# ---- chan_edge_counter_flat ----
==> chan_edge_counter_flat/placement.png <==
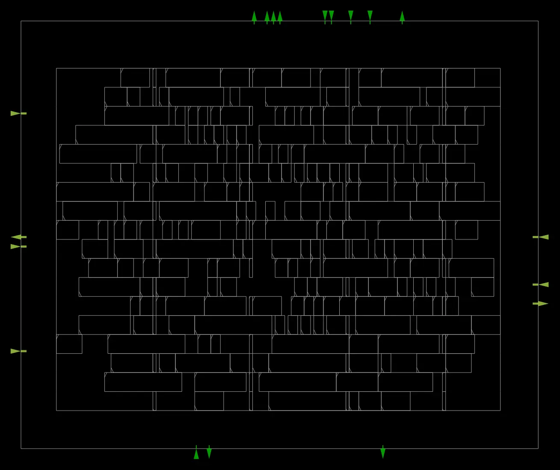
==> chan_edge_counter_flat/cell_density.png <==
7 x 6 tiles, from white (low) to dark blue (high), 0 to 100% covered.
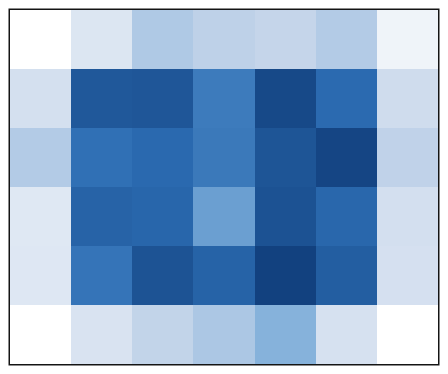
==> chan_edge_counter_flat/flops_by_reg.png <==
Other sequential cells in the stronger grey, the rest of the logic in the fainter grey.
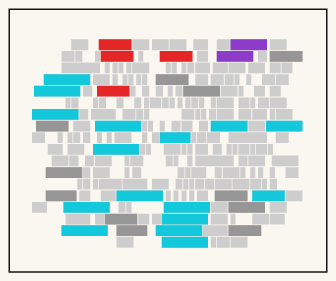
===== config.mk =====
export PLATFORM = sky130hd
export DESIGN_NAME = chan_edge_counter_flat
export DESIGN_NICKNAME = d
export VERILOG_FILES = /design/src/rtl/chan_edge_counter_if.sv /design/src/rtl/chan_edge_counter.sv /design/src/flat_wrapper.sv
export SDC_FILE = /design/constraint.sdc
export NUM_CORES = 1
export LEC_CHECK = 0
export ABC_AREA = 1
export CORE_ASPECT_RATIO = 0.8
export CORE_MARGIN = 5
export CORE_UTILIZATION = 45
export CTS_BUF_LIST = sky130_fd_sc_hd__clkbuf_2
export CTS_CLUSTER_SIZE = 10
export DETAILED_ROUTE_END_ITERATION = 12
export PLACE_DENSITY = 0.7
export SETUP_SLACK_MARGIN = 0.4
export SYNTH_ARGS = -nofsm -noshare
export SYNTH_HDL_FRONTEND = slang
export SYNTH_SLANG_ARGS = --single-unit

===== constraint.sdc =====
create_clock -name clk -period 1.3 [get_ports clk]
set_clock_uncertainty 0.15 [all_clocks]
set_input_delay 0.195 -clock clk [delete_from_list [all_inputs] [get_ports clk]]
set_output_delay 0.195 -clock clk [all_outputs]
set_load 0.01 [all_outputs]

===== src/rtl/chan_edge_counter_if.sv =====
// ----------------------------------------------------------------------------
// chan_edge_counter_if
// Read handshake bundle for chan_edge_counter (two-signal four-phase read).
//   rd_sel   [1:0]      channel to read, sampled only when a read is accepted
//   rd_req              read request, level held by the requester
//   rd_valid            rd_data is valid; held until rd_req drops
//   rd_data  [CNT_W-1:0] captured count of the selected channel
// master: the requester (test/debug path); slave: chan_edge_counter.
// ----------------------------------------------------------------------------
interface chan_edge_counter_if #(
  parameter int CNT_W = 4
);
  logic [1:0]       rd_sel;
  logic             rd_req;
  logic             rd_valid;
  logic [CNT_W-1:0] rd_data;

  modport master (
    output rd_sel,
    output rd_req,
    input  rd_valid,
    input  rd_data
  );

  modport slave (
    input  rd_sel,
    input  rd_req,
    output rd_valid,
    output rd_data
  );
endinterface


===== src/rtl/chan_edge_counter.sv =====
// ----------------------------------------------------------------------------
// chan_edge_counter
// Counts rising edges on the four routed channels in wrapping per-channel
// counters with sticky per-channel overflow flags, and returns one channel's
// count through a registered four-phase read handshake.
//
// Ports:
//   clk           single clock, rising edge
//   rst           synchronous reset, active-high
//   in0..in3      channel inputs from the routing stage (synchronous to clk)
//   clr           synchronous clear of all counters and overflow flags
//   ovf   [3:0]   sticky wrap flags, bit i belongs to in_i
//   rd            read handshake (chan_edge_counter_if.slave)
//
// Parameters:
//   CNT_W         counter and rd_data width (default 4)
//
// Build option:
//   CHAN_EDGE_RDCLR_EN  when defined, a read clears the selected channel's
//                       counter and overflow flag at the capture edge
//                       (an edge arriving in that same cycle is kept as 1).
//                       When undefined, reads are non-destructive.
// ----------------------------------------------------------------------------
module chan_edge_counter #(
  parameter int CNT_W = 4
) (
  input  logic                 clk,
  input  logic                 rst,
  input  logic                 in0,
  input  logic                 in1,
  input  logic                 in2,
  input  logic                 in3,
  input  logic                 clr,
  output logic [3:0]           ovf,
  chan_edge_counter_if.slave   rd
);

  typedef enum logic [1:0] {
    IDLE  = 2'd0,
    LATCH = 2'd1,
    HOLD  = 2'd2
  } state_t;

  state_t           state_q;
  state_t           state_d;
  logic [3:0]       in_vec;
  logic [3:0]       prev_q;
  logic [3:0]       edge_v;
  logic [CNT_W-1:0] cnt_q [4];
  logic [1:0]       sel_q;
  logic             accept;
  logic             capture;
  logic             release_rd;

  assign in_vec = {in3, in2, in1, in0};
  assign edge_v = in_vec & ~prev_q;

  // prev_q tracks the inputs in reset as well, so a channel that is already
  // high when reset releases does not register a rising edge.
  // NOTE: sequential state uses non-blocking (<=) so every register samples
  // pre-edge values; blocking here would create order-dependent races.
  always_ff @(posedge clk) begin
    prev_q <= in_vec;
  end

  // --------------------------------------------------------------------------
  // Read FSM: next state and one-cycle strobes
  // --------------------------------------------------------------------------
  // NOTE: every output of this block gets a default first, so no path leaves
  // a signal unassigned and no latch is inferred.
  always_comb begin
    state_d    = state_q;
    accept     = 1'b0;
    capture    = 1'b0;
    release_rd = 1'b0;
    unique case (state_q)
      IDLE: begin
        if (rd.rd_req) begin
          accept  = 1'b1;
          state_d = LATCH;
        end
      end
      LATCH: begin
        capture = 1'b1;
        state_d = HOLD;
      end
      HOLD: begin
        if (!rd.rd_req) begin
          release_rd = 1'b1;
          state_d    = IDLE;
        end
      end
      default: state_d = IDLE;
    endcase
  end

  always_ff @(posedge clk) begin
    if (rst) begin
      state_q     <= IDLE;
      sel_q       <= 2'd0;
      rd.rd_valid <= 1'b0;
      rd.rd_data  <= '0;
    end else begin
      state_q <= state_d;
      if (accept) begin
        sel_q <= rd.rd_sel;
      end
      // cnt_q is read before this edge's update, so the capture is the
      // pre-update (and pre-clear) count.
      if (capture) begin
        rd.rd_data  <= cnt_q[sel_q];
        rd.rd_valid <= 1'b1;
      end
      if (release_rd) begin
        rd.rd_valid <= 1'b0;
      end
    end
  end

  // --------------------------------------------------------------------------
  // Per-channel counters and sticky overflow flags
  // --------------------------------------------------------------------------
  // NOTE: the counter array is only four registers wide, so it is reset like
  // ordinary flops; it is not a RAM and needs no init sequence.
  always_ff @(posedge clk) begin
    if (rst) begin
      for (int i = 0; i < 4; i++) begin
        cnt_q[i] <= '0;
      end
      ovf <= 4'b0000;
    end else if (clr) begin
      // clr wins over any coincident edge: the edge is dropped.
      for (int i = 0; i < 4; i++) begin
        cnt_q[i] <= '0;
      end
      ovf <= 4'b0000;
    end else begin
      for (int i = 0; i < 4; i++) begin
`ifdef CHAN_EDGE_RDCLR_EN
        if (capture && (sel_q == 2'(i))) begin
          // Read-and-clear: an edge in the capture cycle survives as 1.
          cnt_q[i] <= CNT_W'(edge_v[i]);
          ovf[i]   <= 1'b0;
        end else if (edge_v[i]) begin
          cnt_q[i] <= cnt_q[i] + CNT_W'(1);
          if (&cnt_q[i]) begin
            ovf[i] <= 1'b1;
          end
        end
`else
        if (edge_v[i]) begin
          cnt_q[i] <= cnt_q[i] + CNT_W'(1);
          // Wrap from all-ones to zero sets the sticky flag.
          if (&cnt_q[i]) begin
            ovf[i] <= 1'b1;
          end
        end
`endif
      end
    end
  end

endmodule


===== src/flat_wrapper.sv =====
// flat-port wrapper written by rule: the top's interface ports become plain ports
module chan_edge_counter_flat 
#(
  parameter int CNT_W = 4
)
  (clk, rst, in0, in1, in2, in3, clr, ovf, rd_rd_sel, rd_rd_req, rd_rd_valid, rd_rd_data);
  chan_edge_counter_if #(.CNT_W(CNT_W)) rd_i ();
  input  logic clk;
  input  logic rst;
  input  logic in0;
  input  logic in1;
  input  logic in2;
  input  logic in3;
  input  logic clr;
  output logic [3:0] ovf;
  input wire logic [$bits(rd_i.rd_sel)-1:0] rd_rd_sel;
  input wire logic [$bits(rd_i.rd_req)-1:0] rd_rd_req;
  output wire logic [$bits(rd_i.rd_valid)-1:0] rd_rd_valid;
  output wire logic [$bits(rd_i.rd_data)-1:0] rd_rd_data;
  assign rd_i.rd_sel = rd_rd_sel;
  assign rd_i.rd_req = rd_rd_req;
  assign rd_rd_valid = rd_i.rd_valid;
  assign rd_rd_data = rd_i.rd_data;
  chan_edge_counter #(.CNT_W(CNT_W)) u_core (.clk(clk), .rst(rst), .in0(in0), .in1(in1), .in2(in2), .in3(in3), .clr(clr), .ovf(ovf), .rd(rd_i));
endmodule

==> impl_metrics.json <==
{
  "syn_to_final_growth_pct": 52.93,
  "drtPass1Iterations": 4,
  "grt_max_degree": 10,
  "status": "finished, final reports clean",
  "clock.fmax_mhz": 787.7,
  "cts_root_buffer": "clkbuf_2",
  "cp-endpoint": "u_core.cnt_q[0][3]",
  "timing.final.ws_setup_ns": 0.03043,
  "synth-async-reset-ratio_pct": 0,
  "detail_route.vias_per_cell": 5.098,
  "r2r_setup_slack_ns": 0.03,
  "yosysTopAreaCell": "dfxtp_1",
  "path_clk_slew_ns": 0.15,
  "synth_nets": 191,
  "fin_crit_sh_pct": 97.66,
  "ant_nets": 0,
  "regArea_um2": 820.8,
  "drv_slew": 0,
  "setup_viol": 0,
  "critPathMaxStageDelay_ns": 0.47,
  "post_cts_buffers": 6,
  "use_met2_pct": 27.15,
  "hold_class": "input port to flop",
  "cp_max_fo": 3,
  "crit_chain": "buf_6 -> a31o_2 -> nand2_1 -> nor2_1",
  "relSlewSlack_pct": 84.45,
  "n_all_buffers": 42,
  "grt_busiest_layer": "met2",
  "globalRouteMet3Util_pct": 5.546,
  "non_clock_buffer_area_share_pct": 18.83,
  "r2r_start": "u_core.cnt_q[0][0]",
  "comb-cell-share_pct": 37.00,
  "dr.max_layer_used": "met4",
  "hold_depth": 1,
  "synth-edff-count": 12,
  "combGateArea_um2": 833.3,
  "most_common_cell": "nor2_1",
  "tool_warnings": 30,
  "overflow": 0,
  "hpwl_um": 2277
}
Notes on chan_edge_counter_flat/placement.png above:
Final Util: 72.46%
Seq Cell Count: 33
core area: 3108 µm²
tap cells: 40
row count: 18

Notes on chan_edge_counter_flat/cell_density.png above:
- mean over tiles: 49%
- fullest tile: 93%
- nearly empty tiles: 7.1%
- tiles over 75% full: 36%
- densest ninth of the die: centre
starting density of the core: 47.38%

Notes on chan_edge_counter_flat/flops_by_reg.png above:
- purple: `u_core.state_q` (flops 2)
- cyan: `u_core.cnt_q` (flops 16)
- red: `u_core.rd.rd_data` (flops 4)

logic make-up (layout without fill, tap and decap cells):
logic type	count (synthesis)	after routing	share of synthesized area, %
AND-OR/OR-AND	27	27	10.20
XOR/XNOR	3	3	1.785
adder cells (fa/ha/maj)	4	4	3.399
buffers and inverters	23	71	6.202
flip-flops	33	33	53.02
AND/OR/NAND/NOR	87	88	25.40
where the power goes:
group          total, mW  switching [mW]  internal (mW)
clock network      0.488           0.330          0.159
logic              0.386           0.189          0.197
registers           1.18          0.0611           1.12

# ---- fetch_queue ----
==> fetch_queue/layer_met2.png <==
Cells faint in the background.
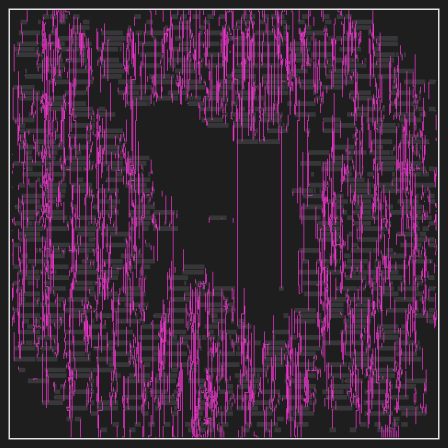
==> fetch_queue/placement.png <==
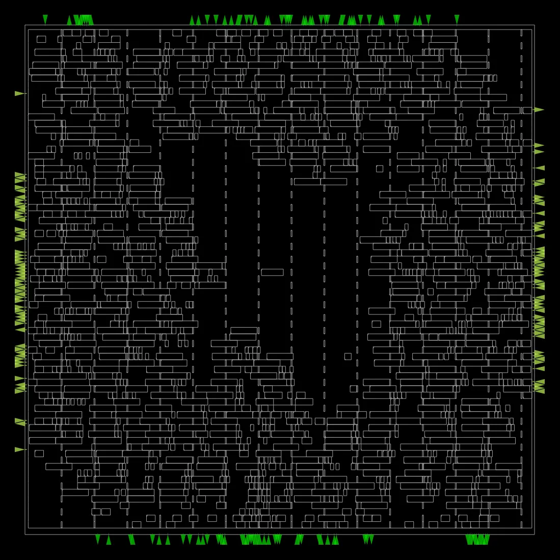
`config.mk`:
```
export PLATFORM = sky130hd
export DESIGN_NAME = fetch_queue
export DESIGN_NICKNAME = d
export VERILOG_FILES = /design/src/rtl/fetch_queue.sv
export SDC_FILE = /design/constraint.sdc
export NUM_CORES = 1
export LEC_CHECK = 0
export ABC_AREA = 1
export CORE_MARGIN = 1
export CORE_UTILIZATION = 34
export CTS_CLUSTER_SIZE = 40
export DETAILED_ROUTE_END_ITERATION = 12
export PLACE_DENSITY = 0.52
export SLEW_MARGIN = 20
export SYNTH_ARGS = -nofsm -noshare
export SYNTH_HDL_FRONTEND = slang
export SYNTH_SLANG_ARGS = --single-unit
```
`constraint.sdc`:
```
create_clock -name clk -period 7.12 [get_ports clk]
set_input_delay 1.424 -clock clk [delete_from_list [all_inputs] [get_ports clk]]
set_output_delay 1.424 -clock clk [all_outputs]
set_load 0.05 [all_outputs]
```
`src/rtl/fetch_queue.sv`:
```
// fetch_queue: circular {pc, instr} FIFO between fetch and decode with valid/ready and flush.
// Define FETCH_QUEUE_BYPASS_EN for zero-latency pass-through when the queue is empty.
module fetch_queue #(
    parameter int unsigned DEPTH = 4,
    parameter int unsigned PTR_W = $clog2(DEPTH)
) (
    input  logic             clk,
    input  logic             rst,
    input  logic             in_valid,
    output logic             in_ready,
    input  logic [63:0]      in_pc,
    input  logic [31:0]      in_instr,
    input  logic             flush,
    output logic             out_valid,
    input  logic             out_ready,
    output logic [63:0]      out_pc,
    output logic [31:0]      out_instr,
    output logic [PTR_W:0]   count
);

    localparam logic [PTR_W:0] FULL = (PTR_W+1)'(DEPTH);

    logic [63:0]      pc_mem    [DEPTH];
    logic [31:0]      instr_mem [DEPTH];
    logic [PTR_W-1:0] wr_ptr_q, wr_ptr_d;
    logic [PTR_W-1:0] rd_ptr_q, rd_ptr_d;
    logic [PTR_W:0]   count_q, count_d;

    logic empty;
    logic bypass;
    logic push, pop;
    logic byp_take;
    logic wr_en, rd_en;

    assign empty    = (count_q == '0);
    assign in_ready = (count_q != FULL);
    assign count    = count_q;

`ifdef FETCH_QUEUE_BYPASS_EN
    assign bypass = empty & in_valid & ~flush;
`else
    assign bypass = 1'b0;
`endif

    assign out_valid = ~flush & (~empty | bypass);
    assign push      = in_valid & in_ready & ~flush;
    assign pop       = out_valid & out_ready;
    // A bypassed beat consumed in the same cycle never touches storage.
    assign byp_take  = bypass & out_ready;
    assign wr_en     = push & ~byp_take;
    assign rd_en     = pop & ~byp_take;

    always_comb begin
        out_pc    = '0;
        out_instr = '0;
        if (~flush & ~empty) begin
            out_pc    = pc_mem[rd_ptr_q];
            out_instr = instr_mem[rd_ptr_q];
        end
`ifdef FETCH_QUEUE_BYPASS_EN
        else if (bypass) begin
            out_pc    = in_pc;
            out_instr = in_instr;
        end
`endif
    end

    always_comb begin
        wr_ptr_d = wr_ptr_q;
        rd_ptr_d = rd_ptr_q;
        count_d  = count_q;
        if (flush) begin
            wr_ptr_d = '0;
            rd_ptr_d = '0;
            count_d  = '0;
        end else begin
            if (wr_en) wr_ptr_d = wr_ptr_q + PTR_W'(1);
            if (rd_en) rd_ptr_d = rd_ptr_q + PTR_W'(1);
            unique case ({wr_en, rd_en})
                2'b10:   count_d = count_q + (PTR_W+1)'(1);
                2'b01:   count_d = count_q - (PTR_W+1)'(1);
                default: count_d = count_q;
            endcase
        end
    end

    always_ff @(posedge clk or negedge rst) begin
        if (!rst) begin
            wr_ptr_q <= '0;
            rd_ptr_q <= '0;
            count_q  <= '0;
        end else begin
            wr_ptr_q <= wr_ptr_d;
            rd_ptr_q <= rd_ptr_d;
            count_q  <= count_d;
        end
    end

    // Storage is deliberately left uncleared by reset.
    always_ff @(posedge clk) begin
        if (wr_en & ~flush) begin
            pc_mem[wr_ptr_q]    <= in_pc;
            instr_mem[wr_ptr_q] <= in_instr;
        end
    end

endmodule

```
==> impl_metrics.json <==
{
  "endpoint_kind": "output port",
  "leakage_nw": 6.440,
  "slowest_stage": "clkdlybuf4s50_1",
  "swShare_pct": 35.04,
  "finalPower_mw": 7.244,
  "path_clk_slew_ns": 0.06,
  "tap_cells": 592,
  "hold_depth": 1,
  "groute.layer.met1.usage_pct": 20.14,
  "cts_root_buffer": "clkbuf_16",
  "worstMarginPinSlew_ns": 1.032,
  "cts.path.max_buffers": 3,
  "seq-power_mw": 2.76,
  "fin_crit_sh_pct": 77.44,
  "grt_busiest_layer": "met2",
  "wl_met2_um": 17490,
  "top_area_share_pct": 75.39,
  "status": "finished, final reports clean",
  "cp-endpoint": "out_pc[62]",
  "switchingPower_mw": 2.539,
  "cts_hold_buffers": 0,
  "relSlewSlack_pct": 31.18,
  "syn_avg_cell_area_um2": 12.79,
  "min_period_ns": 5.514,
  "worst_clock_skew_ns": 0.01433,
  "track_usage_pct": 15.68,
  "r2r_setup_slack_ns": 4.36,
  "power_leader": "sequential cells",
  "yosysTopAreaCell": "edfxtp_1",
  "cp.depth": 6,
  "combGateArea_um2": 3172,
  "clock-sinks": 391,
  "path_common_cell": "clkdlybuf4s50_1",
  "insertion_delay_ns": 0.56,
  "p_clk_mw": 2.24,
  "inv_count": 15,
  "lay_top_count": "nor2_1",
  "logic_gate_count": 717,
  "clock.fmax_mhz": 181.4,
  "cts_tree": "built",
  "drv_slew": 0,
  "rows": 77,
  "ant_nets": 0
}
Notes on fetch_queue/layer_met2.png above:
- main direction: vertical
- nets with wire on the layer: 1,116
- longest straight run: 109 µm
- share of all routed wire: 48%
- wire length on this layer: 17,500 µm
Vias: 9,543
met2 Use GR: 26.20%

Notes on fetch_queue/placement.png above:
Seq Cell Count: 391
fillcell total: 4,097

==> cells by family (layout without fill, tap and decap cells) <==
family                   count (synthesis)  count (layout)  share of synthesized area, %
AND-OR/OR-AND                          295             295                         9.694
flip-flops                             391             391                         76.54
adder cells (fa/ha/maj)                  5               5                        0.4581
buffers and inverters                   88             311                         2.970
XOR/XNOR                                 1               1                       0.05727
AND/OR/NAND/NOR                        416             416                         10.28
==> through the flow <==
stage	setup slack, ns	utilization [%]
global route	1.472	43.59
detailed placement	1.587	40.37
finish	1.606	43.59
global placement	1.579	40.31
floorplan	0.8120	-
CTS	1.574	43.59

# ---- sd_cmd_engine_flat ----
==> sd_cmd_engine_flat/flops_by_reg.png <==
Other sequential cells in the stronger grey, the rest of the logic in the fainter grey.
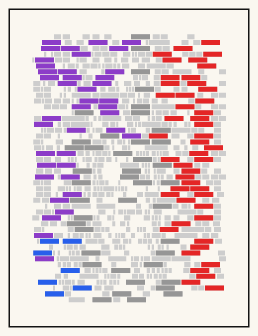
==> sd_cmd_engine_flat/layer_met2.png <==
Cells faint in the background.
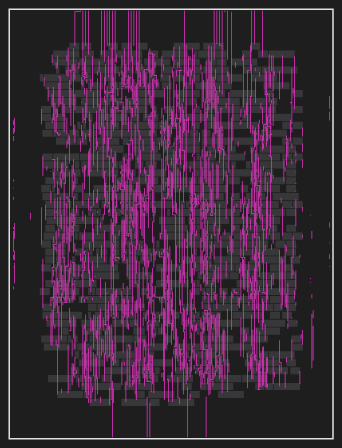
==> sd_cmd_engine_flat/layer_met1.png <==
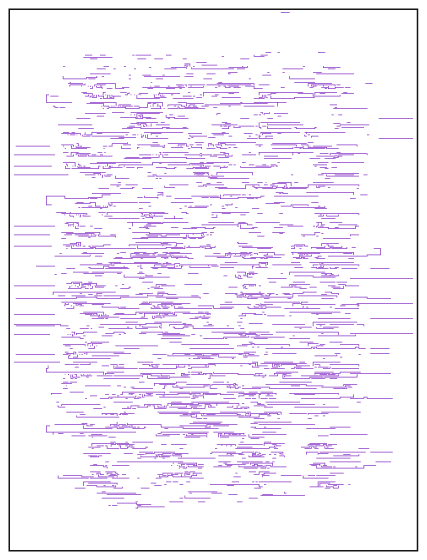
`src/rtl/sd_pkg.sv`:
```
// Shared types and constants for the SD CMD-line sequencer.
package sd_pkg;

  typedef enum logic [2:0] {
    IDLE,
    SEND,
    WAIT_START,
    RECV,
    TRAIL,
    DONE
  } sd_state_e;

  localparam int SD_FRAME_BITS = 48;
  localparam int SD_NRC        = 8;
  // Bits of a frame covered by CRC7 (start, dir, index/cmd field, argument).
  localparam int SD_CRC_SPAN   = 40;
  localparam logic [6:0] CRC7_POLY = 7'h09;

endpackage

```
`src/rtl/sd_cmd_engine_if.sv`:
```
// Host-side command/status bundle of the SD CMD engine.
interface sd_cmd_engine_if;
  logic        start;
  logic [5:0]  cmd_index;
  logic [31:0] cmd_arg;
  logic        resp_expected;
  logic        resp_check_crc;
  logic        busy;
  logic        done;
  logic        timeout;
  logic        crc_err;
  logic [47:0] resp;

  modport master (
    output start, cmd_index, cmd_arg, resp_expected, resp_check_crc,
    input  busy, done, timeout, crc_err, resp
  );

  modport slave (
    input  start, cmd_index, cmd_arg, resp_expected, resp_check_crc,
    output busy, done, timeout, crc_err, resp
  );
endinterface

```
`src/rtl/sd_crc7.sv`:
```
// Serial CRC7 (x^7+x^3+1), MSB first; shared by the transmit and receive paths.
module sd_crc7
  import sd_pkg::*;
(
  input  logic       clk,
  input  logic       reset,
  input  logic       clear,
  input  logic       en,
  input  logic       bit_in,
  output logic [6:0] crc
);

  logic [6:0] crc_q, crc_d;
  logic       fb;

  always_comb begin
    fb    = bit_in ^ crc_q[6];
    crc_d = crc_q;
    if (clear) begin
      crc_d = '0;
    end else if (en) begin
      crc_d = {crc_q[5:0], 1'b0} ^ (fb ? CRC7_POLY : 7'h00);
    end
  end

  always_ff @(posedge clk or posedge reset) begin
    if (reset) crc_q <= '0;
    else       crc_q <= crc_d;
  end

  assign crc = crc_q;

endmodule

```
`src/rtl/sd_cmd_engine.sv`:
```
// SD CMD-line sequencer: divided sd_clk, 48-bit command with CRC7, optional
// 48-bit response capture with CRC check and start-bit timeout.
//
// state      | meaning
// IDLE       | waiting for start, sd_clk parked low
// SEND       | shifting the command frame out on fall ticks
// WAIT_START | CMD released, sampling for the response start bit
// RECV       | capturing the remaining 47 response bits on rise ticks
// TRAIL      | Nrc clock periods with CMD released
// DONE       | one-cycle done pulse, back to IDLE
module sd_cmd_engine
  import sd_pkg::*;
#(
  parameter int CLK_DIV      = 125,
  parameter int RESP_TIMEOUT = 64
) (
  input  logic           clk,
  input  logic           reset,
  sd_cmd_engine_if.slave host,
  output logic           sd_clk,
  output logic           sd_cmd_out,
  output logic           sd_cmd_oe,
  input  logic           sd_cmd_in
);

  localparam int DW = $clog2(CLK_DIV);
  localparam int WW = $clog2(RESP_TIMEOUT + 1);

  sd_state_e   state_q, state_d;
  logic [DW-1:0] div_q, div_d;
  logic        sd_clk_q, sd_clk_d;
  logic        busy_q, busy_d;
  logic        done_q, done_d;
  logic        timeout_q, timeout_d;
  logic        crc_err_q, crc_err_d;
  logic [47:0] resp_q, resp_d;
  logic [47:0] tx_q, tx_d;
  logic [5:0]  bit_cnt_q, bit_cnt_d;
  logic [5:0]  rx_cnt_q, rx_cnt_d;
  logic [WW-1:0] wait_cnt_q, wait_cnt_d;
  logic [3:0]  trail_cnt_q, trail_cnt_d;
  logic        oe_q, oe_d;
  logic        out_q, out_d;
  logic        rexp_q, rexp_d;
  logic        chk_q, chk_d;

  logic        wrap, rise_tick, fall_tick;
  logic        crc_clear, crc_en, crc_bit;
  logic [6:0]  crc_val;

  assign wrap      = busy_q && (div_q == DW'(CLK_DIV - 1));
  assign rise_tick = wrap && !sd_clk_q;
  assign fall_tick = wrap && sd_clk_q;

  sd_crc7 u_crc7 (
    .clk    (clk),
    .reset  (reset),
    .clear  (crc_clear),
    .en     (crc_en),
    .bit_in (crc_bit),
    .crc    (crc_val)
  );

  always_comb begin
    state_d     = state_q;
    div_d       = div_q;
    sd_clk_d    = sd_clk_q;
    busy_d      = busy_q;
    done_d      = 1'b0;
    timeout_d   = timeout_q;
    crc_err_d   = crc_err_q;
    resp_d      = resp_q;
    tx_d        = tx_q;
    bit_cnt_d   = bit_cnt_q;
    rx_cnt_d    = rx_cnt_q;
    wait_cnt_d  = wait_cnt_q;
    trail_cnt_d = trail_cnt_q;
    oe_d        = oe_q;
    out_d       = out_q;
    rexp_d      = rexp_q;
    chk_d       = chk_q;
    crc_clear   = 1'b0;
    crc_en      = 1'b0;
    crc_bit     = 1'b0;

    if (!busy_q) begin
      div_d    = '0;
      sd_clk_d = 1'b0;
    end else if (wrap) begin
      div_d    = '0;
      sd_clk_d = ~sd_clk_q;
    end else begin
      div_d = div_q + 1'b1;
    end

    case (state_q)
      IDLE: begin
        if (host.start) begin
          state_d    = SEND;
          busy_d     = 1'b1;
          timeout_d  = 1'b0;
          crc_err_d  = 1'b0;
          resp_d     = '0;
          tx_d       = {2'b01, host.cmd_index, host.cmd_arg, 8'h00};
          bit_cnt_d  = '0;
          wait_cnt_d = '0;
          oe_d       = 1'b1;
          out_d      = 1'b0;
          rexp_d     = host.resp_expected;
          chk_d      = host.resp_check_crc;
          crc_clear  = 1'b1;
        end
      end
      SEND: begin
        // CRC is fed mid-bit so it is complete by the fall tick that loads it.
        if (rise_tick && bit_cnt_q < 6'(SD_CRC_SPAN)) begin
          crc_en  = 1'b1;
          crc_bit = tx_q[47];
        end
        if (fall_tick) begin
          if (bit_cnt_q == 6'(SD_FRAME_BITS - 1)) begin
            oe_d  = 1'b0;
            out_d = 1'b1;
            if (rexp_q) begin
              state_d = WAIT_START;
            end else begin
              state_d     = TRAIL;
              trail_cnt_d = 4'(SD_NRC);
            end
          end else begin
            bit_cnt_d = bit_cnt_q + 1'b1;
            if (bit_cnt_q == 6'(SD_CRC_SPAN - 1)) tx_d = {crc_val, 1'b1, 40'h0};
            else                                  tx_d = {tx_q[46:0], 1'b0};
            out_d = tx_d[47];
          end
        end
      end
      WAIT_START: begin
        if (rise_tick) begin
          if (!sd_cmd_in) begin
            resp_d    = {resp_q[46:0], 1'b0};
            rx_cnt_d  = 6'd1;
            crc_clear = 1'b1;
            state_d   = RECV;
          end else if (wait_cnt_q == WW'(RESP_TIMEOUT - 1)) begin
            timeout_d   = 1'b1;
            state_d     = TRAIL;
            trail_cnt_d = 4'(SD_NRC + 1);
          end else begin
            wait_cnt_d = wait_cnt_q + 1'b1;
          end
        end
      end
      RECV: begin
        if (rise_tick) begin
          resp_d = {resp_q[46:0], sd_cmd_in};
          if (rx_cnt_q < 6'(SD_CRC_SPAN)) begin
            crc_en  = 1'b1;
            crc_bit = sd_cmd_in;
          end
          if (rx_cnt_q == 6'(SD_FRAME_BITS - 1)) begin
            crc_err_d   = (chk_q && (crc_val != resp_d[7:1])) || !resp_d[0];
            state_d     = TRAIL;
            // Entered on a rise tick: one extra fall closes the last bit period.
            trail_cnt_d = 4'(SD_NRC + 1);
          end else begin
            rx_cnt_d = rx_cnt_q + 1'b1;
          end
        end
      end
      TRAIL: begin
        if (fall_tick) begin
          if (trail_cnt_q == 4'd1) begin
            state_d = DONE;
            done_d  = 1'b1;
            busy_d  = 1'b0;
          end else begin
            trail_cnt_d = trail_cnt_q - 1'b1;
          end
        end
      end
      DONE: begin
        state_d = IDLE;
      end
      default: state_d = IDLE;
    endcase
  end

  always_ff @(posedge clk or posedge reset) begin
    if (reset) begin
      state_q     <= IDLE;
      div_q       <= '0;
      sd_clk_q    <= 1'b0;
      busy_q      <= 1'b0;
      done_q      <= 1'b0;
      timeout_q   <= 1'b0;
      crc_err_q   <= 1'b0;
      resp_q      <= '0;
      tx_q        <= '0;
      bit_cnt_q   <= '0;
      rx_cnt_q    <= '0;
      wait_cnt_q  <= '0;
      trail_cnt_q <= '0;
      oe_q        <= 1'b0;
      out_q       <= 1'b1;
      rexp_q      <= 1'b0;
      chk_q       <= 1'b0;
    end else begin
      state_q     <= state_d;
      div_q       <= div_d;
      sd_clk_q    <= sd_clk_d;
      busy_q      <= busy_d;
      done_q      <= done_d;
      timeout_q   <= timeout_d;
      crc_err_q   <= crc_err_d;
      resp_q      <= resp_d;
      tx_q        <= tx_d;
      bit_cnt_q   <= bit_cnt_d;
      rx_cnt_q    <= rx_cnt_d;
      wait_cnt_q  <= wait_cnt_d;
      trail_cnt_q <= trail_cnt_d;
      oe_q        <= oe_d;
      out_q       <= out_d;
      rexp_q      <= rexp_d;
      chk_q       <= chk_d;
    end
  end

  assign host.busy    = busy_q;
  assign host.done    = done_q;
  assign host.timeout = timeout_q;
  assign host.crc_err = crc_err_q;
  assign host.resp    = resp_q;
  assign sd_clk       = sd_clk_q;
  assign sd_cmd_oe    = oe_q;
  assign sd_cmd_out   = out_q;

endmodule

```
`src/flat_wrapper.sv`:
```
// flat-port wrapper written by rule: the top's interface ports become plain ports
module sd_cmd_engine_flat import sd_pkg::*;
#(
  parameter int CLK_DIV      = 125,
  parameter int RESP_TIMEOUT = 64
)
  (clk, reset, sd_clk, sd_cmd_out, sd_cmd_oe, sd_cmd_in, host_start, host_cmd_index, host_cmd_arg, host_resp_expected, host_resp_check_crc, host_busy, host_done, host_timeout, host_crc_err, host_resp);
  sd_cmd_engine_if host_i ();
  input  logic clk;
  input  logic reset;
  output logic sd_clk;
  output logic sd_cmd_out;
  output logic sd_cmd_oe;
  input  logic sd_cmd_in;
  input wire logic [$bits(host_i.start)-1:0] host_start;
  input wire logic [$bits(host_i.cmd_index)-1:0] host_cmd_index;
  input wire logic [$bits(host_i.cmd_arg)-1:0] host_cmd_arg;
  input wire logic [$bits(host_i.resp_expected)-1:0] host_resp_expected;
  input wire logic [$bits(host_i.resp_check_crc)-1:0] host_resp_check_crc;
  output wire logic [$bits(host_i.busy)-1:0] host_busy;
  output wire logic [$bits(host_i.done)-1:0] host_done;
  output wire logic [$bits(host_i.timeout)-1:0] host_timeout;
  output wire logic [$bits(host_i.crc_err)-1:0] host_crc_err;
  output wire logic [$bits(host_i.resp)-1:0] host_resp;
  assign host_i.start = host_start;
  assign host_i.cmd_index = host_cmd_index;
  assign host_i.cmd_arg = host_cmd_arg;
  assign host_i.resp_expected = host_resp_expected;
  assign host_i.resp_check_crc = host_resp_check_crc;
  assign host_busy = host_i.busy;
  assign host_done = host_i.done;
  assign host_timeout = host_i.timeout;
  assign host_crc_err = host_i.crc_err;
  assign host_resp = host_i.resp;
  sd_cmd_engine #(.CLK_DIV(CLK_DIV), .RESP_TIMEOUT(RESP_TIMEOUT)) u_core (.clk(clk), .reset(reset), .host(host_i), .sd_clk(sd_clk), .sd_cmd_out(sd_cmd_out), .sd_cmd_oe(sd_cmd_oe), .sd_cmd_in(sd_cmd_in));
endmodule
```
`config.mk`:
```
export PLATFORM = sky130hd
export DESIGN_NAME = sd_cmd_engine_flat
export DESIGN_NICKNAME = d
export VERILOG_FILES = /design/src/rtl/sd_pkg.sv /design/src/rtl/sd_cmd_engine_if.sv /design/src/rtl/sd_crc7.sv /design/src/rtl/sd_cmd_engine.sv /design/src/flat_wrapper.sv
export SDC_FILE = /design/constraint.sdc
export NUM_CORES = 1
export LEC_CHECK = 0
export CAP_MARGIN = 20
export CORE_ASPECT_RATIO = 1.4
export CORE_MARGIN = 10
export CORE_UTILIZATION = 54
export CTS_CLUSTER_DIAMETER = 30
export CTS_CLUSTER_SIZE = 30
export DETAILED_ROUTE_END_ITERATION = 8
export GPL_TIMING_DRIVEN = 0
export PLACE_DENSITY = 0.77
export SKIP_LAST_GASP = 1
export SLEW_MARGIN = 30
export SYNTH_ARGS = -nofsm -noshare
export SYNTH_HDL_FRONTEND = slang
export SYNTH_HIERARCHICAL = 1
export SYNTH_SLANG_ARGS = --single-unit
```
`constraint.sdc`:
```
create_clock -name clk -period 5.6 [get_ports clk]
set_clock_uncertainty 0.05 [all_clocks]
set_input_delay 0.84 -clock clk [delete_from_list [all_inputs] [get_ports clk]]
set_output_delay 0.84 -clock clk [all_outputs]
set_load 0.005 [all_outputs]
```
==> impl_metrics.json <==
{
  "endpoint_kind": "flop",
  "antenna_found_initial": 0,
  "nFillCells": 805,
  "comb_cell_power_mw": 0.956,
  "rows": 46,
  "wl_per_cell_um": 18.43,
  "insertion_delay_ns": 0.41,
  "non_clock_buffer_area_share_pct": 14.62,
  "hold_depth": 1,
  "synth_nets": 612,
  "clock-sinks": 137,
  "min_period_ns": 2.499,
  "post_cts_buffers": 0,
  "portBuffers": 98,
  "ys_area_um2": 6228,
  "clock_power_share_pct": 34.8,
  "p_clk_mw": 1.23,
  "top_area_share_pct": 54.64,
  "status": "finished, final reports clean",
  "logic_gate_count": 350,
  "drt-met1-wl_um": 6323,
  "common_cells": "dfrtp_1 (136), a22o_1 (50), nor2_1 (43)",
  "syn_to_final_growth_pct": 29.61,
  "p_per_area_nw_per_um2": 437.0,
  "grt_busiest_layer": "met2",
  "rsz0062_at_grt": "false",
  "grt_pass1_vias": 5209,
  "path_clk_slew_ns": 0.06,
  "numCtsBuffers": 17,
  "yosysCellCount": 561,
  "reg2reg_to": "u_core/tx_q[13]",
  "die.size.y_um": 147.1,
  "power.share.sequential_pct": 38.1,
  "dr.max_layer_used": "met4",
  "startpoint": "host_start",
  "min-delay-start": "u_core/tx_q[46]",
  "swShare_pct": 32.35,
  "drtIter0Drc": 295,
  "worstMarginPinSlew_ns": 0.7791,
  "synthTopCellsByArea": "dfrtp_1 (55%), a22o_1 (7.0%), a222oi_1 (5.0%)",
  "cts_root_buffer": "clkbuf_16",
  "top_logic_kind": "AND-OR/OR-AND gates",
  "synth-adder-area-share_pct": 1.406,
  "ys_sh_mux_pct": 2.451,
  "hpwl_um": 10860,
  "r2r_start": "u_core/state_q[1]",
  "hold_ws_ns": 0.4296,
  "xor_share_pct": 2.672,
  "synth-async-reset-ratio_pct": 100.0,
  "cp_max_fo": 10,
  "dominant_cells": "sequential cells",
  "route.detailed.drc": 0,
  "ant_nets": 0,
  "yosys_warnings": 6,
  "fin_nets": 730,
  "detail_route.vias_per_cell": 5.916,
  "wl_met2_um": 8029,
  "synth_cell_type_count": 62
}
## Picture notes: sd_cmd_engine_flat/flops_by_reg.png
- red: `u_core/host.resp` (flops 48; where a vertical strip on the right)
- blue: `u_core/div_q` (flops 7; where south-west)
- purple: `u_core/tx_q` (flops 40)
- not coloured: 42
flop share of the area: 42.48%
register area: 3430 µm²
Final Util: 71.20%

## Picture notes: sd_cmd_engine_flat/layer_met2.png
- longest straight run: 49.0 µm
- main direction: vertical
- nets with wire on the layer: 644
WL final: 15,390 µm
met2 Use GR: 32.77%
Vias: 4,940

## Picture notes: sd_cmd_engine_flat/layer_met1.png
- longest straight run: 24.4 µm
- wire length on this layer: 6,320 µm
- main direction: horizontal
- nets with wire on the layer: 668

stage by stage:
step | setup slack [ns] | TNS (ns) | std cells | util, %
2_1_floorplan | 1.242 | 0 | 561 | -
3_3_place_gp | -0.3886 | -49.23 | 803 | 65.17
3_5_place_dp | 2.730 | 0 | 804 | 65.48
4_1_cts | 3.103 | 0 | 835 | 71.20
5_1_grt | 2.996 | 0 | 835 | 71.20
6_report | 3.101 | 0 | 835 | 71.20
worst max-delay path, stage by stage:
cell and delay [ns]:
clkdlybuf4s50_1 0.59, nor4b_2 0.69, clkbuf_1 0.41, a222oi_1 0.17, inv_1 0.09

# ---- rgb_to_ycbcr ----
==> rgb_to_ycbcr/layer_met1.png <==
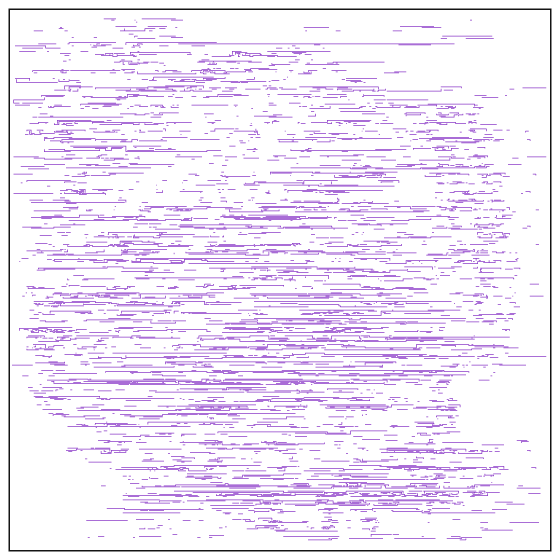
`src/rtl/rgb_to_ycbcr.sv`:
```
// rgb_to_ycbcr: one-clock pipelined RGB to level-shifted signed YCbCr converter
//   clock, reset_n         : rising-edge clock, async active-low reset
//   in_valid, r, g, b      : 8-bit unsigned pixel, qualified by in_valid
//   out, out_valid         : {Y, Cb, Cr} signed 12-bit each, valid one clock later
module rgb_to_ycbcr #(
  parameter int IN_W = 8,
  parameter int OUT_W = 12,
  parameter int FRAC_W = 8
) (
  input  logic                 clock,
  input  logic                 reset_n,
  input  logic                 in_valid,
  input  logic [IN_W-1:0]      r,
  input  logic [IN_W-1:0]      g,
  input  logic [IN_W-1:0]      b,
  output logic [3*OUT_W-1:0]   out,
  output logic                 out_valid
);
  localparam int ACC_W = IN_W + FRAC_W + 4;
  localparam logic signed [ACC_W-1:0] Y_R = ACC_W'(77);
  localparam logic signed [ACC_W-1:0] Y_G = ACC_W'(150);
  localparam logic signed [ACC_W-1:0] Y_B = ACC_W'(29);
  localparam logic signed [ACC_W-1:0] CB_R = -ACC_W'(43);
  localparam logic signed [ACC_W-1:0] CB_G = -ACC_W'(85);
  localparam logic signed [ACC_W-1:0] CB_B = ACC_W'(128);
  localparam logic signed [ACC_W-1:0] CR_R = ACC_W'(128);
  localparam logic signed [ACC_W-1:0] CR_G = -ACC_W'(107);
  localparam logic signed [ACC_W-1:0] CR_B = -ACC_W'(21);
  localparam logic signed [ACC_W-1:0] RND = ACC_W'(1) << (FRAC_W - 1);
  localparam logic signed [ACC_W-1:0] Y_OFS = ACC_W'(128);
  logic signed [ACC_W-1:0] rs, gs, bs;
  logic signed [ACC_W-1:0] acc_y, acc_cb, acc_cr;
  logic signed [ACC_W-1:0] s_y, s_cb, s_cr;
  always_comb begin
    rs = ACC_W'(r);
    gs = ACC_W'(g);
    bs = ACC_W'(b);
    acc_y = Y_R * rs + Y_G * gs + Y_B * bs + RND;
    acc_cb = CB_R * rs + CB_G * gs + CB_B * bs + RND;
    acc_cr = CR_R * rs + CR_G * gs + CR_B * bs + RND;
    s_y = (acc_y >>> FRAC_W) - Y_OFS;
    s_cb = acc_cb >>> FRAC_W;
    s_cr = acc_cr >>> FRAC_W;
  end
  // results always lie within -128..128, so the low OUT_W bits are the sign-extended value
  always_ff @(posedge clock or negedge reset_n)
    if (!reset_n) begin
      out <= '0;
      out_valid <= 1'b0;
    end else begin
      out <= {s_y[OUT_W-1:0], s_cb[OUT_W-1:0], s_cr[OUT_W-1:0]};
      out_valid <= in_valid;
    end
endmodule

```
`config.mk`:
```
export PLATFORM = sky130hd
export DESIGN_NAME = rgb_to_ycbcr
export DESIGN_NICKNAME = d
export VERILOG_FILES = /design/src/rtl/rgb_to_ycbcr.sv
export SDC_FILE = /design/constraint.sdc
export NUM_CORES = 1
export LEC_CHECK = 0
export ABC_AREA = 1
export ABC_CLOCK_PERIOD_IN_PS = 1000
export CORE_UTILIZATION = 35
export CTS_CLUSTER_DIAMETER = 40
export DETAILED_ROUTE_END_ITERATION = 12
export MAX_ROUTING_LAYER = met4
export PLACE_DENSITY = 0.49
export SYNTH_ARGS = -nofsm -noshare
export SYNTH_HDL_FRONTEND = slang
export SYNTH_SLANG_ARGS = --single-unit
```
`constraint.sdc`:
```
create_clock -name clock -period 1 [get_ports clock]
set_input_delay 0.25 -clock clock [delete_from_list [all_inputs] [get_ports clock]]
set_output_delay 0.25 -clock clock [all_outputs]
set_load 0.02 [all_outputs]
```
==> impl_metrics.json <==
{
  "detail_route.vias_per_cell": 4.405,
  "setup_viol": 73,
  "coreArea_um2": 27860,
  "status": "complete, but fails checks",
  "cap_violations": 0,
  "fin_nets": 1866,
  "violations": "negative setup slack",
  "regArea_um2": 925.9,
  "timing.final.ws_setup_ns": -4.925,
  "combGateArea_um2": 8907,
  "startpoint": "g[3]",
  "globalRouteMet3Util_pct": 2.116,
  "synth-adder-area-share_pct": 59.51,
  "yosysTopAreaCell": "fa_1",
  "cts_tree": "built",
  "overflow": 0,
  "n_all_buffers": 326
}
Notes on rgb_to_ycbcr/layer_met1.png above:
- wire length on this layer: 12,900 µm
- longest straight run: 86.9 µm
- share of all routed wire: 48%
Vias: 8,100
WL final: 27,180 µm
met1 Track Usage GR: 27.44%

[logic make-up after synthesis]
group | Yosys count
AOI/OAI and AO/OA | 85
DFF | 37
buffers and inverters | 337
adders and majority gates | 379
xor gates and xnor gates | 17
and+or+nand+nor | 272
[layer usage]
layer / up-vias / wire [µm]
li1: 4101 / -
met1: 3873 / 12940
met2: 98 / 12990
met3: 28 / 708
met4: 0 / 543
met5: - / 0
[state kept, by name, summed over array words and instances, names as in the netlist]
register   cells
out           36
out_valid      1

# ---- pong_game ----
==> pong_game/cell_density.png <==
11 x 11 tiles, from white (low) to dark blue (high), 0 to 100% covered.
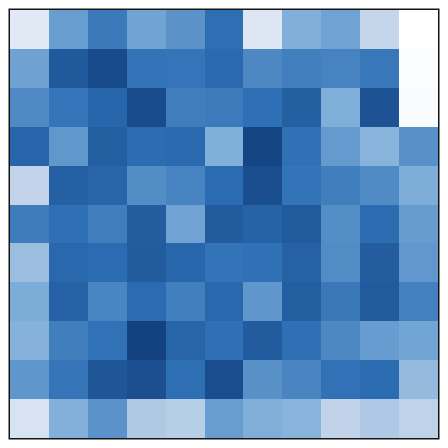
==> pong_game/layer_met2.png <==
Cells faint in the background.
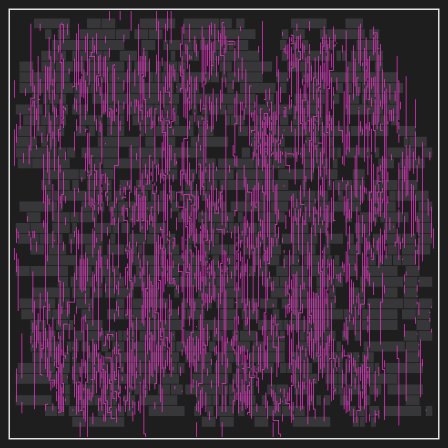
==> pong_game/flops_by_reg.png <==
Other sequential cells in the stronger grey, the rest of the logic in the fainter grey.
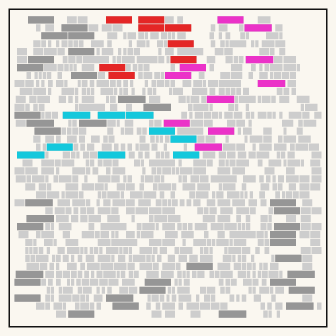
===== src/rtl/pong_game.sv =====
// Pong game engine and pixel generator. Sits directly behind the VGA timing
// generator: game state advances once per frame on the vsync falling edge,
// and the pixel path turns the current hcount/vcount into a registered
// colour with the syncs delayed to match.
module pong_game #(
  parameter int PADDLE_W     = 8,
  parameter int PADDLE_H     = 64,
  parameter int BALL_SIZE    = 8,
  parameter int PADDLE_SPEED = 4,
  parameter int BALL_SPEED   = 2,
  parameter int LEFT_X       = 16,
  parameter int RIGHT_X      = 616,
  parameter int SCORE_MAX    = 9,
  parameter int POINT_FRAMES = 60
) (
  input  logic        clk_25,
  input  logic        rst_n,
  input  logic [10:0] hcount,
  input  logic [9:0]  vcount,
  input  logic        hsync,
  input  logic        vsync,
  input  logic        blank,
  input  logic        btn_l_up,
  input  logic        btn_l_dn,
  input  logic        btn_r_up,
  input  logic        btn_r_dn,
  input  logic        start,
  output logic        vga_hsync,
  output logic        vga_vsync,
  output logic [11:0] rgb,
  output logic [3:0]  score_l,
  output logic [3:0]  score_r,
  output logic        game_over
);

  localparam logic [10:0] X_CENTRE   = 11'((640 - BALL_SIZE) / 2);
  localparam logic [9:0]  Y_CENTRE   = 10'((480 - BALL_SIZE) / 2);
  localparam logic [9:0]  PAD_RESET  = 10'((480 - PADDLE_H) / 2);
  localparam logic [9:0]  PAD_MAX    = 10'(480 - PADDLE_H);
  localparam logic [9:0]  PAD_STEP   = 10'(PADDLE_SPEED);
  localparam logic [9:0]  PAD_HEIGHT = 10'(PADDLE_H);
  localparam logic [10:0] BALL_W     = 11'(BALL_SIZE);
  localparam logic [9:0]  BALL_H     = 10'(BALL_SIZE);
  localparam logic [10:0] STEP_X     = 11'(BALL_SPEED);
  localparam logic [9:0]  STEP_Y     = 10'(BALL_SPEED);
  localparam logic [9:0]  BALL_Y_MAX = 10'(480 - BALL_SIZE);
  localparam logic [10:0] L_HIT_X    = 11'(LEFT_X + PADDLE_W);
  localparam logic [10:0] R_HIT_X    = 11'(RIGHT_X - BALL_SIZE);
  localparam logic [10:0] R_MISS_X   = 11'(640 - BALL_SIZE);
  localparam logic [10:0] LP_X0      = 11'(LEFT_X);
  localparam logic [10:0] LP_X1      = 11'(LEFT_X + PADDLE_W);
  localparam logic [10:0] RP_X0      = 11'(RIGHT_X);
  localparam logic [10:0] RP_X1      = 11'(RIGHT_X + PADDLE_W);
  localparam logic [3:0]  SMAX       = 4'(SCORE_MAX);
  localparam logic [7:0]  CNT_LAST   = 8'(POINT_FRAMES - 1);

  typedef enum logic [1:0] {SERVE, PLAY, POINT, GAMEOVER} state_t;

  state_t      state, state_next;
  logic [9:0]  pad_l, pad_r, pad_l_next, pad_r_next;
  logic [10:0] ball_x, ball_x_next, nx;
  logic [9:0]  ball_y, ball_y_next, ny;
  logic        dx, dy, dx_next, dy_next;    // 1 = increasing coordinate
  logic        serve_dir, serve_dir_next;   // direction of the next serve
  logic [3:0]  score_l_next, score_r_next;
  logic [7:0]  cnt, cnt_next;
  logic        frame_tick;
  logic        hit_l, hit_r;
  logic        in_ball, in_pad_l, in_pad_r, in_line;
  logic [11:0] rgb_next;

  // vga_vsync doubles as the delayed vsync used for edge detection
  assign frame_tick = vga_vsync & ~vsync;
  assign game_over  = (state == GAMEOVER);

  // Candidate positions; only used when the step cannot underflow
  assign nx = dx ? ball_x + STEP_X : ball_x - STEP_X;
  assign ny = dy ? ball_y + STEP_Y : ball_y - STEP_Y;

  assign hit_l = (ball_y + BALL_H > pad_l) && (ball_y < pad_l + PAD_HEIGHT);
  assign hit_r = (ball_y + BALL_H > pad_r) && (ball_y < pad_r + PAD_HEIGHT);

  function automatic logic [9:0] paddle_step(input logic [9:0] y, input logic up, input logic dn);
    paddle_step = y;
    if (up && !dn)
      paddle_step = (y < PAD_STEP) ? 10'd0 : y - PAD_STEP;
    else if (dn && !up)
      paddle_step = (y > PAD_MAX - PAD_STEP) ? PAD_MAX : y + PAD_STEP;
  endfunction

  // Next-frame game state: paddles, ball motion, collisions, scoring, FSM
  always_comb begin
    state_next     = state;
    ball_x_next    = ball_x;
    ball_y_next    = ball_y;
    dx_next        = dx;
    dy_next        = dy;
    serve_dir_next = serve_dir;
    score_l_next   = score_l;
    score_r_next   = score_r;
    cnt_next       = cnt;
    pad_l_next     = paddle_step(pad_l, btn_l_up, btn_l_dn);
    pad_r_next     = paddle_step(pad_r, btn_r_up, btn_r_dn);
    case (state)
      SERVE: begin
        ball_x_next = X_CENTRE;
        ball_y_next = Y_CENTRE;
        if (start) state_next = PLAY;
      end
      PLAY: begin
        if (!dy && ball_y <= STEP_Y) begin
          ball_y_next = 10'd0;
          dy_next     = 1'b1;
        end else if (dy && ball_y >= BALL_Y_MAX - STEP_Y) begin
          ball_y_next = BALL_Y_MAX;
          dy_next     = 1'b0;
        end else begin
          ball_y_next = ny;
        end
        // Misses are tested first so they win over a paddle hit
        if (!dx && ball_x <= STEP_X) begin
          if (score_r < SMAX) score_r_next = score_r + 4'd1;
          serve_dir_next = 1'b0;
          cnt_next       = 8'd0;
          state_next     = POINT;
        end else if (dx && ball_x >= R_MISS_X - STEP_X) begin
          if (score_l < SMAX) score_l_next = score_l + 4'd1;
          serve_dir_next = 1'b1;
          cnt_next       = 8'd0;
          state_next     = POINT;
        end else if (!dx && nx <= L_HIT_X && hit_l) begin
          ball_x_next = L_HIT_X;
          dx_next     = 1'b1;
        end else if (dx && nx >= R_HIT_X && hit_r) begin
          ball_x_next = R_HIT_X;
          dx_next     = 1'b0;
        end else begin
          ball_x_next = nx;
        end
      end
      POINT: begin
        if (cnt == CNT_LAST) begin
          ball_x_next = X_CENTRE;
          ball_y_next = Y_CENTRE;
          dx_next     = serve_dir;
          state_next  = (score_l == SMAX || score_r == SMAX) ? GAMEOVER : SERVE;
        end else begin
          cnt_next = cnt + 8'd1;
        end
      end
      GAMEOVER: begin
        if (start) begin
          score_l_next = 4'd0;
          score_r_next = 4'd0;
          ball_x_next  = X_CENTRE;
          ball_y_next  = Y_CENTRE;
          state_next   = SERVE;
        end
      end
      default: state_next = SERVE;
    endcase
  end

  // FSM state register, advanced once per frame
  always_ff @(posedge clk_25 or negedge rst_n) begin
    if (!rst_n)          state <= SERVE;
    else if (frame_tick) state <= state_next;
  end

  // Game datapath registers, advanced once per frame
  always_ff @(posedge clk_25 or negedge rst_n) begin
    if (!rst_n) begin
      pad_l     <= PAD_RESET;
      pad_r     <= PAD_RESET;
      ball_x    <= X_CENTRE;
      ball_y    <= Y_CENTRE;
      dx        <= 1'b1;
      dy        <= 1'b1;
      serve_dir <= 1'b1;
      score_l   <= 4'd0;
      score_r   <= 4'd0;
      cnt       <= 8'd0;
    end else if (frame_tick) begin
      pad_l     <= pad_l_next;
      pad_r     <= pad_r_next;
      ball_x    <= ball_x_next;
      ball_y    <= ball_y_next;
      dx        <= dx_next;
      dy        <= dy_next;
      serve_dir <= serve_dir_next;
      score_l   <= score_l_next;
      score_r   <= score_r_next;
      cnt       <= cnt_next;
    end
  end

  assign in_ball  = (hcount >= ball_x) && (hcount < ball_x + BALL_W) &&
                    (vcount >= ball_y) && (vcount < ball_y + BALL_H);
  assign in_pad_l = (hcount >= LP_X0) && (hcount < LP_X1) &&
                    (vcount >= pad_l) && (vcount < pad_l + PAD_HEIGHT);
  assign in_pad_r = (hcount >= RP_X0) && (hcount < RP_X1) &&
                    (vcount >= pad_r) && (vcount < pad_r + PAD_HEIGHT);
  assign in_line  = (hcount == 11'd319 || hcount == 11'd320) && !vcount[3];

  // Pixel colour by object priority
  always_comb begin
    rgb_next = 12'h000;
    if (blank)         rgb_next = 12'h000;
    else if (in_ball)  rgb_next = 12'hFFF;
    else if (in_pad_l) rgb_next = 12'h00F;
    else if (in_pad_r) rgb_next = 12'hF00;
    else if (in_line)  rgb_next = 12'h888;
  end

  // Registered pixel and syncs, aligned with one clock of latency
  always_ff @(posedge clk_25 or negedge rst_n) begin
    if (!rst_n) begin
      rgb       <= 12'h000;
      vga_hsync <= 1'b1;
      vga_vsync <= 1'b1;
    end else begin
      rgb       <= rgb_next;
      vga_hsync <= hsync;
      vga_vsync <= vsync;
    end
  end

endmodule


===== config.mk =====
export PLATFORM = sky130hd
export DESIGN_NAME = pong_game
export DESIGN_NICKNAME = d
export VERILOG_FILES = /design/src/rtl/pong_game.sv
export SDC_FILE = /design/constraint.sdc
export NUM_CORES = 1
export LEC_CHECK = 0
export ABC_CLOCK_PERIOD_IN_PS = 4790
export CORE_UTILIZATION = 60
export CTS_BUF_LIST = sky130_fd_sc_hd__clkbuf_16
export DETAILED_ROUTE_END_ITERATION = 12
export PLACE_DENSITY = 0.79
export SYNTH_ARGS = -nofsm -noshare
export SYNTH_HDL_FRONTEND = slang
export SYNTH_SLANG_ARGS = --single-unit

===== constraint.sdc =====
create_clock -name clk_25 -period 4.79 [get_ports clk_25]
set_input_delay 1.437 -clock clk_25 [delete_from_list [all_inputs] [get_ports clk_25]]
set_output_delay 1.437 -clock clk_25 [all_outputs]
set_load 0.01 [all_outputs]

==> impl_metrics.json <==
{
  "status": "finished, final reports clean",
  "layout_top_cells": "ha_1 (126), inv_1 (63), nand2_1 (62)",
  "syn_avg_cell_area_um2": 8.380,
  "post_cts_buffers": 0,
  "yosysTopAreaCell": "ha_1",
  "lay_top_count": "ha_1",
  "top_regs": "ball_x: 10 flops, ball_y: 9 flops",
  "min-delay-start": "serve_dir",
  "synth_flops": 64,
  "critPathMaxStageDelay_ns": 0.66,
  "post_cts_resize_count": 0,
  "tool_warnings": 57,
  "power_leader": "combinational logic",
  "grt_busiest_layer": "met2",
  "hold_class": "flop to flop",
  "path_delay_family": "AND-OR/OR-AND gates",
  "ys_area_um2": 6754,
  "p_clk_mw": 0.610,
  "cts_tree": "built",
  "worstMarginPinSlew_ns": 1.046,
  "cts_root_buffer": "clkbuf_16",
  "power.share.sequential_pct": 28.1,
  "met3_length_um": 1094,
  "tns_ns": 0,
  "cp-start-kind": "flop",
  "hold_ws_ns": 0.5094,
  "drtIter0Drc": 415,
  "top_area_share_pct": 23.34,
  "path_buffers": 1,
  "die_width_um": 108.1,
  "top_register": "ball_x",
  "synthTopCellsByArea": "ha_1 (23%), dfrtp_1 (16%), dfstp_2 (8.2%)",
  "rr_worst_depth": 13,
  "synth-async-reset-ratio_pct": 100.0,
  "finalInstanceArea_um2": 7621,
  "synth_cell_type_count": 74,
  "yosysCellCount": 806,
  "clock-sinks": 64,
  "rsz0062_at_grt": "false",
  "r2r_setup_slack_ns": 0.60,
  "numCtsBuffers": 9
}
About pong_game/cell_density.png:
- mean over tiles: 64%
- emptiest ninth of the die: north-east
- tiles over 75% full: 32%
- fullest tile: 93%
- nearly empty tiles: 1.7%
core area: 10,890 µm²
starting density of the core: 62.03%
Final Util: 70.00%

About pong_game/layer_met2.png:
- longest straight run: 38.1 µm
- main direction: vertical
- share of all routed wire: 45%
WL final: 17,340 µm
Vias: 6,190

About pong_game/flops_by_reg.png:
- cyan: `ball_y` (flops 9)
- magenta: `ball_x` (flops 10)
- red: `cnt` (flops 8; where north)
- not coloured: 37
sequential cell power: 0.975 mW
register area: 1628 µm²
flop share of the area: 21.36%

==> area by class of cell <==
| type | count | share of cell area [%] |
|---|---|---|
| Inverter | 67 | 3.300 |
| Timing Repair Buffer | 57 | 7.257 |
| Sequential cell | 64 | 21.36 |
| Clock inverter | 7 | 0.5910 |
| Multi-Input combinational cell | 649 | 62.24 |
| Clock buffer | 9 | 2.955 |
| Tap cell | 140 | 2.298 |
==> cell families after synthesis <==
logic type	synth area share, %
adder cells (fa/ha/maj)	23.34
AND-OR/OR-AND	23.42
flip-flops	24.10
AND/OR/NAND/NOR	18.45
buffers and inverters	5.669
XOR/XNOR	4.539
multiplexers	0.4816

# ---- simon_sequencer_flat ----
<file path="src/rtl/simon_sequencer_if.sv">
// Signal bundle between the Simon game sequencer and its neighbours:
// the LFSR random source, the button debouncers and the LED/display logic.
// Signal suffixes are named from the sequencer's point of view.
interface simon_sequencer_if;
  logic       start_i;
  logic [3:0] btn_i;
  logic       random_i;
  logic [2:0] next_random_i;
  logic       step_o;
  logic       rerun_o;
  logic       randomize_o;
  logic [3:0] led_o;
  logic [4:0] round_o;
  logic       win_o;
  logic       lose_o;

  modport slave (
    input  start_i, btn_i, random_i, next_random_i,
    output step_o, rerun_o, randomize_o, led_o, round_o, win_o, lose_o
  );

  modport master (
    output start_i, btn_i, random_i, next_random_i,
    input  step_o, rerun_o, randomize_o, led_o, round_o, win_o, lose_o
  );
endinterface

</file>
<file path="src/rtl/simon_sequencer.sv">
// Simon game controller. Seeds the LFSR while start is held, snapshots it,
// then each round rewinds to the snapshot, shows len colours on the LEDs,
// rewinds again and checks the player's presses against the same sequence.
module simon_sequencer #(
  parameter int unsigned MAX_LEN        = 16,
  parameter int unsigned SHOW_CYCLES    = 25_000_000,
  parameter int unsigned GAP_CYCLES     = 12_500_000,
  parameter int unsigned TIMEOUT_CYCLES = 250_000_000
) (
  input logic              clk,
  input logic              reset,
  simon_sequencer_if.slave bus_io
);

  localparam int unsigned MaxSg    = (SHOW_CYCLES > GAP_CYCLES) ? SHOW_CYCLES : GAP_CYCLES;
  localparam int unsigned MaxParam = (MaxSg > TIMEOUT_CYCLES) ? MaxSg : TIMEOUT_CYCLES;
  localparam int unsigned TimerW   = (MaxParam > 1) ? $clog2(MaxParam) : 1;

  // Timers count 0..N-1, so the last-cycle value always fits in TimerW bits.
  localparam logic [TimerW-1:0] ShowLast    = TimerW'(SHOW_CYCLES - 1);
  localparam logic [TimerW-1:0] GapLast     = TimerW'(GAP_CYCLES - 1);
  localparam logic [TimerW-1:0] TimeoutLast = TimerW'(TIMEOUT_CYCLES - 1);
  localparam logic [TimerW-1:0] TimerOne    = TimerW'(1);
  localparam logic [4:0]        MaxLenL     = 5'(MAX_LEN);

  typedef enum logic [3:0] {
    StIdle, StSeed, StSnap, StRewindS, StShow, StGap, StRewindI, StInput, StWin, StLose
  } state_e;

  state_e            state_q, state_d;
  logic [TimerW-1:0] timer_q, timer_d;
  logic [4:0]        idx_q, idx_d;
  logic [4:0]        len_q, len_d;
  logic [4:0]        round_q, round_d;
  logic [3:0]        led_q, led_d;
  logic              win_q, win_d;
  logic              lose_q, lose_d;

  logic [1:0] colour;
  logic [3:0] colour_led;
  logic       press_ok;
  logic [4:0] idx_inc;
  logic [4:0] len_inc;
  logic       unused_rand;

  assign colour      = {bus_io.next_random_i[0], bus_io.random_i};
  assign colour_led  = 4'b0001 << colour;
  // A correct press is exactly the one-hot code of the current colour.
  assign press_ok    = (bus_io.btn_i == colour_led);
  assign idx_inc     = (idx_q >= MaxLenL) ? MaxLenL : idx_q + 5'd1;
  assign len_inc     = (len_q >= MaxLenL) ? MaxLenL : len_q + 5'd1;
  assign unused_rand = ^bus_io.next_random_i[2:1];

  // LFSR requests are decoded straight from state so they line up with the
  // one-clock LFSR latency.
  assign bus_io.randomize_o = (state_q == StSeed);
  assign bus_io.rerun_o     = (state_q == StRewindS) || (state_q == StRewindI);
  assign bus_io.step_o      = ((state_q == StGap) && (timer_q == GapLast)) ||
                              ((state_q == StInput) && press_ok);

  assign bus_io.led_o   = led_q;
  assign bus_io.round_o = round_q;
  assign bus_io.win_o   = win_q;
  assign bus_io.lose_o  = lose_q;

  // Next-state and next-output computation for the game FSM.
  always_comb begin
    state_d = state_q;
    timer_d = timer_q;
    idx_d   = idx_q;
    len_d   = len_q;
    led_d   = led_q;
    win_d   = win_q;
    lose_d  = lose_q;
    unique case (state_q)
      StIdle: begin
        if (bus_io.start_i) state_d = StSeed;
      end
      StSeed: begin
        if (!bus_io.start_i) begin
          state_d = StSnap;
          len_d   = 5'd1;
        end
      end
      // LFSR takes its snapshot here; rerun must wait one more cycle.
      StSnap: state_d = StRewindS;
      StRewindS: begin
        idx_d   = '0;
        timer_d = '0;
        state_d = StShow;
      end
      StShow: begin
        if (timer_q == '0) led_d = colour_led;
        if (timer_q == ShowLast) begin
          timer_d = '0;
          state_d = StGap;
        end else begin
          timer_d = timer_q + TimerOne;
        end
      end
      StGap: begin
        led_d = '0;
        if (timer_q == GapLast) begin
          timer_d = '0;
          idx_d   = idx_inc;
          state_d = (idx_inc == len_q) ? StRewindI : StShow;
        end else begin
          timer_d = timer_q + TimerOne;
        end
      end
      StRewindI: begin
        idx_d   = '0;
        timer_d = '0;
        led_d   = '0;
        state_d = StInput;
      end
      StInput: begin
        led_d = '0;
        if (bus_io.btn_i == 4'b0000) begin
          if (timer_q == TimeoutLast) begin
            state_d = StLose;
            lose_d  = 1'b1;
          end else begin
            timer_d = timer_q + TimerOne;
          end
        end else if (press_ok) begin
          timer_d = '0;
          idx_d   = idx_inc;
          if (idx_inc == len_q) begin
            if (len_q == MaxLenL) begin
              state_d = StWin;
              win_d   = 1'b1;
              led_d   = 4'b1111;
            end else begin
              len_d   = len_inc;
              state_d = StRewindS;
            end
          end
        end else begin
          state_d = StLose;
          lose_d  = 1'b1;
        end
      end
      StWin, StLose: begin
        if (bus_io.start_i) begin
          state_d = StSeed;
          win_d   = 1'b0;
          lose_d  = 1'b0;
          led_d   = '0;
        end
      end
      default: state_d = StIdle;
    endcase
    round_d = (state_d == StIdle) ? 5'd0 : len_d;
  end

  // State and registered outputs; reset wins over every state.
  always_ff @(posedge clk) begin
    if (reset) begin
      state_q <= StIdle;
      timer_q <= '0;
      idx_q   <= '0;
      len_q   <= '0;
      round_q <= '0;
      led_q   <= '0;
      win_q   <= 1'b0;
      lose_q  <= 1'b0;
    end else begin
      state_q <= state_d;
      timer_q <= timer_d;
      idx_q   <= idx_d;
      len_q   <= len_d;
      round_q <= round_d;
      led_q   <= led_d;
      win_q   <= win_d;
      lose_q  <= lose_d;
    end
  end

endmodule
</file>
<file path="src/flat_wrapper.sv">
// flat-port wrapper written by rule: the top's interface ports become plain ports
module simon_sequencer_flat 
#(
  parameter int unsigned MAX_LEN        = 16,
  parameter int unsigned SHOW_CYCLES    = 25_000_000,
  parameter int unsigned GAP_CYCLES     = 12_500_000,
  parameter int unsigned TIMEOUT_CYCLES = 250_000_000
)
  (clk, reset, bus_io_start_i, bus_io_btn_i, bus_io_random_i, bus_io_next_random_i, bus_io_step_o, bus_io_rerun_o, bus_io_randomize_o, bus_io_led_o, bus_io_round_o, bus_io_win_o, bus_io_lose_o);
  simon_sequencer_if bus_io_i ();
  input logic clk;
  input logic reset;
  input wire logic [$bits(bus_io_i.start_i)-1:0] bus_io_start_i;
  input wire logic [$bits(bus_io_i.btn_i)-1:0] bus_io_btn_i;
  input wire logic [$bits(bus_io_i.random_i)-1:0] bus_io_random_i;
  input wire logic [$bits(bus_io_i.next_random_i)-1:0] bus_io_next_random_i;
  output wire logic [$bits(bus_io_i.step_o)-1:0] bus_io_step_o;
  output wire logic [$bits(bus_io_i.rerun_o)-1:0] bus_io_rerun_o;
  output wire logic [$bits(bus_io_i.randomize_o)-1:0] bus_io_randomize_o;
  output wire logic [$bits(bus_io_i.led_o)-1:0] bus_io_led_o;
  output wire logic [$bits(bus_io_i.round_o)-1:0] bus_io_round_o;
  output wire logic [$bits(bus_io_i.win_o)-1:0] bus_io_win_o;
  output wire logic [$bits(bus_io_i.lose_o)-1:0] bus_io_lose_o;
  assign bus_io_i.start_i = bus_io_start_i;
  assign bus_io_i.btn_i = bus_io_btn_i;
  assign bus_io_i.random_i = bus_io_random_i;
  assign bus_io_i.next_random_i = bus_io_next_random_i;
  assign bus_io_step_o = bus_io_i.step_o;
  assign bus_io_rerun_o = bus_io_i.rerun_o;
  assign bus_io_randomize_o = bus_io_i.randomize_o;
  assign bus_io_led_o = bus_io_i.led_o;
  assign bus_io_round_o = bus_io_i.round_o;
  assign bus_io_win_o = bus_io_i.win_o;
  assign bus_io_lose_o = bus_io_i.lose_o;
  simon_sequencer #(.MAX_LEN(MAX_LEN), .SHOW_CYCLES(SHOW_CYCLES), .GAP_CYCLES(GAP_CYCLES), .TIMEOUT_CYCLES(TIMEOUT_CYCLES)) u_core (.clk(clk), .reset(reset), .bus_io(bus_io_i));
endmodule
</file>
<file path="config.mk">
export PLATFORM = sky130hd
export DESIGN_NAME = simon_sequencer_flat
export DESIGN_NICKNAME = d
export VERILOG_FILES = /design/src/rtl/simon_sequencer_if.sv /design/src/rtl/simon_sequencer.sv /design/src/flat_wrapper.sv
export SDC_FILE = /design/constraint.sdc
export NUM_CORES = 1
export LEC_CHECK = 0
export CAP_MARGIN = 25
export CORE_MARGIN = 5
export CORE_UTILIZATION = 50
export DETAILED_ROUTE_END_ITERATION = 12
export DONT_BUFFER_PORTS = 1
export GPL_TIMING_DRIVEN = 0
export MAX_ROUTING_LAYER = met4
export SYNTH_ARGS = -nofsm -noshare
export SYNTH_HDL_FRONTEND = slang
export SYNTH_SLANG_ARGS = --single-unit
</file>
<file path="constraint.sdc">
create_clock -name clk -period 4.8 [get_ports clk]
set_input_delay 1.44 -clock clk [delete_from_list [all_inputs] [get_ports clk]]
set_output_delay 1.44 -clock clk [all_outputs]
set_load 0.02 [all_outputs]
</file>
==> impl_metrics.json <==
{
  "crit_type": "input port to output port",
  "route.detailed.drc": 0,
  "use_met2_pct": 34.57,
  "r2r_setup_slack_ns": 1.59,
  "nClkBuffers": 5,
  "portBuffers": 0,
  "most_common_cell": "dfxtp_1",
  "n_all_buffers": 23,
  "cts.path.max_buffers": 2,
  "logic_gate_count": 316,
  "cts_root_buffer": "clkbuf_8",
  "ys_seq_share_pct": 32.89,
  "ant_nets": 0,
  "fp_util_pct": 51.09,
  "setup_viol": 0,
  "tns_ns": 0,
  "top_register": "u_core.timer_q",
  "dr.max_layer_used": "met4",
  "timing.final.ws_setup_ns": 0.3848,
  "status": "finished, final reports clean",
  "drt-met1-wl_um": 3782,
  "final_layout_size_suffix_gt1_share_pct": 6.039,
  "top_area_share_pct": 32.89,
  "flop-count": 53,
  "clock-sinks": 53,
  "ys_area_um2": 3226,
  "synth_flops": 53,
  "synth_cell_type_count": 64,
  "startpoint": "bus_io_btn_i[1]",
  "synth_nets": 421,
  "die.size.y_um": 90.32,
  "post_cts_resize_count": 0,
  "yosysCellCount": 404,
  "tool_warnings": 32
}
## report_power, final
part           switching, mW  internal (mW)  total [mW]
logic                 0.0408         0.0218      0.0626
clock network          0.157          0.157       0.314
registers            0.00667          0.444       0.450
## worst max-delay path: cells and delay by family
family | cells | cell delay, ns
AND-OR/OR-AND | 3 | 0.86
AND/OR/NAND/NOR | 2 | 0.66
## kinds of logic after synthesis
logic type | synth area share [%]
AOI/OAI and AO/OA | 14.08
xor gates and xnor gates | 8.146
adders and majority gates | 2.327
buffers and inverters | 4.693
DFF | 32.89
muxes | 0.9697
and+or+nand+nor | 36.89
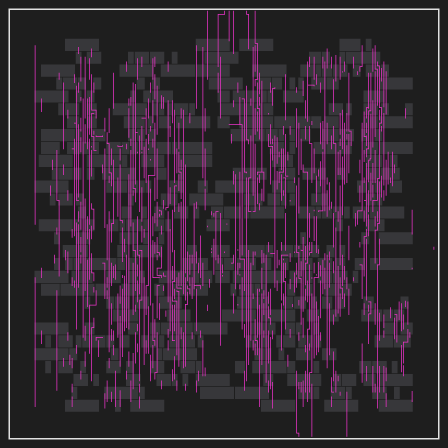
(simon_sequencer_flat/layer_met2.png)
Cells faint in the background.
- share of all routed wire: 47%
- nets with wire on the layer: 345
- longest straight run: 50.3 µm

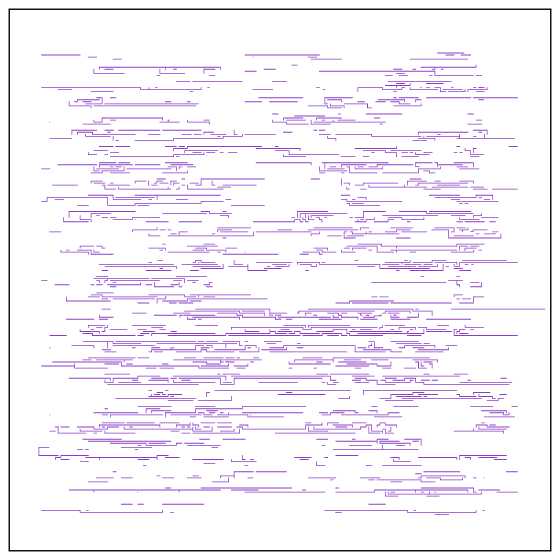
(simon_sequencer_flat/layer_met1.png)
- nets with wire on the layer: 405
- wire length on this layer: 3,780 µm
met1 Track Usage GR: 26.41%
WL final: 8274 µm
Vias: 2,972

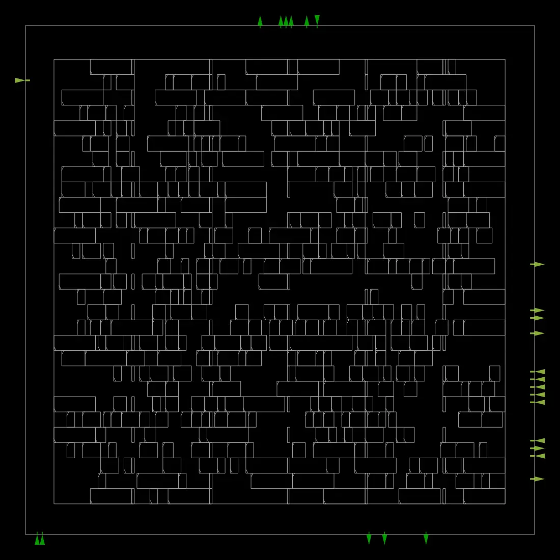
(simon_sequencer_flat/placement.png)
flop share of the area: 30.81%
Final Util: 54.54%
fillcell total: 635
core area: 6314 µm²


# ---- spike_encoder_element ----
==> spike_encoder_element/layer_met2.png <==
Cells faint in the background.
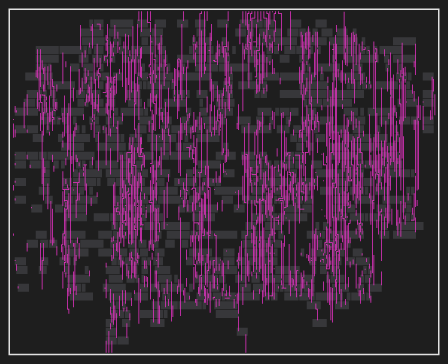
==> spike_encoder_element/placement.png <==
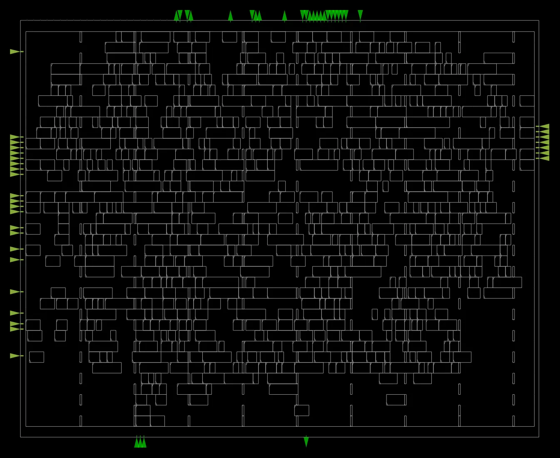
==> spike_encoder_element/layer_met1.png <==
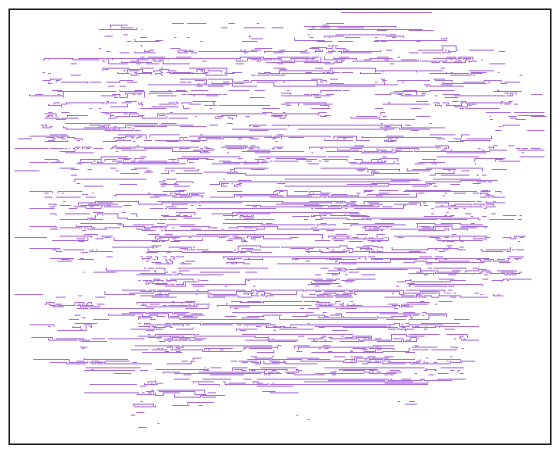
[src/rtl/spike_encoder_element.sv]
// Purpose: rate-coded spike generator; integrate-and-fire with subtractive reset turns a latched activation into T spikes/no-spikes.
// Latency: spike/spike_valid are registered, one cycle after each step_en edge; done coincides with the final spike_valid (or one cycle after accept when T=0).
// Backpressure: start is only accepted while ready_o=1 (IDLE); step_en_i paces the run and stalls it (all state held) while low.
//
// Ports:
//   clk_i, rst_i              : clock and synchronous active-high reset
//   start_i                   : request to encode one value (accepted when ready_o=1)
//   value_i, threshold_i      : signed activation and firing threshold, sampled on accept
//   num_timesteps_i           : run length T, sampled on accept
//   step_en_i                 : advance one timestep while running
//   ready_o                   : block is idle and will accept start_i
//   spike_o, spike_valid_o    : spike for the timestep just processed, qualified by spike_valid_o
//   spike_count_o             : running count of spikes in the current/last run
//   done_o                    : one-cycle end-of-run pulse

module spike_encoder_element #(
    parameter int DATA_WIDTH     = 16,
    parameter int TIMESTEP_WIDTH = 8
) (
    input  logic                             clk_i,
    input  logic                             rst_i,
    input  logic                             start_i,
    input  logic signed [DATA_WIDTH-1:0]     value_i,
    input  logic signed [DATA_WIDTH-1:0]     threshold_i,
    input  logic        [TIMESTEP_WIDTH-1:0] num_timesteps_i,
    input  logic                             step_en_i,
    output logic                             ready_o,
    output logic                             spike_o,
    output logic                             spike_valid_o,
    output logic        [TIMESTEP_WIDTH-1:0] spike_count_o,
    output logic                             done_o
);

    typedef enum logic [1:0] {
        ST_IDLE = 2'd0,
        ST_RUN  = 2'd1,
        ST_DONE = 2'd2
    } state_e;

    state_e state_q, state_d;

    // value and threshold are kept as non-negative magnitudes: the value is
    // ReLU-clamped at latch, and a threshold <= 0 is folded into fire_en_q,
    // so the datapath below can be purely unsigned.
    logic [DATA_WIDTH-1:0]     value_q, value_d;
    logic [DATA_WIDTH-1:0]     thr_q, thr_d;
    logic                      fire_en_q, fire_en_d;
    logic [DATA_WIDTH-1:0]     acc_q, acc_d;
    logic [TIMESTEP_WIDTH-1:0] num_ts_q, num_ts_d;
    logic [TIMESTEP_WIDTH-1:0] t_q, t_d;
    logic [TIMESTEP_WIDTH-1:0] count_q, count_d;
    logic                      spike_q, spike_d;
    logic                      spike_valid_q, spike_valid_d;

    // Integrate datapath, one bit wider than the operands. While firing is
    // enabled acc stays below threshold and value is at most 2^(W-1)-1, so
    // the sum always fits in DATA_WIDTH+1 bits and the residue after
    // subtracting the threshold fits back into DATA_WIDTH bits.
    logic [DATA_WIDTH:0]   sum;
    logic [DATA_WIDTH:0]   excess;
    logic [DATA_WIDTH-1:0] thr_m1;
    logic [DATA_WIDTH-1:0] acc_fire;
    logic                  fire;
    logic                  last_step;

    assign sum    = {1'b0, acc_q} + {1'b0, value_q};
    assign excess = sum - {1'b0, thr_q};
    assign thr_m1 = thr_q - DATA_WIDTH'(1);
    assign fire   = fire_en_q && (sum >= {1'b0, thr_q});

    // Residue is capped at threshold-1 so a huge value cannot build up
    // charge without bound; such a value simply fires on every step.
    assign acc_fire = (excess > {1'b0, thr_m1}) ? thr_m1 : excess[DATA_WIDTH-1:0];

    // num_ts_q is never 0 in RUN (T=0 goes straight to DONE), so T-1 is safe.
    assign last_step = (t_q == (num_ts_q - TIMESTEP_WIDTH'(1)));

    always_comb begin
        state_d       = state_q;
        value_d       = value_q;
        thr_d         = thr_q;
        fire_en_d     = fire_en_q;
        acc_d         = acc_q;
        num_ts_d      = num_ts_q;
        t_d           = t_q;
        count_d       = count_q;
        spike_d       = spike_q;
        spike_valid_d = 1'b0;

        case (state_q)
            ST_IDLE: begin
                if (start_i) begin
                    value_d   = value_i[DATA_WIDTH-1] ? '0 : value_i;
                    thr_d     = threshold_i;
                    fire_en_d = !threshold_i[DATA_WIDTH-1] && (|threshold_i);
                    num_ts_d  = num_timesteps_i;
                    acc_d     = '0;
                    t_d       = '0;
                    count_d   = '0;
                    state_d   = (num_timesteps_i == '0) ? ST_DONE : ST_RUN;
                end
            end

            ST_RUN: begin
                // start_i is deliberately not looked at here.
                if (step_en_i) begin
                    spike_valid_d = 1'b1;
                    t_d           = t_q + TIMESTEP_WIDTH'(1);
                    if (fire) begin
                        spike_d = 1'b1;
                        count_d = count_q + TIMESTEP_WIDTH'(1);
                        acc_d   = acc_fire;
                    end else begin
                        spike_d = 1'b0;
                        // With firing disabled this may wrap; acc is then
                        // never compared, so the wrap is harmless.
                        acc_d   = sum[DATA_WIDTH-1:0];
                    end
                    if (last_step) begin
                        state_d = ST_DONE;
                    end
                end
            end

            ST_DONE: begin
                // Single-cycle state; start and step_en are ignored.
                state_d = ST_IDLE;
            end

            default: begin
                state_d = ST_IDLE;
            end
        endcase
    end

    always_ff @(posedge clk_i) begin
        if (rst_i) begin
            state_q       <= ST_IDLE;
            value_q       <= '0;
            thr_q         <= '0;
            fire_en_q     <= 1'b0;
            acc_q         <= '0;
            num_ts_q      <= '0;
            t_q           <= '0;
            count_q       <= '0;
            spike_q       <= 1'b0;
            spike_valid_q <= 1'b0;
        end else begin
            state_q       <= state_d;
            value_q       <= value_d;
            thr_q         <= thr_d;
            fire_en_q     <= fire_en_d;
            acc_q         <= acc_d;
            num_ts_q      <= num_ts_d;
            t_q           <= t_d;
            count_q       <= count_d;
            spike_q       <= spike_d;
            spike_valid_q <= spike_valid_d;
        end
    end

    // done is decoded from the one-cycle DONE state, which lines it up with
    // the final spike_valid pulse produced by the edge that entered DONE.
    always_comb begin
        ready_o       = (state_q == ST_IDLE);
        done_o        = (state_q == ST_DONE);
        spike_o       = spike_q;
        spike_valid_o = spike_valid_q;
        spike_count_o = count_q;
    end

endmodule

[config.mk]
export PLATFORM = sky130hd
export DESIGN_NAME = spike_encoder_element
export DESIGN_NICKNAME = d
export VERILOG_FILES = /design/src/rtl/spike_encoder_element.sv
export SDC_FILE = /design/constraint.sdc
export NUM_CORES = 1
export LEC_CHECK = 0
export CORE_ASPECT_RATIO = 0.8
export CORE_UTILIZATION = 41
export DETAILED_ROUTE_END_ITERATION = 10
export PLACE_DENSITY = 0.67
export SLEW_MARGIN = 20
export SYNTH_ARGS = -nofsm -noshare
export SYNTH_HDL_FRONTEND = slang
export SYNTH_SLANG_ARGS = --single-unit
[constraint.sdc]
create_clock -name clk_i -period 5.4 [get_ports clk_i]
set_input_delay 1.35 -clock clk_i [delete_from_list [all_inputs] [get_ports clk_i]]
set_output_delay 1.35 -clock clk_i [all_outputs]
set_load 0.02 [all_outputs]
==> impl_metrics.json <==
{
  "vdd_drop_max_uv": 168.7,
  "top_logic_kind": "simple AND/OR/NAND/NOR gates",
  "clock_cell_area_share_pct": 4.630,
  "logic_gate_count": 545,
  "dr.max_layer_used": "met4",
  "grt_pass1_vias": 4907,
  "status": "finished, final reports clean",
  "cp-start-kind": "flop",
  "setup_viol": 0,
  "place_ws_ns": 0.03437,
  "clock_power_share_pct": 30.0,
  "htree_levels": 3,
  "power_frac_comb_pct": 40.9,
  "synthTopCellsByArea": "dfxtp_1 (27%), ha_1 (11%), a21oi_1 (6.5%)",
  "drtPass1Iterations": 4,
  "cp_max_fo": 14,
  "synth-edff-count": 0,
  "power.share.sequential_pct": 29.1,
  "tns_ns": 0,
  "comb-cell-share_pct": 57.40,
  "drv_slew": 0,
  "clock-sinks": 76,
  "r2r_start": "acc_q[2]",
  "rows": 37,
  "die.size.y_um": 106.2,
  "wl_met2_um": 6555,
  "relSlewSlack_pct": 32.00,
  "hold_end": "value_q[2]",
  "hold_depth": 2,
  "inv_count": 47,
  "clock.fmax_mhz": 192.6,
  "startpoint": "acc_q[2]",
  "rr_worst_depth": 22,
  "worstPathArrival_ns": 5.41,
  "switchingPower_mw": 0.7706,
  "synth_nets": 787,
  "drt-met1-wl_um": 7688,
  "numCtsBuffers": 9
}
About spike_encoder_element/layer_met2.png:
- main direction: vertical
- longest straight run: 54.6 µm
- share of all routed wire: 43%
- nets with wire on the layer: 714
met2 Use GR: 34.62%
Vias: 5,143
WL final: 15,240 µm

About spike_encoder_element/placement.png:
fillcell total: 1,257
core area: 13,060 µm²
Seq Cell Count: 76
tap cells: 175
fin cells: 924

About spike_encoder_element/layer_met1.png:
- main direction: horizontal
- wire length on this layer: 7,690 µm
- nets with wire on the layer: 783
- share of all routed wire: 50%
- longest straight run: 41.9 µm
met1 Track Usage GR: 31.68%

==> critical path: stages (launching register included) <==
cell and delay [ns]:
dfxtp_1 0.33, ha_1 0.40, o21ai_0 0.13, o21ai_0 0.31, a31oi_1 0.20, o21bai_1 0.21, xor2_1 0.29, ha_1 0.34
inv_1 0.14, nor2_1 0.07, o21a_1 0.20, o41ai_2 0.23, o21ai_0 0.17, xnor2_1 0.27, ha_1 0.29, nand3_1 0.13
buf_4 0.13, a31oi_1 0.04, nor4_2 0.38, o2bb2ai_4 0.14, buf_12 0.18, mux2i_1 0.15, a221o_1 0.34

# ---- ahb_mem_slave_ctrl_flat ----
==> ahb_mem_slave_ctrl_flat/layer_met2.png <==
Cells faint in the background.
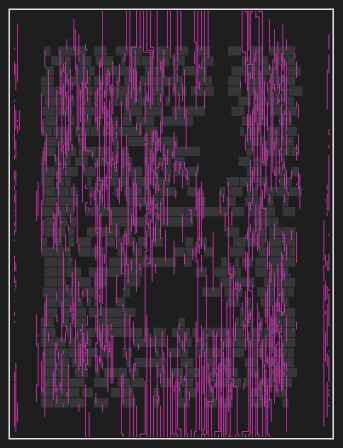
==> ahb_mem_slave_ctrl_flat/flops_by_reg.png <==
Other sequential cells in the stronger grey, the rest of the logic in the fainter grey.
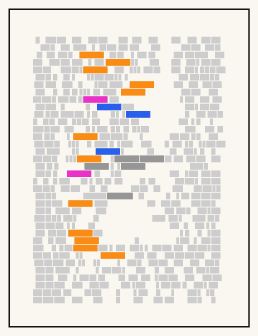
[src/rtl/ahb_mem_slave_ctrl_if.sv]
// AHB-Lite bus bundle between the interconnect and one ROM/RAM slave controller.
interface ahb_mem_slave_ctrl_if;
  logic        hsel;
  logic [31:0] haddr;
  logic [1:0]  htrans;
  logic        hwrite;
  logic [2:0]  hsize;
  logic        hready_in;
  logic [31:0] hwdata;
  logic        hreadyout;
  logic        hresp;
  logic [31:0] hrdata;

  modport master (
    output hsel, haddr, htrans, hwrite, hsize, hready_in, hwdata,
    input  hreadyout, hresp, hrdata
  );

  modport slave (
    input  hsel, haddr, htrans, hwrite, hsize, hready_in, hwdata,
    output hreadyout, hresp, hrdata
  );
endinterface

[src/rtl/ahb_mem_slave_ctrl.sv]
// AHB-Lite slave sequencer for a 4 KB ROM and a 4 KB RAM: decode, wait states,
// byte lanes and the two-cycle ERROR response.
module ahb_mem_slave_ctrl #(
  parameter logic [31:0] ROM_BASE = 32'h0000_0000,
  parameter logic [31:0] RAM_BASE = 32'h0000_1000,
  parameter int unsigned ROM_WAIT = 2,
  parameter int unsigned RAM_WAIT = 1
) (
  input  logic                 hclk,
  input  logic                 hresetn,
  ahb_mem_slave_ctrl_if.slave  bus,
  input  logic [31:0]          rom_rdata,
  input  logic [31:0]          ram_rdata,
  output logic                 rom_rd_en,
  output logic [11:0]          rom_addr,
  output logic                 ram_rd_en,
  output logic                 ram_wr_en,
  output logic [11:0]          ram_addr,
  output logic [31:0]          ram_wdata,
  output logic [3:0]           ram_be
);

  localparam logic [2:0] ROM_WAIT_C = 3'(ROM_WAIT);
  localparam logic [2:0] RAM_WAIT_C = 3'(RAM_WAIT);

  typedef enum logic [2:0] {
    S_IDLE,
    S_WAIT,
    S_ACCESS,
    S_ERR1,
    S_ERR2
  } state_t;

  state_t      state, state_nxt;
  logic [2:0]  wait_cnt, wait_cnt_nxt;
  logic [31:0] addr_q;
  logic        write_q;
  logic [1:0]  size_q;
  logic        rom_q;

  logic        open_phase;
  logic        accept;
  logic        rom_hit;
  logic        ram_hit;
  logic        misalign;
  logic        dec_err;
  logic [2:0]  wait_ld;
  logic [3:0]  be_lanes;

  function automatic logic [3:0] lane_mask(input logic [1:0] size, input logic [1:0] a);
    case (size)
      2'd0:    lane_mask = 4'b0001 << a;
      2'd1:    lane_mask = a[1] ? 4'b1100 : 4'b0011;
      default: lane_mask = 4'b1111;
    endcase
  endfunction

  // Address-phase decode; regions are 4 KB aligned so the upper bits identify them.
  assign rom_hit = (bus.haddr[31:12] == ROM_BASE[31:12]);
  assign ram_hit = (bus.haddr[31:12] == RAM_BASE[31:12]);

  always_comb begin
    case (bus.hsize)
      3'd1:    misalign = bus.haddr[0];
      3'd2:    misalign = |bus.haddr[1:0];
      default: misalign = 1'b0;
    endcase
  end

  assign dec_err = (bus.hsize > 3'd2) | misalign | ~(rom_hit | ram_hit)
                 | (bus.hwrite & rom_hit);
  assign wait_ld = rom_hit ? ROM_WAIT_C : RAM_WAIT_C;

  assign open_phase = (state == S_IDLE) | (state == S_ACCESS) | (state == S_ERR2);
  assign accept     = open_phase & bus.hsel & bus.htrans[1] & bus.hready_in;

  always_comb begin
    state_nxt    = state;
    wait_cnt_nxt = wait_cnt;
    case (state)
      S_WAIT: begin
        wait_cnt_nxt = wait_cnt - 3'd1;
        if (wait_cnt <= 3'd1) state_nxt = S_ACCESS;
      end
      S_ERR1:  state_nxt = S_ERR2;
      default: state_nxt = S_IDLE;
    endcase
    if (accept) begin
      if (dec_err) begin
        state_nxt    = S_ERR1;
        wait_cnt_nxt = 3'd0;
      end else if (wait_ld != 3'd0) begin
        state_nxt    = S_WAIT;
        wait_cnt_nxt = wait_ld;
      end else begin
        state_nxt    = S_ACCESS;
        wait_cnt_nxt = 3'd0;
      end
    end
  end

  always_ff @(posedge hclk or negedge hresetn) begin
    if (!hresetn) begin
      state    <= S_IDLE;
      wait_cnt <= 3'd0;
      addr_q   <= 32'd0;
      write_q  <= 1'b0;
      size_q   <= 2'd0;
      rom_q    <= 1'b0;
    end else begin
      state    <= state_nxt;
      wait_cnt <= wait_cnt_nxt;
      if (accept) begin
        addr_q  <= bus.haddr;
        write_q <= bus.hwrite;
        size_q  <= bus.hsize[1:0];
        rom_q   <= rom_hit;
      end
    end
  end

  // Offsets wrap within 4 KB, so only the low 12 bits of the base matter here.
  assign rom_addr = addr_q[11:0] - ROM_BASE[11:0];
  assign ram_addr = addr_q[11:0] - RAM_BASE[11:0];
  assign be_lanes = lane_mask(size_q, addr_q[1:0]);

  always_comb begin
    bus.hreadyout = 1'b1;
    bus.hresp     = 1'b0;
    bus.hrdata    = 32'd0;
    rom_rd_en     = 1'b0;
    ram_rd_en     = 1'b0;
    ram_wr_en     = 1'b0;
    ram_wdata     = 32'd0;
    ram_be        = 4'd0;
    case (state)
      S_WAIT: begin
        bus.hreadyout = 1'b0;
        rom_rd_en     = ~write_q & rom_q;
        ram_rd_en     = ~write_q & ~rom_q;
      end
      S_ACCESS: begin
        rom_rd_en = ~write_q & rom_q;
        ram_rd_en = ~write_q & ~rom_q;
        // Writes only ever reach ACCESS for RAM; ROM writes decode as errors.
        if (write_q) begin
          ram_wr_en = 1'b1;
          ram_wdata = bus.hwdata;
          ram_be    = be_lanes;
        end else begin
          bus.hrdata = rom_q ? rom_rdata : ram_rdata;
        end
      end
      S_ERR1: begin
        bus.hreadyout = 1'b0;
        bus.hresp     = 1'b1;
      end
      S_ERR2: begin
        bus.hresp = 1'b1;
      end
      default: ;
    endcase
  end

endmodule
[src/flat_wrapper.sv]
// flat-port wrapper written by rule: the top's interface ports become plain ports
module ahb_mem_slave_ctrl_flat 
#(
  parameter logic [31:0] ROM_BASE = 32'h0000_0000,
  parameter logic [31:0] RAM_BASE = 32'h0000_1000,
  parameter int unsigned ROM_WAIT = 2,
  parameter int unsigned RAM_WAIT = 1
)
  (hclk, hresetn, rom_rdata, ram_rdata, rom_rd_en, rom_addr, ram_rd_en, ram_wr_en, ram_addr, ram_wdata, ram_be, bus_hsel, bus_haddr, bus_htrans, bus_hwrite, bus_hsize, bus_hready_in, bus_hwdata, bus_hreadyout, bus_hresp, bus_hrdata);
  ahb_mem_slave_ctrl_if bus_i ();
  input  logic hclk;
  input  logic hresetn;
  input  logic [31:0] rom_rdata;
  input  logic [31:0] ram_rdata;
  output logic rom_rd_en;
  output logic [11:0] rom_addr;
  output logic ram_rd_en;
  output logic ram_wr_en;
  output logic [11:0] ram_addr;
  output logic [31:0] ram_wdata;
  output logic [3:0] ram_be;
  input wire logic [$bits(bus_i.hsel)-1:0] bus_hsel;
  input wire logic [$bits(bus_i.haddr)-1:0] bus_haddr;
  input wire logic [$bits(bus_i.htrans)-1:0] bus_htrans;
  input wire logic [$bits(bus_i.hwrite)-1:0] bus_hwrite;
  input wire logic [$bits(bus_i.hsize)-1:0] bus_hsize;
  input wire logic [$bits(bus_i.hready_in)-1:0] bus_hready_in;
  input wire logic [$bits(bus_i.hwdata)-1:0] bus_hwdata;
  output wire logic [$bits(bus_i.hreadyout)-1:0] bus_hreadyout;
  output wire logic [$bits(bus_i.hresp)-1:0] bus_hresp;
  output wire logic [$bits(bus_i.hrdata)-1:0] bus_hrdata;
  assign bus_i.hsel = bus_hsel;
  assign bus_i.haddr = bus_haddr;
  assign bus_i.htrans = bus_htrans;
  assign bus_i.hwrite = bus_hwrite;
  assign bus_i.hsize = bus_hsize;
  assign bus_i.hready_in = bus_hready_in;
  assign bus_i.hwdata = bus_hwdata;
  assign bus_hreadyout = bus_i.hreadyout;
  assign bus_hresp = bus_i.hresp;
  assign bus_hrdata = bus_i.hrdata;
  ahb_mem_slave_ctrl #(.ROM_BASE(ROM_BASE), .RAM_BASE(RAM_BASE), .ROM_WAIT(ROM_WAIT), .RAM_WAIT(RAM_WAIT)) u_core (.hclk(hclk), .hresetn(hresetn), .bus(bus_i), .rom_rdata(rom_rdata), .ram_rdata(ram_rdata), .rom_rd_en(rom_rd_en), .rom_addr(rom_addr), .ram_rd_en(ram_rd_en), .ram_wr_en(ram_wr_en), .ram_addr(ram_addr), .ram_wdata(ram_wdata), .ram_be(ram_be));
endmodule
[config.mk]
export PLATFORM = sky130hd
export DESIGN_NAME = ahb_mem_slave_ctrl_flat
export DESIGN_NICKNAME = d
export VERILOG_FILES = /design/src/rtl/ahb_mem_slave_ctrl_if.sv /design/src/rtl/ahb_mem_slave_ctrl.sv /design/src/flat_wrapper.sv
export SDC_FILE = /design/constraint.sdc
export NUM_CORES = 1
export LEC_CHECK = 0
export CAP_MARGIN = 15
export CORE_ASPECT_RATIO = 1.4
export CORE_MARGIN = 8
export CORE_UTILIZATION = 27
export CTS_CLUSTER_DIAMETER = 120
export DETAILED_ROUTE_END_ITERATION = 7
export GPL_TIMING_DRIVEN = 0
export PLACE_DENSITY = 0.79
export SYNTH_ARGS = -nofsm -noshare
export SYNTH_HDL_FRONTEND = slang
export SYNTH_SLANG_ARGS = --single-unit
[constraint.sdc]
create_clock -name hclk -period 1.85 [get_ports hclk]
set_input_delay 0.185 -clock hclk [delete_from_list [all_inputs] [get_ports hclk]]
set_output_delay 0.185 -clock hclk [all_outputs]
set_load 0.01 [all_outputs]
==> impl_metrics.json <==
{
  "min_period_ns": 1.868,
  "cts_root_buffer": "clkbuf_8",
  "ys_seq_share_pct": 28.68,
  "crit_chain": "buf_6 -> nor4b_4 -> buf_6 -> buf_6 -> buf_4 -> nor2b_4 -> buf_6",
  "seq-power_mw": 0.878,
  "power.share.sequential_pct": 24.3,
  "drtPass1Iterations": 4,
  "slowest_stage": "dfrtp_1",
  "path_delay_family": "buffers and inverters",
  "globalRouteMet3Util_pct": 11.07,
  "numCtsBuffers": 3,
  "top_logic_kind": "simple AND/OR/NAND/NOR gates",
  "grt_busiest_layer": "met2",
  "groute.layer.met1.usage_pct": 16.40,
  "largest_reg_flops": 12,
  "track_usage_pct": 19.03,
  "finalHoldViolCount": 0,
  "drtIter0Drc": 53,
  "hpwl_um": 8707,
  "rows": 36,
  "use_met2_pct": 35.04,
  "dr.max_layer_used": "met4",
  "syn_area_um2": 1919,
  "finalPower_mw": 3.617,
  "most_common_cell": "nand2_1",
  "nFillCells": 633,
  "cts.path.max_buffers": 2,
  "synthTopCellsByArea": "dfrtp_1 (29%), mux2i_1 (17%), and2_1 (10%)",
  "drv_slew": 0,
  "final_layout_size_suffix_gt1_share_pct": 27.66,
  "synth-edff-count": 0,
  "status": "complete, but fails checks",
  "dieArea_um2": 10100,
  "relSlewSlack_pct": 31.60,
  "grt_max_degree": 23,
  "p_per_area_nw_per_um2": 810.3,
  "synth-async-reset-ratio_pct": 100.0,
  "critPathMaxStageDelay_ns": 0.39,
  "path_common_cell": "buf_6",
  "coreArea_um2": 6937,
  "nClkBuffers": 4,
  "clock_cell_area_share_pct": 1.234,
  "hold_class": "input port to flop",
  "xor_share_pct": 0.9126,
  "finalInstanceArea_um2": 4463,
  "tap_cells": 95,
  "drt-met1-wl_um": 3412,
  "non_clock_buffer_area_share_pct": 55.34,
  "clock.fmax_mhz": 535.4,
  "placed_cells": 577,
  "regArea_um2": 551.8,
  "switchingPower_mw": 1.341,
  "wl_per_cell_um": 17.29,
  "n_all_buffers": 273,
  "ant_nets": 0,
  "timing.final.ws_setup_ns": -0.01764,
  "top_area_share_pct": 28.68,
  "setup_viol": 15,
  "violations": "negative setup slack",
  "overflow": 0
}
About ahb_mem_slave_ctrl_flat/layer_met2.png:
- main direction: vertical
- wire length on this layer: 5,180 µm
- nets with wire on the layer: 563
WL final: 10,320 µm
Vias: 2,743

About ahb_mem_slave_ctrl_flat/flops_by_reg.png:
- magenta: `u_core.size_q` (flops 2)
- orange: `u_core.addr_q` (flops 12)
- blue: `u_core.wait_cnt` (flops 3)
- not coloured: 5

worst paths after layout:
| check | cells past startpoint | endpoint | startpoint |
|---|---|---|---|
| max | 7 | ram_be[2] | u_core.state[2] |
| min | 3 | u_core.addr_q[11] | bus_haddr[11] |
| max reg2reg | 4 | u_core.wait_cnt[1] | u_core.state[0] |
| min reg2reg | 2 | u_core.addr_q[7] | u_core.addr_q[7] |
| max in group asynchronous | 1 | u_core.state[0] | hresetn |
| min in group asynchronous | 1 | u_core.addr_q[6] | hresetn |

# ---- hazard_ctrl ----
==> hazard_ctrl/cell_density.png <==
10 x 10 tiles, from white (low) to dark blue (high), 0 to 100% covered.
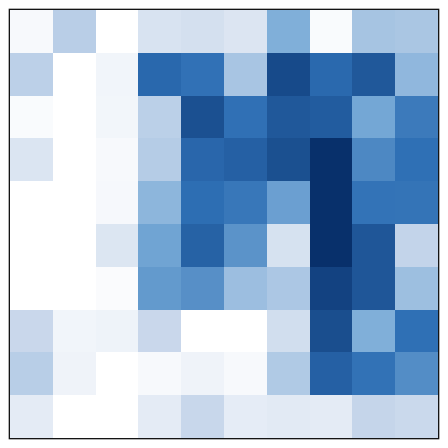
==> hazard_ctrl/layer_met2.png <==
Cells faint in the background.
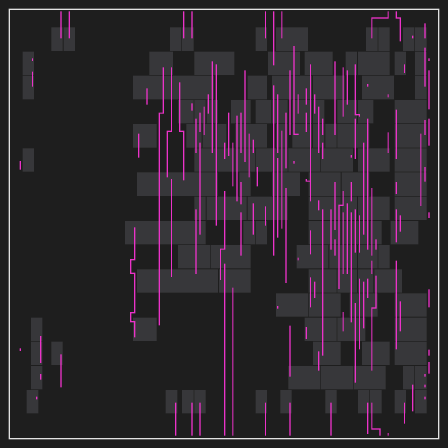
--- config.mk ---
export PLATFORM = sky130hd
export DESIGN_NAME = hazard_ctrl
export DESIGN_NICKNAME = d
export VERILOG_FILES = /design/src/rtl/hazard_ctrl.sv
export SDC_FILE = /design/constraint.sdc
export NUM_CORES = 1
export LEC_CHECK = 0
export CAP_MARGIN = 20
export CORE_UTILIZATION = 33
export CTS_CLUSTER_SIZE = 25
export DETAILED_ROUTE_END_ITERATION = 12
export PLACE_DENSITY = 0.85
export RECOVER_POWER = 100
export REMOVE_ABC_BUFFERS = 1
export SKIP_CTS_REPAIR_TIMING = 1
export SYNTH_ARGS = -nofsm -noshare
export SYNTH_HDL_FRONTEND = slang
export SYNTH_SLANG_ARGS = --single-unit
--- constraint.sdc ---
create_clock -name clk -period 4.6 [get_ports clk]
set_input_delay 0.92 -clock clk [delete_from_list [all_inputs] [get_ports clk]]
set_output_delay 0.92 -clock clk [all_outputs]
set_load 0.005 [all_outputs]
--- src/rtl/hazard_ctrl.sv ---
// Pipeline hazard/stall controller: load-use stall, taken-branch flush, data-memory wait freeze.
// Optional performance counters (stall_cnt, flush_cnt) are enabled by defining HAZARD_PERF_EN.
module hazard_ctrl #(
  parameter int unsigned ASIZE      = 5,
  parameter int unsigned BR_PENALTY = 2
) (
  input  logic             clk,
  input  logic             rst,
  input  logic [ASIZE-1:0] rs_IF_ID,
  input  logic [ASIZE-1:0] rt_IF_ID,
  input  logic [ASIZE-1:0] rt_ID_EXE,
  input  logic             memread_ID_EXE,
  input  logic             branch_taken,
  input  logic             mem_req_EXE_MEM,
  input  logic             mem_ready,
  input  logic             perf_clr,
  output logic             pc_wen,
  output logic             if_id_wen,
  output logic             exe_mem_wen,
  output logic             id_exe_bubble,
  output logic             if_id_flush,
  output logic             id_exe_flush,
  output logic             mem_wb_bubble,
  output logic [1:0]       ctrl_state,
  output logic [15:0]      stall_cnt,
  output logic [15:0]      flush_cnt
);

  typedef enum logic [1:0] {
    RUN      = 2'b00,
    LU_STALL = 2'b01,
    MEM_WAIT = 2'b10,
    FLUSH    = 2'b11
  } state_e;

  localparam logic [1:0] FCNT_LOAD = 2'(BR_PENALTY - 1);

  state_e     state_q, state_d;
  logic [1:0] fcnt_q, fcnt_d;
  logic       mem_wait, lu_hazard, br_accept;
  logic       pc_wen_c, if_id_wen_c, exe_mem_wen_c, id_exe_bubble_c;
  logic       if_id_flush_c, id_exe_flush_c, mem_wb_bubble_c;

  assign mem_wait  = mem_req_EXE_MEM && !mem_ready;
  assign lu_hazard = memread_ID_EXE && (rt_ID_EXE != '0) &&
                     ((rt_ID_EXE == rs_IF_ID) || (rt_ID_EXE == rt_IF_ID));

  always_comb begin
    state_d         = RUN;
    fcnt_d          = fcnt_q;
    br_accept       = 1'b0;
    pc_wen_c        = 1'b1;
    if_id_wen_c     = 1'b1;
    exe_mem_wen_c   = 1'b1;
    id_exe_bubble_c = 1'b0;
    if_id_flush_c   = 1'b0;
    id_exe_flush_c  = 1'b0;
    mem_wb_bubble_c = 1'b0;
    if (mem_wait) begin
      pc_wen_c        = 1'b0;
      if_id_wen_c     = 1'b0;
      exe_mem_wen_c   = 1'b0;
      mem_wb_bubble_c = 1'b1;
      state_d         = MEM_WAIT;
    end else if (branch_taken && (state_q != MEM_WAIT)) begin
      br_accept      = 1'b1;
      if_id_flush_c  = 1'b1;
      id_exe_flush_c = 1'b1;
      fcnt_d         = FCNT_LOAD;
      if (BR_PENALTY > 1) state_d = FLUSH;
    end else begin
      unique case (state_q)
        FLUSH: begin
          if_id_flush_c = 1'b1;
          if (fcnt_q != '0) fcnt_d = fcnt_q - 2'd1;
          // leave FLUSH on the cycle the counter is decremented to zero
          if (fcnt_q > 2'd1) state_d = FLUSH;
        end
        RUN: begin
          if (lu_hazard) begin
            pc_wen_c        = 1'b0;
            if_id_wen_c     = 1'b0;
            id_exe_bubble_c = 1'b1;
            state_d         = LU_STALL;
          end
        end
        default: state_d = RUN;
      endcase
    end
  end

  always_ff @(posedge clk or negedge rst) begin
    if (!rst) begin
      state_q <= RUN;
      fcnt_q  <= '0;
    end else begin
      state_q <= state_d;
      fcnt_q  <= fcnt_d;
    end
  end

  assign pc_wen        = pc_wen_c        & rst;
  assign if_id_wen     = if_id_wen_c     & rst;
  assign exe_mem_wen   = exe_mem_wen_c   & rst;
  assign id_exe_bubble = id_exe_bubble_c & rst;
  assign if_id_flush   = if_id_flush_c   & rst;
  assign id_exe_flush  = id_exe_flush_c  & rst;
  assign mem_wb_bubble = mem_wb_bubble_c & rst;
  assign ctrl_state    = state_q;

`ifdef HAZARD_PERF_EN
  logic [15:0] stall_cnt_q, stall_cnt_d, flush_cnt_q, flush_cnt_d;

  always_comb begin
    stall_cnt_d = stall_cnt_q;
    flush_cnt_d = flush_cnt_q;
    if (perf_clr) begin
      stall_cnt_d = '0;
      flush_cnt_d = '0;
    end else begin
      if (!pc_wen_c && (stall_cnt_q != '1)) stall_cnt_d = stall_cnt_q + 16'd1;
      if (br_accept && (flush_cnt_q != '1)) flush_cnt_d = flush_cnt_q + 16'd1;
    end
  end

  always_ff @(posedge clk or negedge rst) begin
    if (!rst) begin
      stall_cnt_q <= '0;
      flush_cnt_q <= '0;
    end else begin
      stall_cnt_q <= stall_cnt_d;
      flush_cnt_q <= flush_cnt_d;
    end
  end

  assign stall_cnt = stall_cnt_q;
  assign flush_cnt = flush_cnt_q;
`else
  logic unused_perf;
  assign unused_perf = perf_clr ^ br_accept;
  assign stall_cnt   = '0;
  assign flush_cnt   = '0;
`endif

endmodule
==> impl_metrics.json <==
{
  "status": "finished, final reports clean",
  "wl_per_cell_um": 9.170,
  "cts_tree": "built",
  "antenna_found_initial": 0,
  "cts_root_buffer": "clkbuf_4",
  "hpwl_um": 1214,
  "min_period_ns": 4.048,
  "fp_util_pct": 35.48,
  "fin_nets": 149,
  "timing.final.ws_setup_ns": 0.5521,
  "grt_busiest_layer": "met2",
  "hold_depth": 2,
  "synth_flops": 4,
  "synth_cell_type_count": 22,
  "numCtsBuffers": 3,
  "setup_viol": 0,
  "place_ws_ns": 0.7065,
  "detail_route.vias_per_cell": 3.932,
  "wl_met2_um": 681,
  "placed_cell_area_um2": 895.9,
  "nClkBuffers": 3,
  "r2r_setup_slack_ns": 3.22,
  "track_usage_pct": 10.60,
  "place_congestion": 0.8713,
  "n_all_buffers": 29,
  "grt_max_degree": 7,
  "crit_type": "input port to output port",
  "combGateArea_um2": 449.2,
  "layout_top_cells": "conb_1 (32), clkdlybuf4s50_1 (17), dlygate4sd3_1 (12)",
  "clock-sinks": 4,
  "drtIter0Drc": 1,
  "path_buffers": 2,
  "clock_cell_area_share_pct": 2.452,
  "critPathMaxStageDelay_ns": 0.59,
  "worst_clock_skew_ns": 0.002873,
  "portBuffers": 29,
  "hold_class": "flop to flop",
  "path_delay_family": "buffers and inverters",
  "clock.fmax_mhz": 247.0,
  "coreArea_um2": 1982,
  "dieArea_um2": 2319,
  "startpoint": "rt_ID_EXE[0]",
  "ys_seq_share_pct": 14.23,
  "non_clock_buffer_area_share_pct": 31.61,
  "path_common_cell": "dlygate4sd3_1",
  "grt_pass1_vias": 469,
  "cp-endpoint": "pc_wen",
  "most_common_cell": "buf_4",
  "syn_area_um2": 703.2,
  "endpoint_kind": "output port",
  "logic_gate_count": 78,
  "synth-async-reset-ratio_pct": 100.0,
  "finalHoldViolCount": 0,
  "synthTopCellsByArea": "buf_4 (35%), dfrtp_1 (14%), xnor2_1 (12%)",
  "overflow": 0,
  "nFillCells": 191,
  "inv_count": 6,
  "path_clk_slew_ns": 0.04,
  "cp-start-kind": "input port",
  "rows": 16,
  "r2r_start": "ctrl_state[0]"
}
About hazard_ctrl/cell_density.png:
- mean over tiles: 38%
- tiles over 75% full: 20%
- emptiest ninth of the die: west

About hazard_ctrl/layer_met2.png:
- main direction: vertical
- share of all routed wire: 51%
- wire length on this layer: 681 µm
met2 Use GR: 21.87%
Vias: 578
WL final: 1348 µm

==> report_power, final <==
part | switching (mW) | internal (mW) | leakage [nW]
registers | 0.00745 | 0.0431 | 0.0490
clock network | 0.0144 | 0.0292 | 0.0138
logic | 0.0392 | 0.0444 | 0.386
==> logic make-up after synthesis <==
group,after synthesis,synth area share [%]
AOI/OAI and AO/OA,9,9.252
xor gates and xnor gates,10,12.45
adders and majority gates,5,8.897
buffers and inverters,39,38.43
DFF,4,14.24
other,1,0.5333
and+or+nand+nor,22,16.19
==> flip-flops by register name (all words and copies together) (netlist names) <==
register and cells:
ctrl_state 2, fcnt_q 2

# ---- alarm_unit ----
==> alarm_unit/flops_by_reg.png <==
Other sequential cells in the stronger grey, the rest of the logic in the fainter grey.
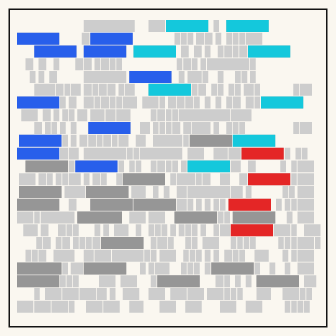
File: src/rtl/alarm_unit.sv
// Alarm stage behind the time-of-day counter: holds a BCD alarm time and
// runs the arm / ring / snooze sequence, all on the 1 Hz tick.
module alarm_unit #(
    parameter logic [1:0]  MODE_SEL    = 2'b01,
    parameter int unsigned RING_SECS   = 60,
    parameter int unsigned SNOOZE_SECS = 300,
    parameter int unsigned MAX_SNOOZE  = 3
) (
    input  logic       clk1sec,
    input  logic       rst,
    input  logic [1:0] sel,
    input  logic       hrbtn,
    input  logic       minbtn,
    input  logic       armbtn,
    input  logic       snzbtn,
    input  logic [3:0] tenhr_in,
    input  logic [3:0] onehr_in,
    input  logic [3:0] tenmin_in,
    input  logic [3:0] onemin_in,
    output logic [3:0] al_tenhr,
    output logic [3:0] al_onehr,
    output logic [3:0] al_tenmin,
    output logic [3:0] al_onemin,
    output logic       armed,
    output logic       ringing,
    output logic       snoozing
);

    typedef enum logic [1:0] {IDLE, ARMED, RINGING, SNOOZE} state_t;

    localparam logic [7:0] RING_LAST = 8'(RING_SECS - 1);
    localparam logic [9:0] SNZ_LAST  = 10'(SNOOZE_SECS - 1);
    localparam logic [1:0] SNZ_MAX   = 2'(MAX_SNOOZE);

    state_t     state, state_n;
    logic [7:0] ring_cnt, ring_cnt_n;
    logic [9:0] snz_cnt, snz_cnt_n;
    logic [1:0] snz_num, snz_num_n;
    logic       hr_q, min_q, arm_q, snz_q, match_d;
    logic       hr_rise, min_rise, arm_rise, snz_rise, match, match_rise, edit;
    logic [3:0] tenhr_n, onehr_n, tenmin_n, onemin_n;

    assign hr_rise    = hrbtn & ~hr_q;
    assign min_rise   = minbtn & ~min_q;
    assign arm_rise   = armbtn & ~arm_q;
    assign snz_rise   = snzbtn & ~snz_q;
    assign edit       = (sel == MODE_SEL);
    assign match      = (tenhr_in == al_tenhr) && (onehr_in == al_onehr) &&
                        (tenmin_in == al_tenmin) && (onemin_in == al_onemin);
    assign match_rise = match & ~match_d;

    assign armed    = (state != IDLE);
    assign ringing  = (state == RINGING);
    assign snoozing = (state == SNOOZE);

    // Hours roll 12 -> 01; minutes roll 59 -> 00 without touching the hour.
    always_comb begin
        tenhr_n  = al_tenhr;
        onehr_n  = al_onehr;
        tenmin_n = al_tenmin;
        onemin_n = al_onemin;
        if (edit && hr_rise) begin
            if (al_tenhr == 4'd1 && al_onehr == 4'd2) begin
                tenhr_n = 4'd0;
                onehr_n = 4'd1;
            end else if (al_onehr == 4'd9) begin
                tenhr_n = 4'd1;
                onehr_n = 4'd0;
            end else begin
                onehr_n = al_onehr + 4'd1;
            end
        end
        if (edit && min_rise) begin
            if (al_onemin == 4'd9) begin
                onemin_n = 4'd0;
                tenmin_n = (al_tenmin == 4'd5) ? 4'd0 : al_tenmin + 4'd1;
            end else begin
                onemin_n = al_onemin + 4'd1;
            end
        end
    end

    always_comb begin
        state_n    = state;
        ring_cnt_n = ring_cnt;
        snz_cnt_n  = snz_cnt;
        snz_num_n  = snz_num;
        case (state)
            IDLE: begin
                if (arm_rise) state_n = ARMED;
            end
            ARMED: begin
                if (arm_rise) begin
                    state_n = IDLE;
                end else if (match_rise) begin
                    state_n    = RINGING;
                    ring_cnt_n = '0;
                    snz_num_n  = '0;
                end
            end
            RINGING: begin
                ring_cnt_n = ring_cnt + 8'd1;
                if (arm_rise) begin
                    state_n = ARMED;
                end else if (snz_rise && snz_num < SNZ_MAX) begin
                    state_n   = SNOOZE;
                    snz_cnt_n = '0;
                    snz_num_n = snz_num + 2'd1;
                end else if (ring_cnt == RING_LAST) begin
                    state_n = ARMED;
                end
            end
            SNOOZE: begin
                snz_cnt_n = snz_cnt + 10'd1;
                if (arm_rise) begin
                    state_n = ARMED;
                end else if (snz_cnt == SNZ_LAST) begin
                    state_n    = RINGING;
                    ring_cnt_n = '0;
                end
            end
            default: state_n = IDLE;
        endcase
    end

    always_ff @(posedge clk1sec or posedge rst) begin
        if (rst) begin
            state     <= IDLE;
            ring_cnt  <= '0;
            snz_cnt   <= '0;
            snz_num   <= '0;
            hr_q      <= 1'b0;
            min_q     <= 1'b0;
            arm_q     <= 1'b0;
            snz_q     <= 1'b0;
            match_d   <= 1'b0;
            al_tenhr  <= 4'd0;
            al_onehr  <= 4'd6;
            al_tenmin <= 4'd0;
            al_onemin <= 4'd0;
        end else begin
            state     <= state_n;
            ring_cnt  <= ring_cnt_n;
            snz_cnt   <= snz_cnt_n;
            snz_num   <= snz_num_n;
            hr_q      <= hrbtn;
            min_q     <= minbtn;
            arm_q     <= armbtn;
            snz_q     <= snzbtn;
            match_d   <= match;
            al_tenhr  <= tenhr_n;
            al_onehr  <= onehr_n;
            al_tenmin <= tenmin_n;
            al_onemin <= onemin_n;
        end
    end

endmodule

File: config.mk
export PLATFORM = sky130hd
export DESIGN_NAME = alarm_unit
export DESIGN_NICKNAME = d
export VERILOG_FILES = /design/src/rtl/alarm_unit.sv
export SDC_FILE = /design/constraint.sdc
export NUM_CORES = 1
export LEC_CHECK = 0
export ABC_AREA = 1
export ABC_CLOCK_PERIOD_IN_PS = 2900
export CAP_MARGIN = 20
export CORE_UTILIZATION = 55
export CTS_BUF_LIST = sky130_fd_sc_hd__clkbuf_16
export DETAILED_ROUTE_END_ITERATION = 16
export GPL_TIMING_DRIVEN = 0
export PLACE_DENSITY = 0.83
export SLEW_MARGIN = 10
export SYNTH_ARGS = -nofsm -noshare
export SYNTH_HDL_FRONTEND = slang
export SYNTH_SLANG_ARGS = --single-unit
File: constraint.sdc
create_clock -name clk1sec -period 2.9 [get_ports clk1sec]
set_input_delay 0.58 -clock clk1sec [delete_from_list [all_inputs] [get_ports clk1sec]]
set_output_delay 0.58 -clock clk1sec [all_outputs]
set_load 0.1 [all_outputs]
==> impl_metrics.json <==
{
  "status": "finished, final reports clean",
  "place_ws_ns": 0.4119,
  "met3_length_um": 188,
  "placed_cells": 412,
  "ys_sh_simple_pct": 33.23,
  "min_period_ns": 2.801,
  "startpoint": "state[0]",
  "use_met2_pct": 42.25,
  "worstMarginPinSlew_ns": 0.9810,
  "detail_route.vias_per_cell": 5.031,
  "portBuffers": 39,
  "coreArea_um2": 4058,
  "syn_to_final_growth_pct": 28.53,
  "synth_flops": 40,
  "antenna_found_initial": 0,
  "drt-met1-wl_um": 2118,
  "top_register": "snz_cnt",
  "synthCells": 320,
  "finalInstanceArea_um2": 3015,
  "relSlewSlack_pct": 34.40,
  "tns_ns": 0,
  "top_logic_kind": "simple AND/OR/NAND/NOR gates",
  "top_regs": "snz_cnt: 10 flops, ring_cnt: 8 flops",
  "route.detailed.drc": 0,
  "wl_per_cell_um": 11.45
}
## Picture notes: alarm_unit/flops_by_reg.png
- red: `al_tenmin` (flops 4; where east)
- cyan: `ring_cnt` (flops 8)
- blue: `snz_cnt` (flops 10)
- not coloured: 18
sequential cell power: 0.931 mW
flop share of the area: 33.28%
register area: 1003 µm²
Final Util: 74.31%

worst max-delay path: stages, from the launching register on:
cell             delay [ns]
dfrtp_1                0.36
buf_2                  0.17
nor2_4                 0.23
clkdlybuf4s50_1        1.17
area by class of cell:
class                   instances  area [µm²]  area share, %
clock inverters                 3       63.81          2.116
clock buffers                   5       125.1          4.149
well taps                      50       62.56          2.075
multi-input cells             217        1094          36.27
inverters                      61       229.0          7.593
repair buffers                 40       410.4          13.61
plain buffers                   4       27.53         0.9129
flip-flops and latches         40        1003          33.28

# ---- mmio_store_responder_flat ----
==> config.mk <==
export PLATFORM = sky130hd
export DESIGN_NAME = mmio_store_responder_flat
export DESIGN_NICKNAME = d
export VERILOG_FILES = /design/src/rtl/mmio_store_responder_if.sv /design/src/rtl/mmio_store_responder.sv /design/src/flat_wrapper.sv
export SDC_FILE = /design/constraint.sdc
export NUM_CORES = 1
export LEC_CHECK = 0
export CAP_MARGIN = 30
export CORE_MARGIN = 3
export CORE_UTILIZATION = 50
export CTS_CLUSTER_SIZE = 30
export DETAILED_ROUTE_END_ITERATION = 8
export PLACE_DENSITY = 0.72
export SLEW_MARGIN = 30
export SYNTH_ARGS = -nofsm -noshare
export SYNTH_HDL_FRONTEND = slang
export SYNTH_SLANG_ARGS = --single-unit
==> constraint.sdc <==
create_clock -name clk -period 7.6 [get_ports clk]
set_input_delay 1.52 -clock clk [delete_from_list [all_inputs] [get_ports clk]]
set_output_delay 1.52 -clock clk [all_outputs]
set_load 0.05 [all_outputs]
==> src/rtl/mmio_store_responder_if.sv <==
// mmio_store_responder_if: store-bus, sink-handshake and status signals of the MMIO store responder
interface mmio_store_responder_if #(
  parameter int DEPTH = 8,
  parameter int CNT_W = 16
);
  logic [31:0]            ALUResultX;
  logic [31:0]            RD2X;
  logic                   MemWriteX;
  logic                   out_valid;
  logic [31:0]            out_data;
  logic                   out_ready;
  logic [$clog2(DEPTH):0] fifo_count;
  logic                   overflow;
  logic                   drain_en;
  logic [CNT_W-1:0]       store_cnt;
`ifdef MMIO_STORE_READBACK_EN
  logic [31:0]            rdata;
`endif
  modport master (
    output ALUResultX, RD2X, MemWriteX, out_ready,
    input  out_valid, out_data, fifo_count, overflow, drain_en, store_cnt
`ifdef MMIO_STORE_READBACK_EN
    , input rdata
`endif
  );
  modport slave (
    input  ALUResultX, RD2X, MemWriteX, out_ready,
    output out_valid, out_data, fifo_count, overflow, drain_en, store_cnt
`ifdef MMIO_STORE_READBACK_EN
    , output rdata
`endif
  );
endinterface

==> src/rtl/mmio_store_responder.sv <==
// mmio_store_responder: decodes MMIO stores into a FIFO drained over valid/ready.
// Define MMIO_STORE_READBACK_EN to add the combinational load readback mux on rdata.
module mmio_store_responder #(
  parameter logic [31:0] BASE_ADDR = 32'h0000_7F00,
  parameter int          DEPTH     = 8,
  parameter int          CNT_W     = 16
) (
  input logic                   clk,
  input logic                   reset,
  mmio_store_responder_if.slave bus
);
  localparam int AW = $clog2(DEPTH);
  localparam int CW = AW + 1;
  localparam logic [CW-1:0] FULL = CW'(DEPTH);
  logic [31:0]      r_mem [DEPTH];
  logic [AW-1:0]    r_wp, r_rp;
  logic [CW-1:0]    r_cnt;
  logic             r_drain_en, r_ovf;
  logic [CNT_W-1:0] r_store_cnt;
  logic             w_win, w_hit, w_data_wr, w_ctrl, w_clr, w_flush;
  logic             w_valid, w_pop, w_full, w_push, w_drop;
  logic [1:0]       w_off;
  logic [31:0]      w_head;
  logic             w_unused;
  assign w_unused  = ^bus.ALUResultX[1:0];
  assign w_win     = bus.ALUResultX[31:4] == BASE_ADDR[31:4];
  assign w_hit     = bus.MemWriteX & w_win;
  assign w_off     = bus.ALUResultX[3:2];
  assign w_data_wr = w_hit & (w_off == 2'd0);
  assign w_ctrl    = w_hit & (w_off == 2'd1);
  assign w_clr     = w_hit & (w_off == 2'd2);
  assign w_flush   = w_ctrl & bus.RD2X[1];
  assign w_valid   = r_drain_en & (r_cnt != '0);
  assign w_pop     = w_valid & bus.out_ready;
  assign w_full    = r_cnt == FULL;
  // A full FIFO still takes a word when the sink frees a slot in the same cycle
  assign w_push    = w_data_wr & (~w_full | w_pop);
  assign w_drop    = w_data_wr & w_full & ~w_pop;
  assign w_head    = r_mem[r_rp];
  assign bus.out_valid  = w_valid;
  assign bus.out_data   = w_valid ? w_head : '0;
  assign bus.fifo_count = r_cnt;
  assign bus.overflow   = r_ovf;
  assign bus.drain_en   = r_drain_en;
  assign bus.store_cnt  = r_store_cnt;
  always_ff @(posedge clk) begin
    if (w_push) r_mem[r_wp] <= bus.RD2X;
  end
  always_ff @(posedge clk) begin
    if (!reset) begin
      r_wp        <= '0;
      r_rp        <= '0;
      r_cnt       <= '0;
      r_drain_en  <= 1'b0;
      r_ovf       <= 1'b0;
      r_store_cnt <= '0;
    end else begin
      r_wp        <= w_flush ? '0 : r_wp + AW'(w_push);
      r_rp        <= w_flush ? '0 : r_rp + AW'(w_pop);
      r_cnt       <= w_flush ? '0 : r_cnt + CW'(w_push) - CW'(w_pop);
      r_drain_en  <= w_ctrl ? bus.RD2X[0] : r_drain_en;
      r_ovf       <= w_drop | (r_ovf & ~w_clr);
      r_store_cnt <= r_store_cnt + CNT_W'(w_push);
    end
  end
`ifdef MMIO_STORE_READBACK_EN
  always_comb begin
    bus.rdata = '0;
    if (w_win)
      bus.rdata = w_off == 2'd0 ? ((r_cnt != '0) ? w_head : '0) :
                  w_off == 2'd1 ? 32'({r_cnt, r_ovf, r_drain_en}) :
                  w_off == 2'd2 ? 32'(r_store_cnt) : '0;
  end
`endif
endmodule

==> src/flat_wrapper.sv <==
// flat-port wrapper written by rule: the top's interface ports become plain ports
module mmio_store_responder_flat 
#(
  parameter logic [31:0] BASE_ADDR = 32'h0000_7F00,
  parameter int          DEPTH     = 8,
  parameter int          CNT_W     = 16
)
  (clk, reset, bus_ALUResultX, bus_RD2X, bus_MemWriteX, bus_out_ready, bus_out_valid, bus_out_data, bus_fifo_count, bus_overflow, bus_drain_en, bus_store_cnt);
  mmio_store_responder_if #(.DEPTH(DEPTH), .CNT_W(CNT_W)) bus_i ();
  input logic clk;
  input logic reset;
  input wire logic [$bits(bus_i.ALUResultX)-1:0] bus_ALUResultX;
  input wire logic [$bits(bus_i.RD2X)-1:0] bus_RD2X;
  input wire logic [$bits(bus_i.MemWriteX)-1:0] bus_MemWriteX;
  input wire logic [$bits(bus_i.out_ready)-1:0] bus_out_ready;
  output wire logic [$bits(bus_i.out_valid)-1:0] bus_out_valid;
  output wire logic [$bits(bus_i.out_data)-1:0] bus_out_data;
  output wire logic [$bits(bus_i.fifo_count)-1:0] bus_fifo_count;
  output wire logic [$bits(bus_i.overflow)-1:0] bus_overflow;
  output wire logic [$bits(bus_i.drain_en)-1:0] bus_drain_en;
  output wire logic [$bits(bus_i.store_cnt)-1:0] bus_store_cnt;
  assign bus_i.ALUResultX = bus_ALUResultX;
  assign bus_i.RD2X = bus_RD2X;
  assign bus_i.MemWriteX = bus_MemWriteX;
  assign bus_i.out_ready = bus_out_ready;
  assign bus_out_valid = bus_i.out_valid;
  assign bus_out_data = bus_i.out_data;
  assign bus_fifo_count = bus_i.fifo_count;
  assign bus_overflow = bus_i.overflow;
  assign bus_drain_en = bus_i.drain_en;
  assign bus_store_cnt = bus_i.store_cnt;
  mmio_store_responder #(.BASE_ADDR(BASE_ADDR), .DEPTH(DEPTH), .CNT_W(CNT_W)) u_core (.clk(clk), .reset(reset), .bus(bus_i));
endmodule
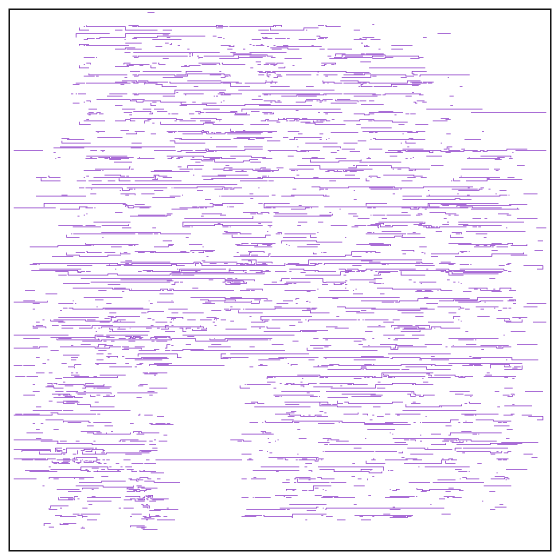
(mmio_store_responder_flat/layer_met1.png)
- longest straight run: 41.9 µm
- nets with wire on the layer: 736
- share of all routed wire: 41%
WL final: 22,240 µm
met1 Track Usage GR: 25.60%

==> impl_metrics.json <==
{
  "cap_violations": 0,
  "dr.max_layer_used": "met4",
  "xor_share_pct": 1.169,
  "coreArea_um2": 21960,
  "comb_cell_power_mw": 0.0573,
  "cp_max_fo": 34,
  "wl_met2_um": 11370,
  "syn_to_final_growth_pct": 22.55,
  "grt_busiest_layer": "met2",
  "io_pins": 123,
  "track_usage_pct": 18.66,
  "top_area_share_pct": 68.38,
  "most_common_cell": "edfxtp_1",
  "synth-adder-area-share_pct": 1.625,
  "p_per_area_nw_per_um2": 221.7,
  "power.share.sequential_pct": 55.6,
  "antenna_cells": 0,
  "path_buffers": 2,
  "r2r_setup_slack_ns": 4.29,
  "yosys_warnings": 0,
  "tap_cells": 280,
  "comb-cell-share_pct": 21.01,
  "startpoint": "u_core.r_rp[0]",
  "hold_ws_ns": 0.5249,
  "crit_type": "flop to output port",
  "critical_path_required_ns": 6.08,
  "status": "finished, final reports clean",
  "ys_sh_mux_pct": 15.67,
  "nClkBuffers": 34,
  "clock.fmax_mhz": 196.6,
  "swShare_pct": 18.46,
  "path_clk_slew_ns": 0.06,
  "route.detailed.drc": 0,
  "fin_crit_sh_pct": 66.92,
  "synth-async-reset-ratio_pct": 0,
  "aoi_share_pct": 0.8904,
  "yosysCellCount": 578
}
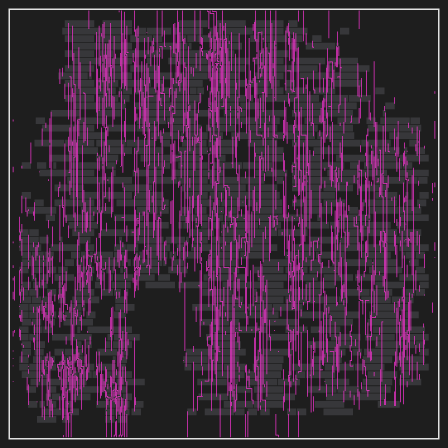
(mmio_store_responder_flat/layer_met2.png)
Cells faint in the background.
- main direction: vertical
- nets with wire on the layer: 713
- longest straight run: 60.9 µm

-- sequential cells by signal, summed over array words and instances, names as in the netlist --
signal	cells
u_core.r_wp	3
u_core.bus.store_cnt	16
u_core.r_rp	3
u_core.r_mem	256
u_core.bus.fifo_count	4
u_core.bus.overflow	1
u_core.bus.drain_en	1
-- per-stage QoR --
stage / cells / area, µm²
2_1_floorplan: 578 / 11240
3_3_place_gp: 971 / 12890
3_5_place_dp: 971 / 12890
4_1_cts: 1023 / 13770
5_1_grt: 1023 / 13780
6_report: 1023 / 13780


==> gallery <==
Signal wires on met2.
Cells faint in the background.
picture 1
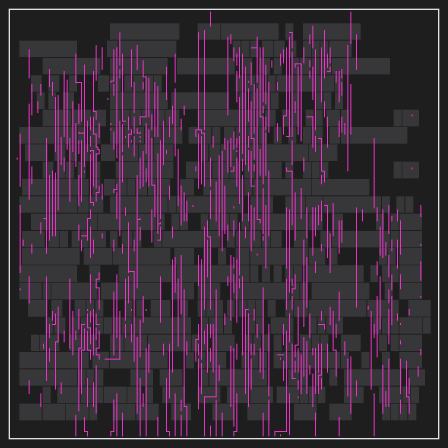
picture 2
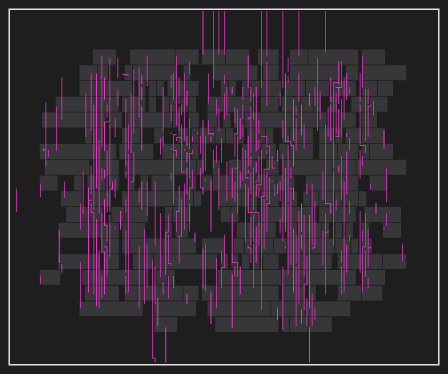
picture 3
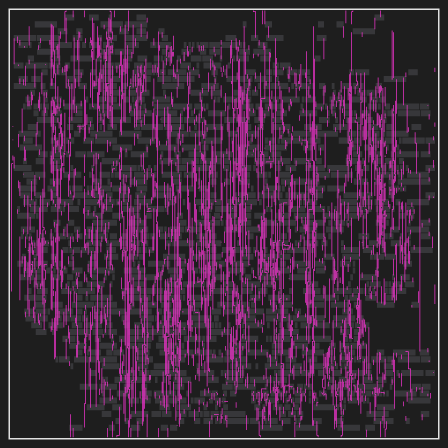
- picture 3 = rgb_to_ycbcr
- picture 2 = chan_edge_counter_flat
- picture 1 = alarm_unit


==> notes/layouts.md <==
Pictures saved along the way, in no particular order.

Met1 routing.
(a)
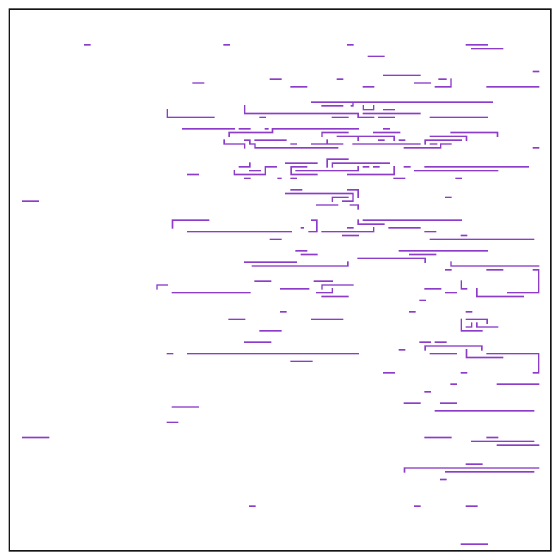
(b)
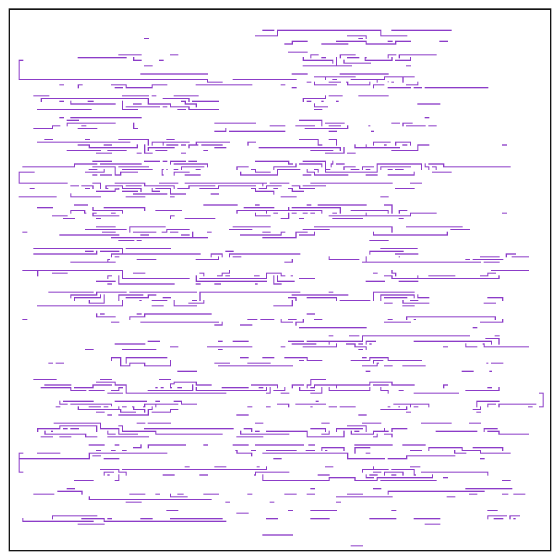
(c)
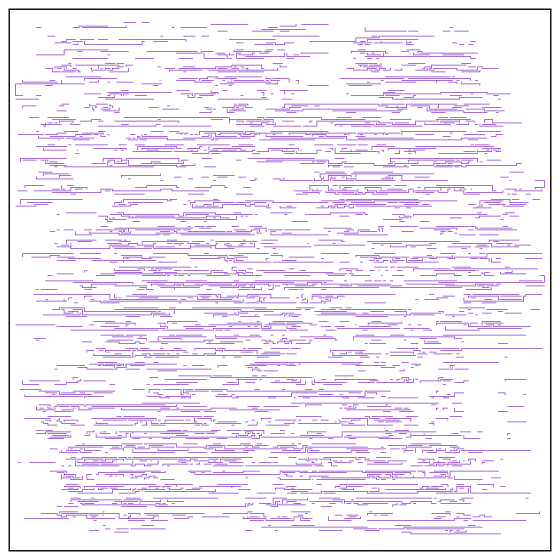
(d)
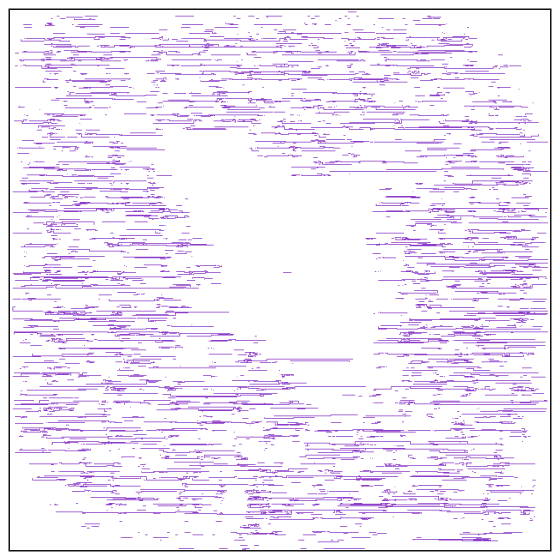
(e)
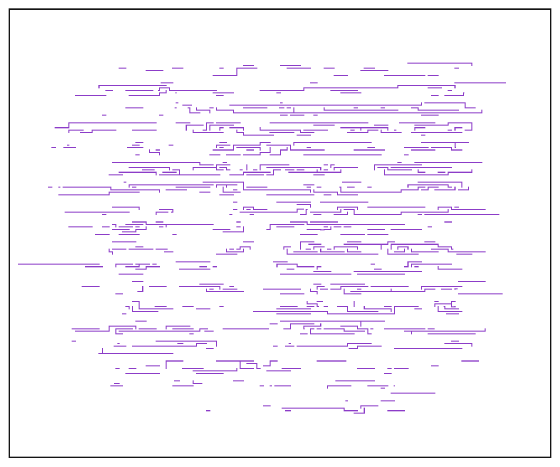
(f)
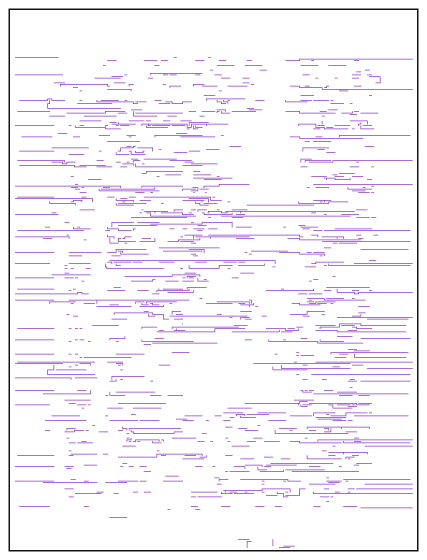
| picture | from |
|---|---|
| (d) | fetch_queue |
| (f) | ahb_mem_slave_ctrl_flat |
| (b) | alarm_unit |
| (e) | chan_edge_counter_flat |
| (c) | pong_game |
| (a) | hazard_ctrl |

No activity file was given, so power comes from the tool's default toggle rates.
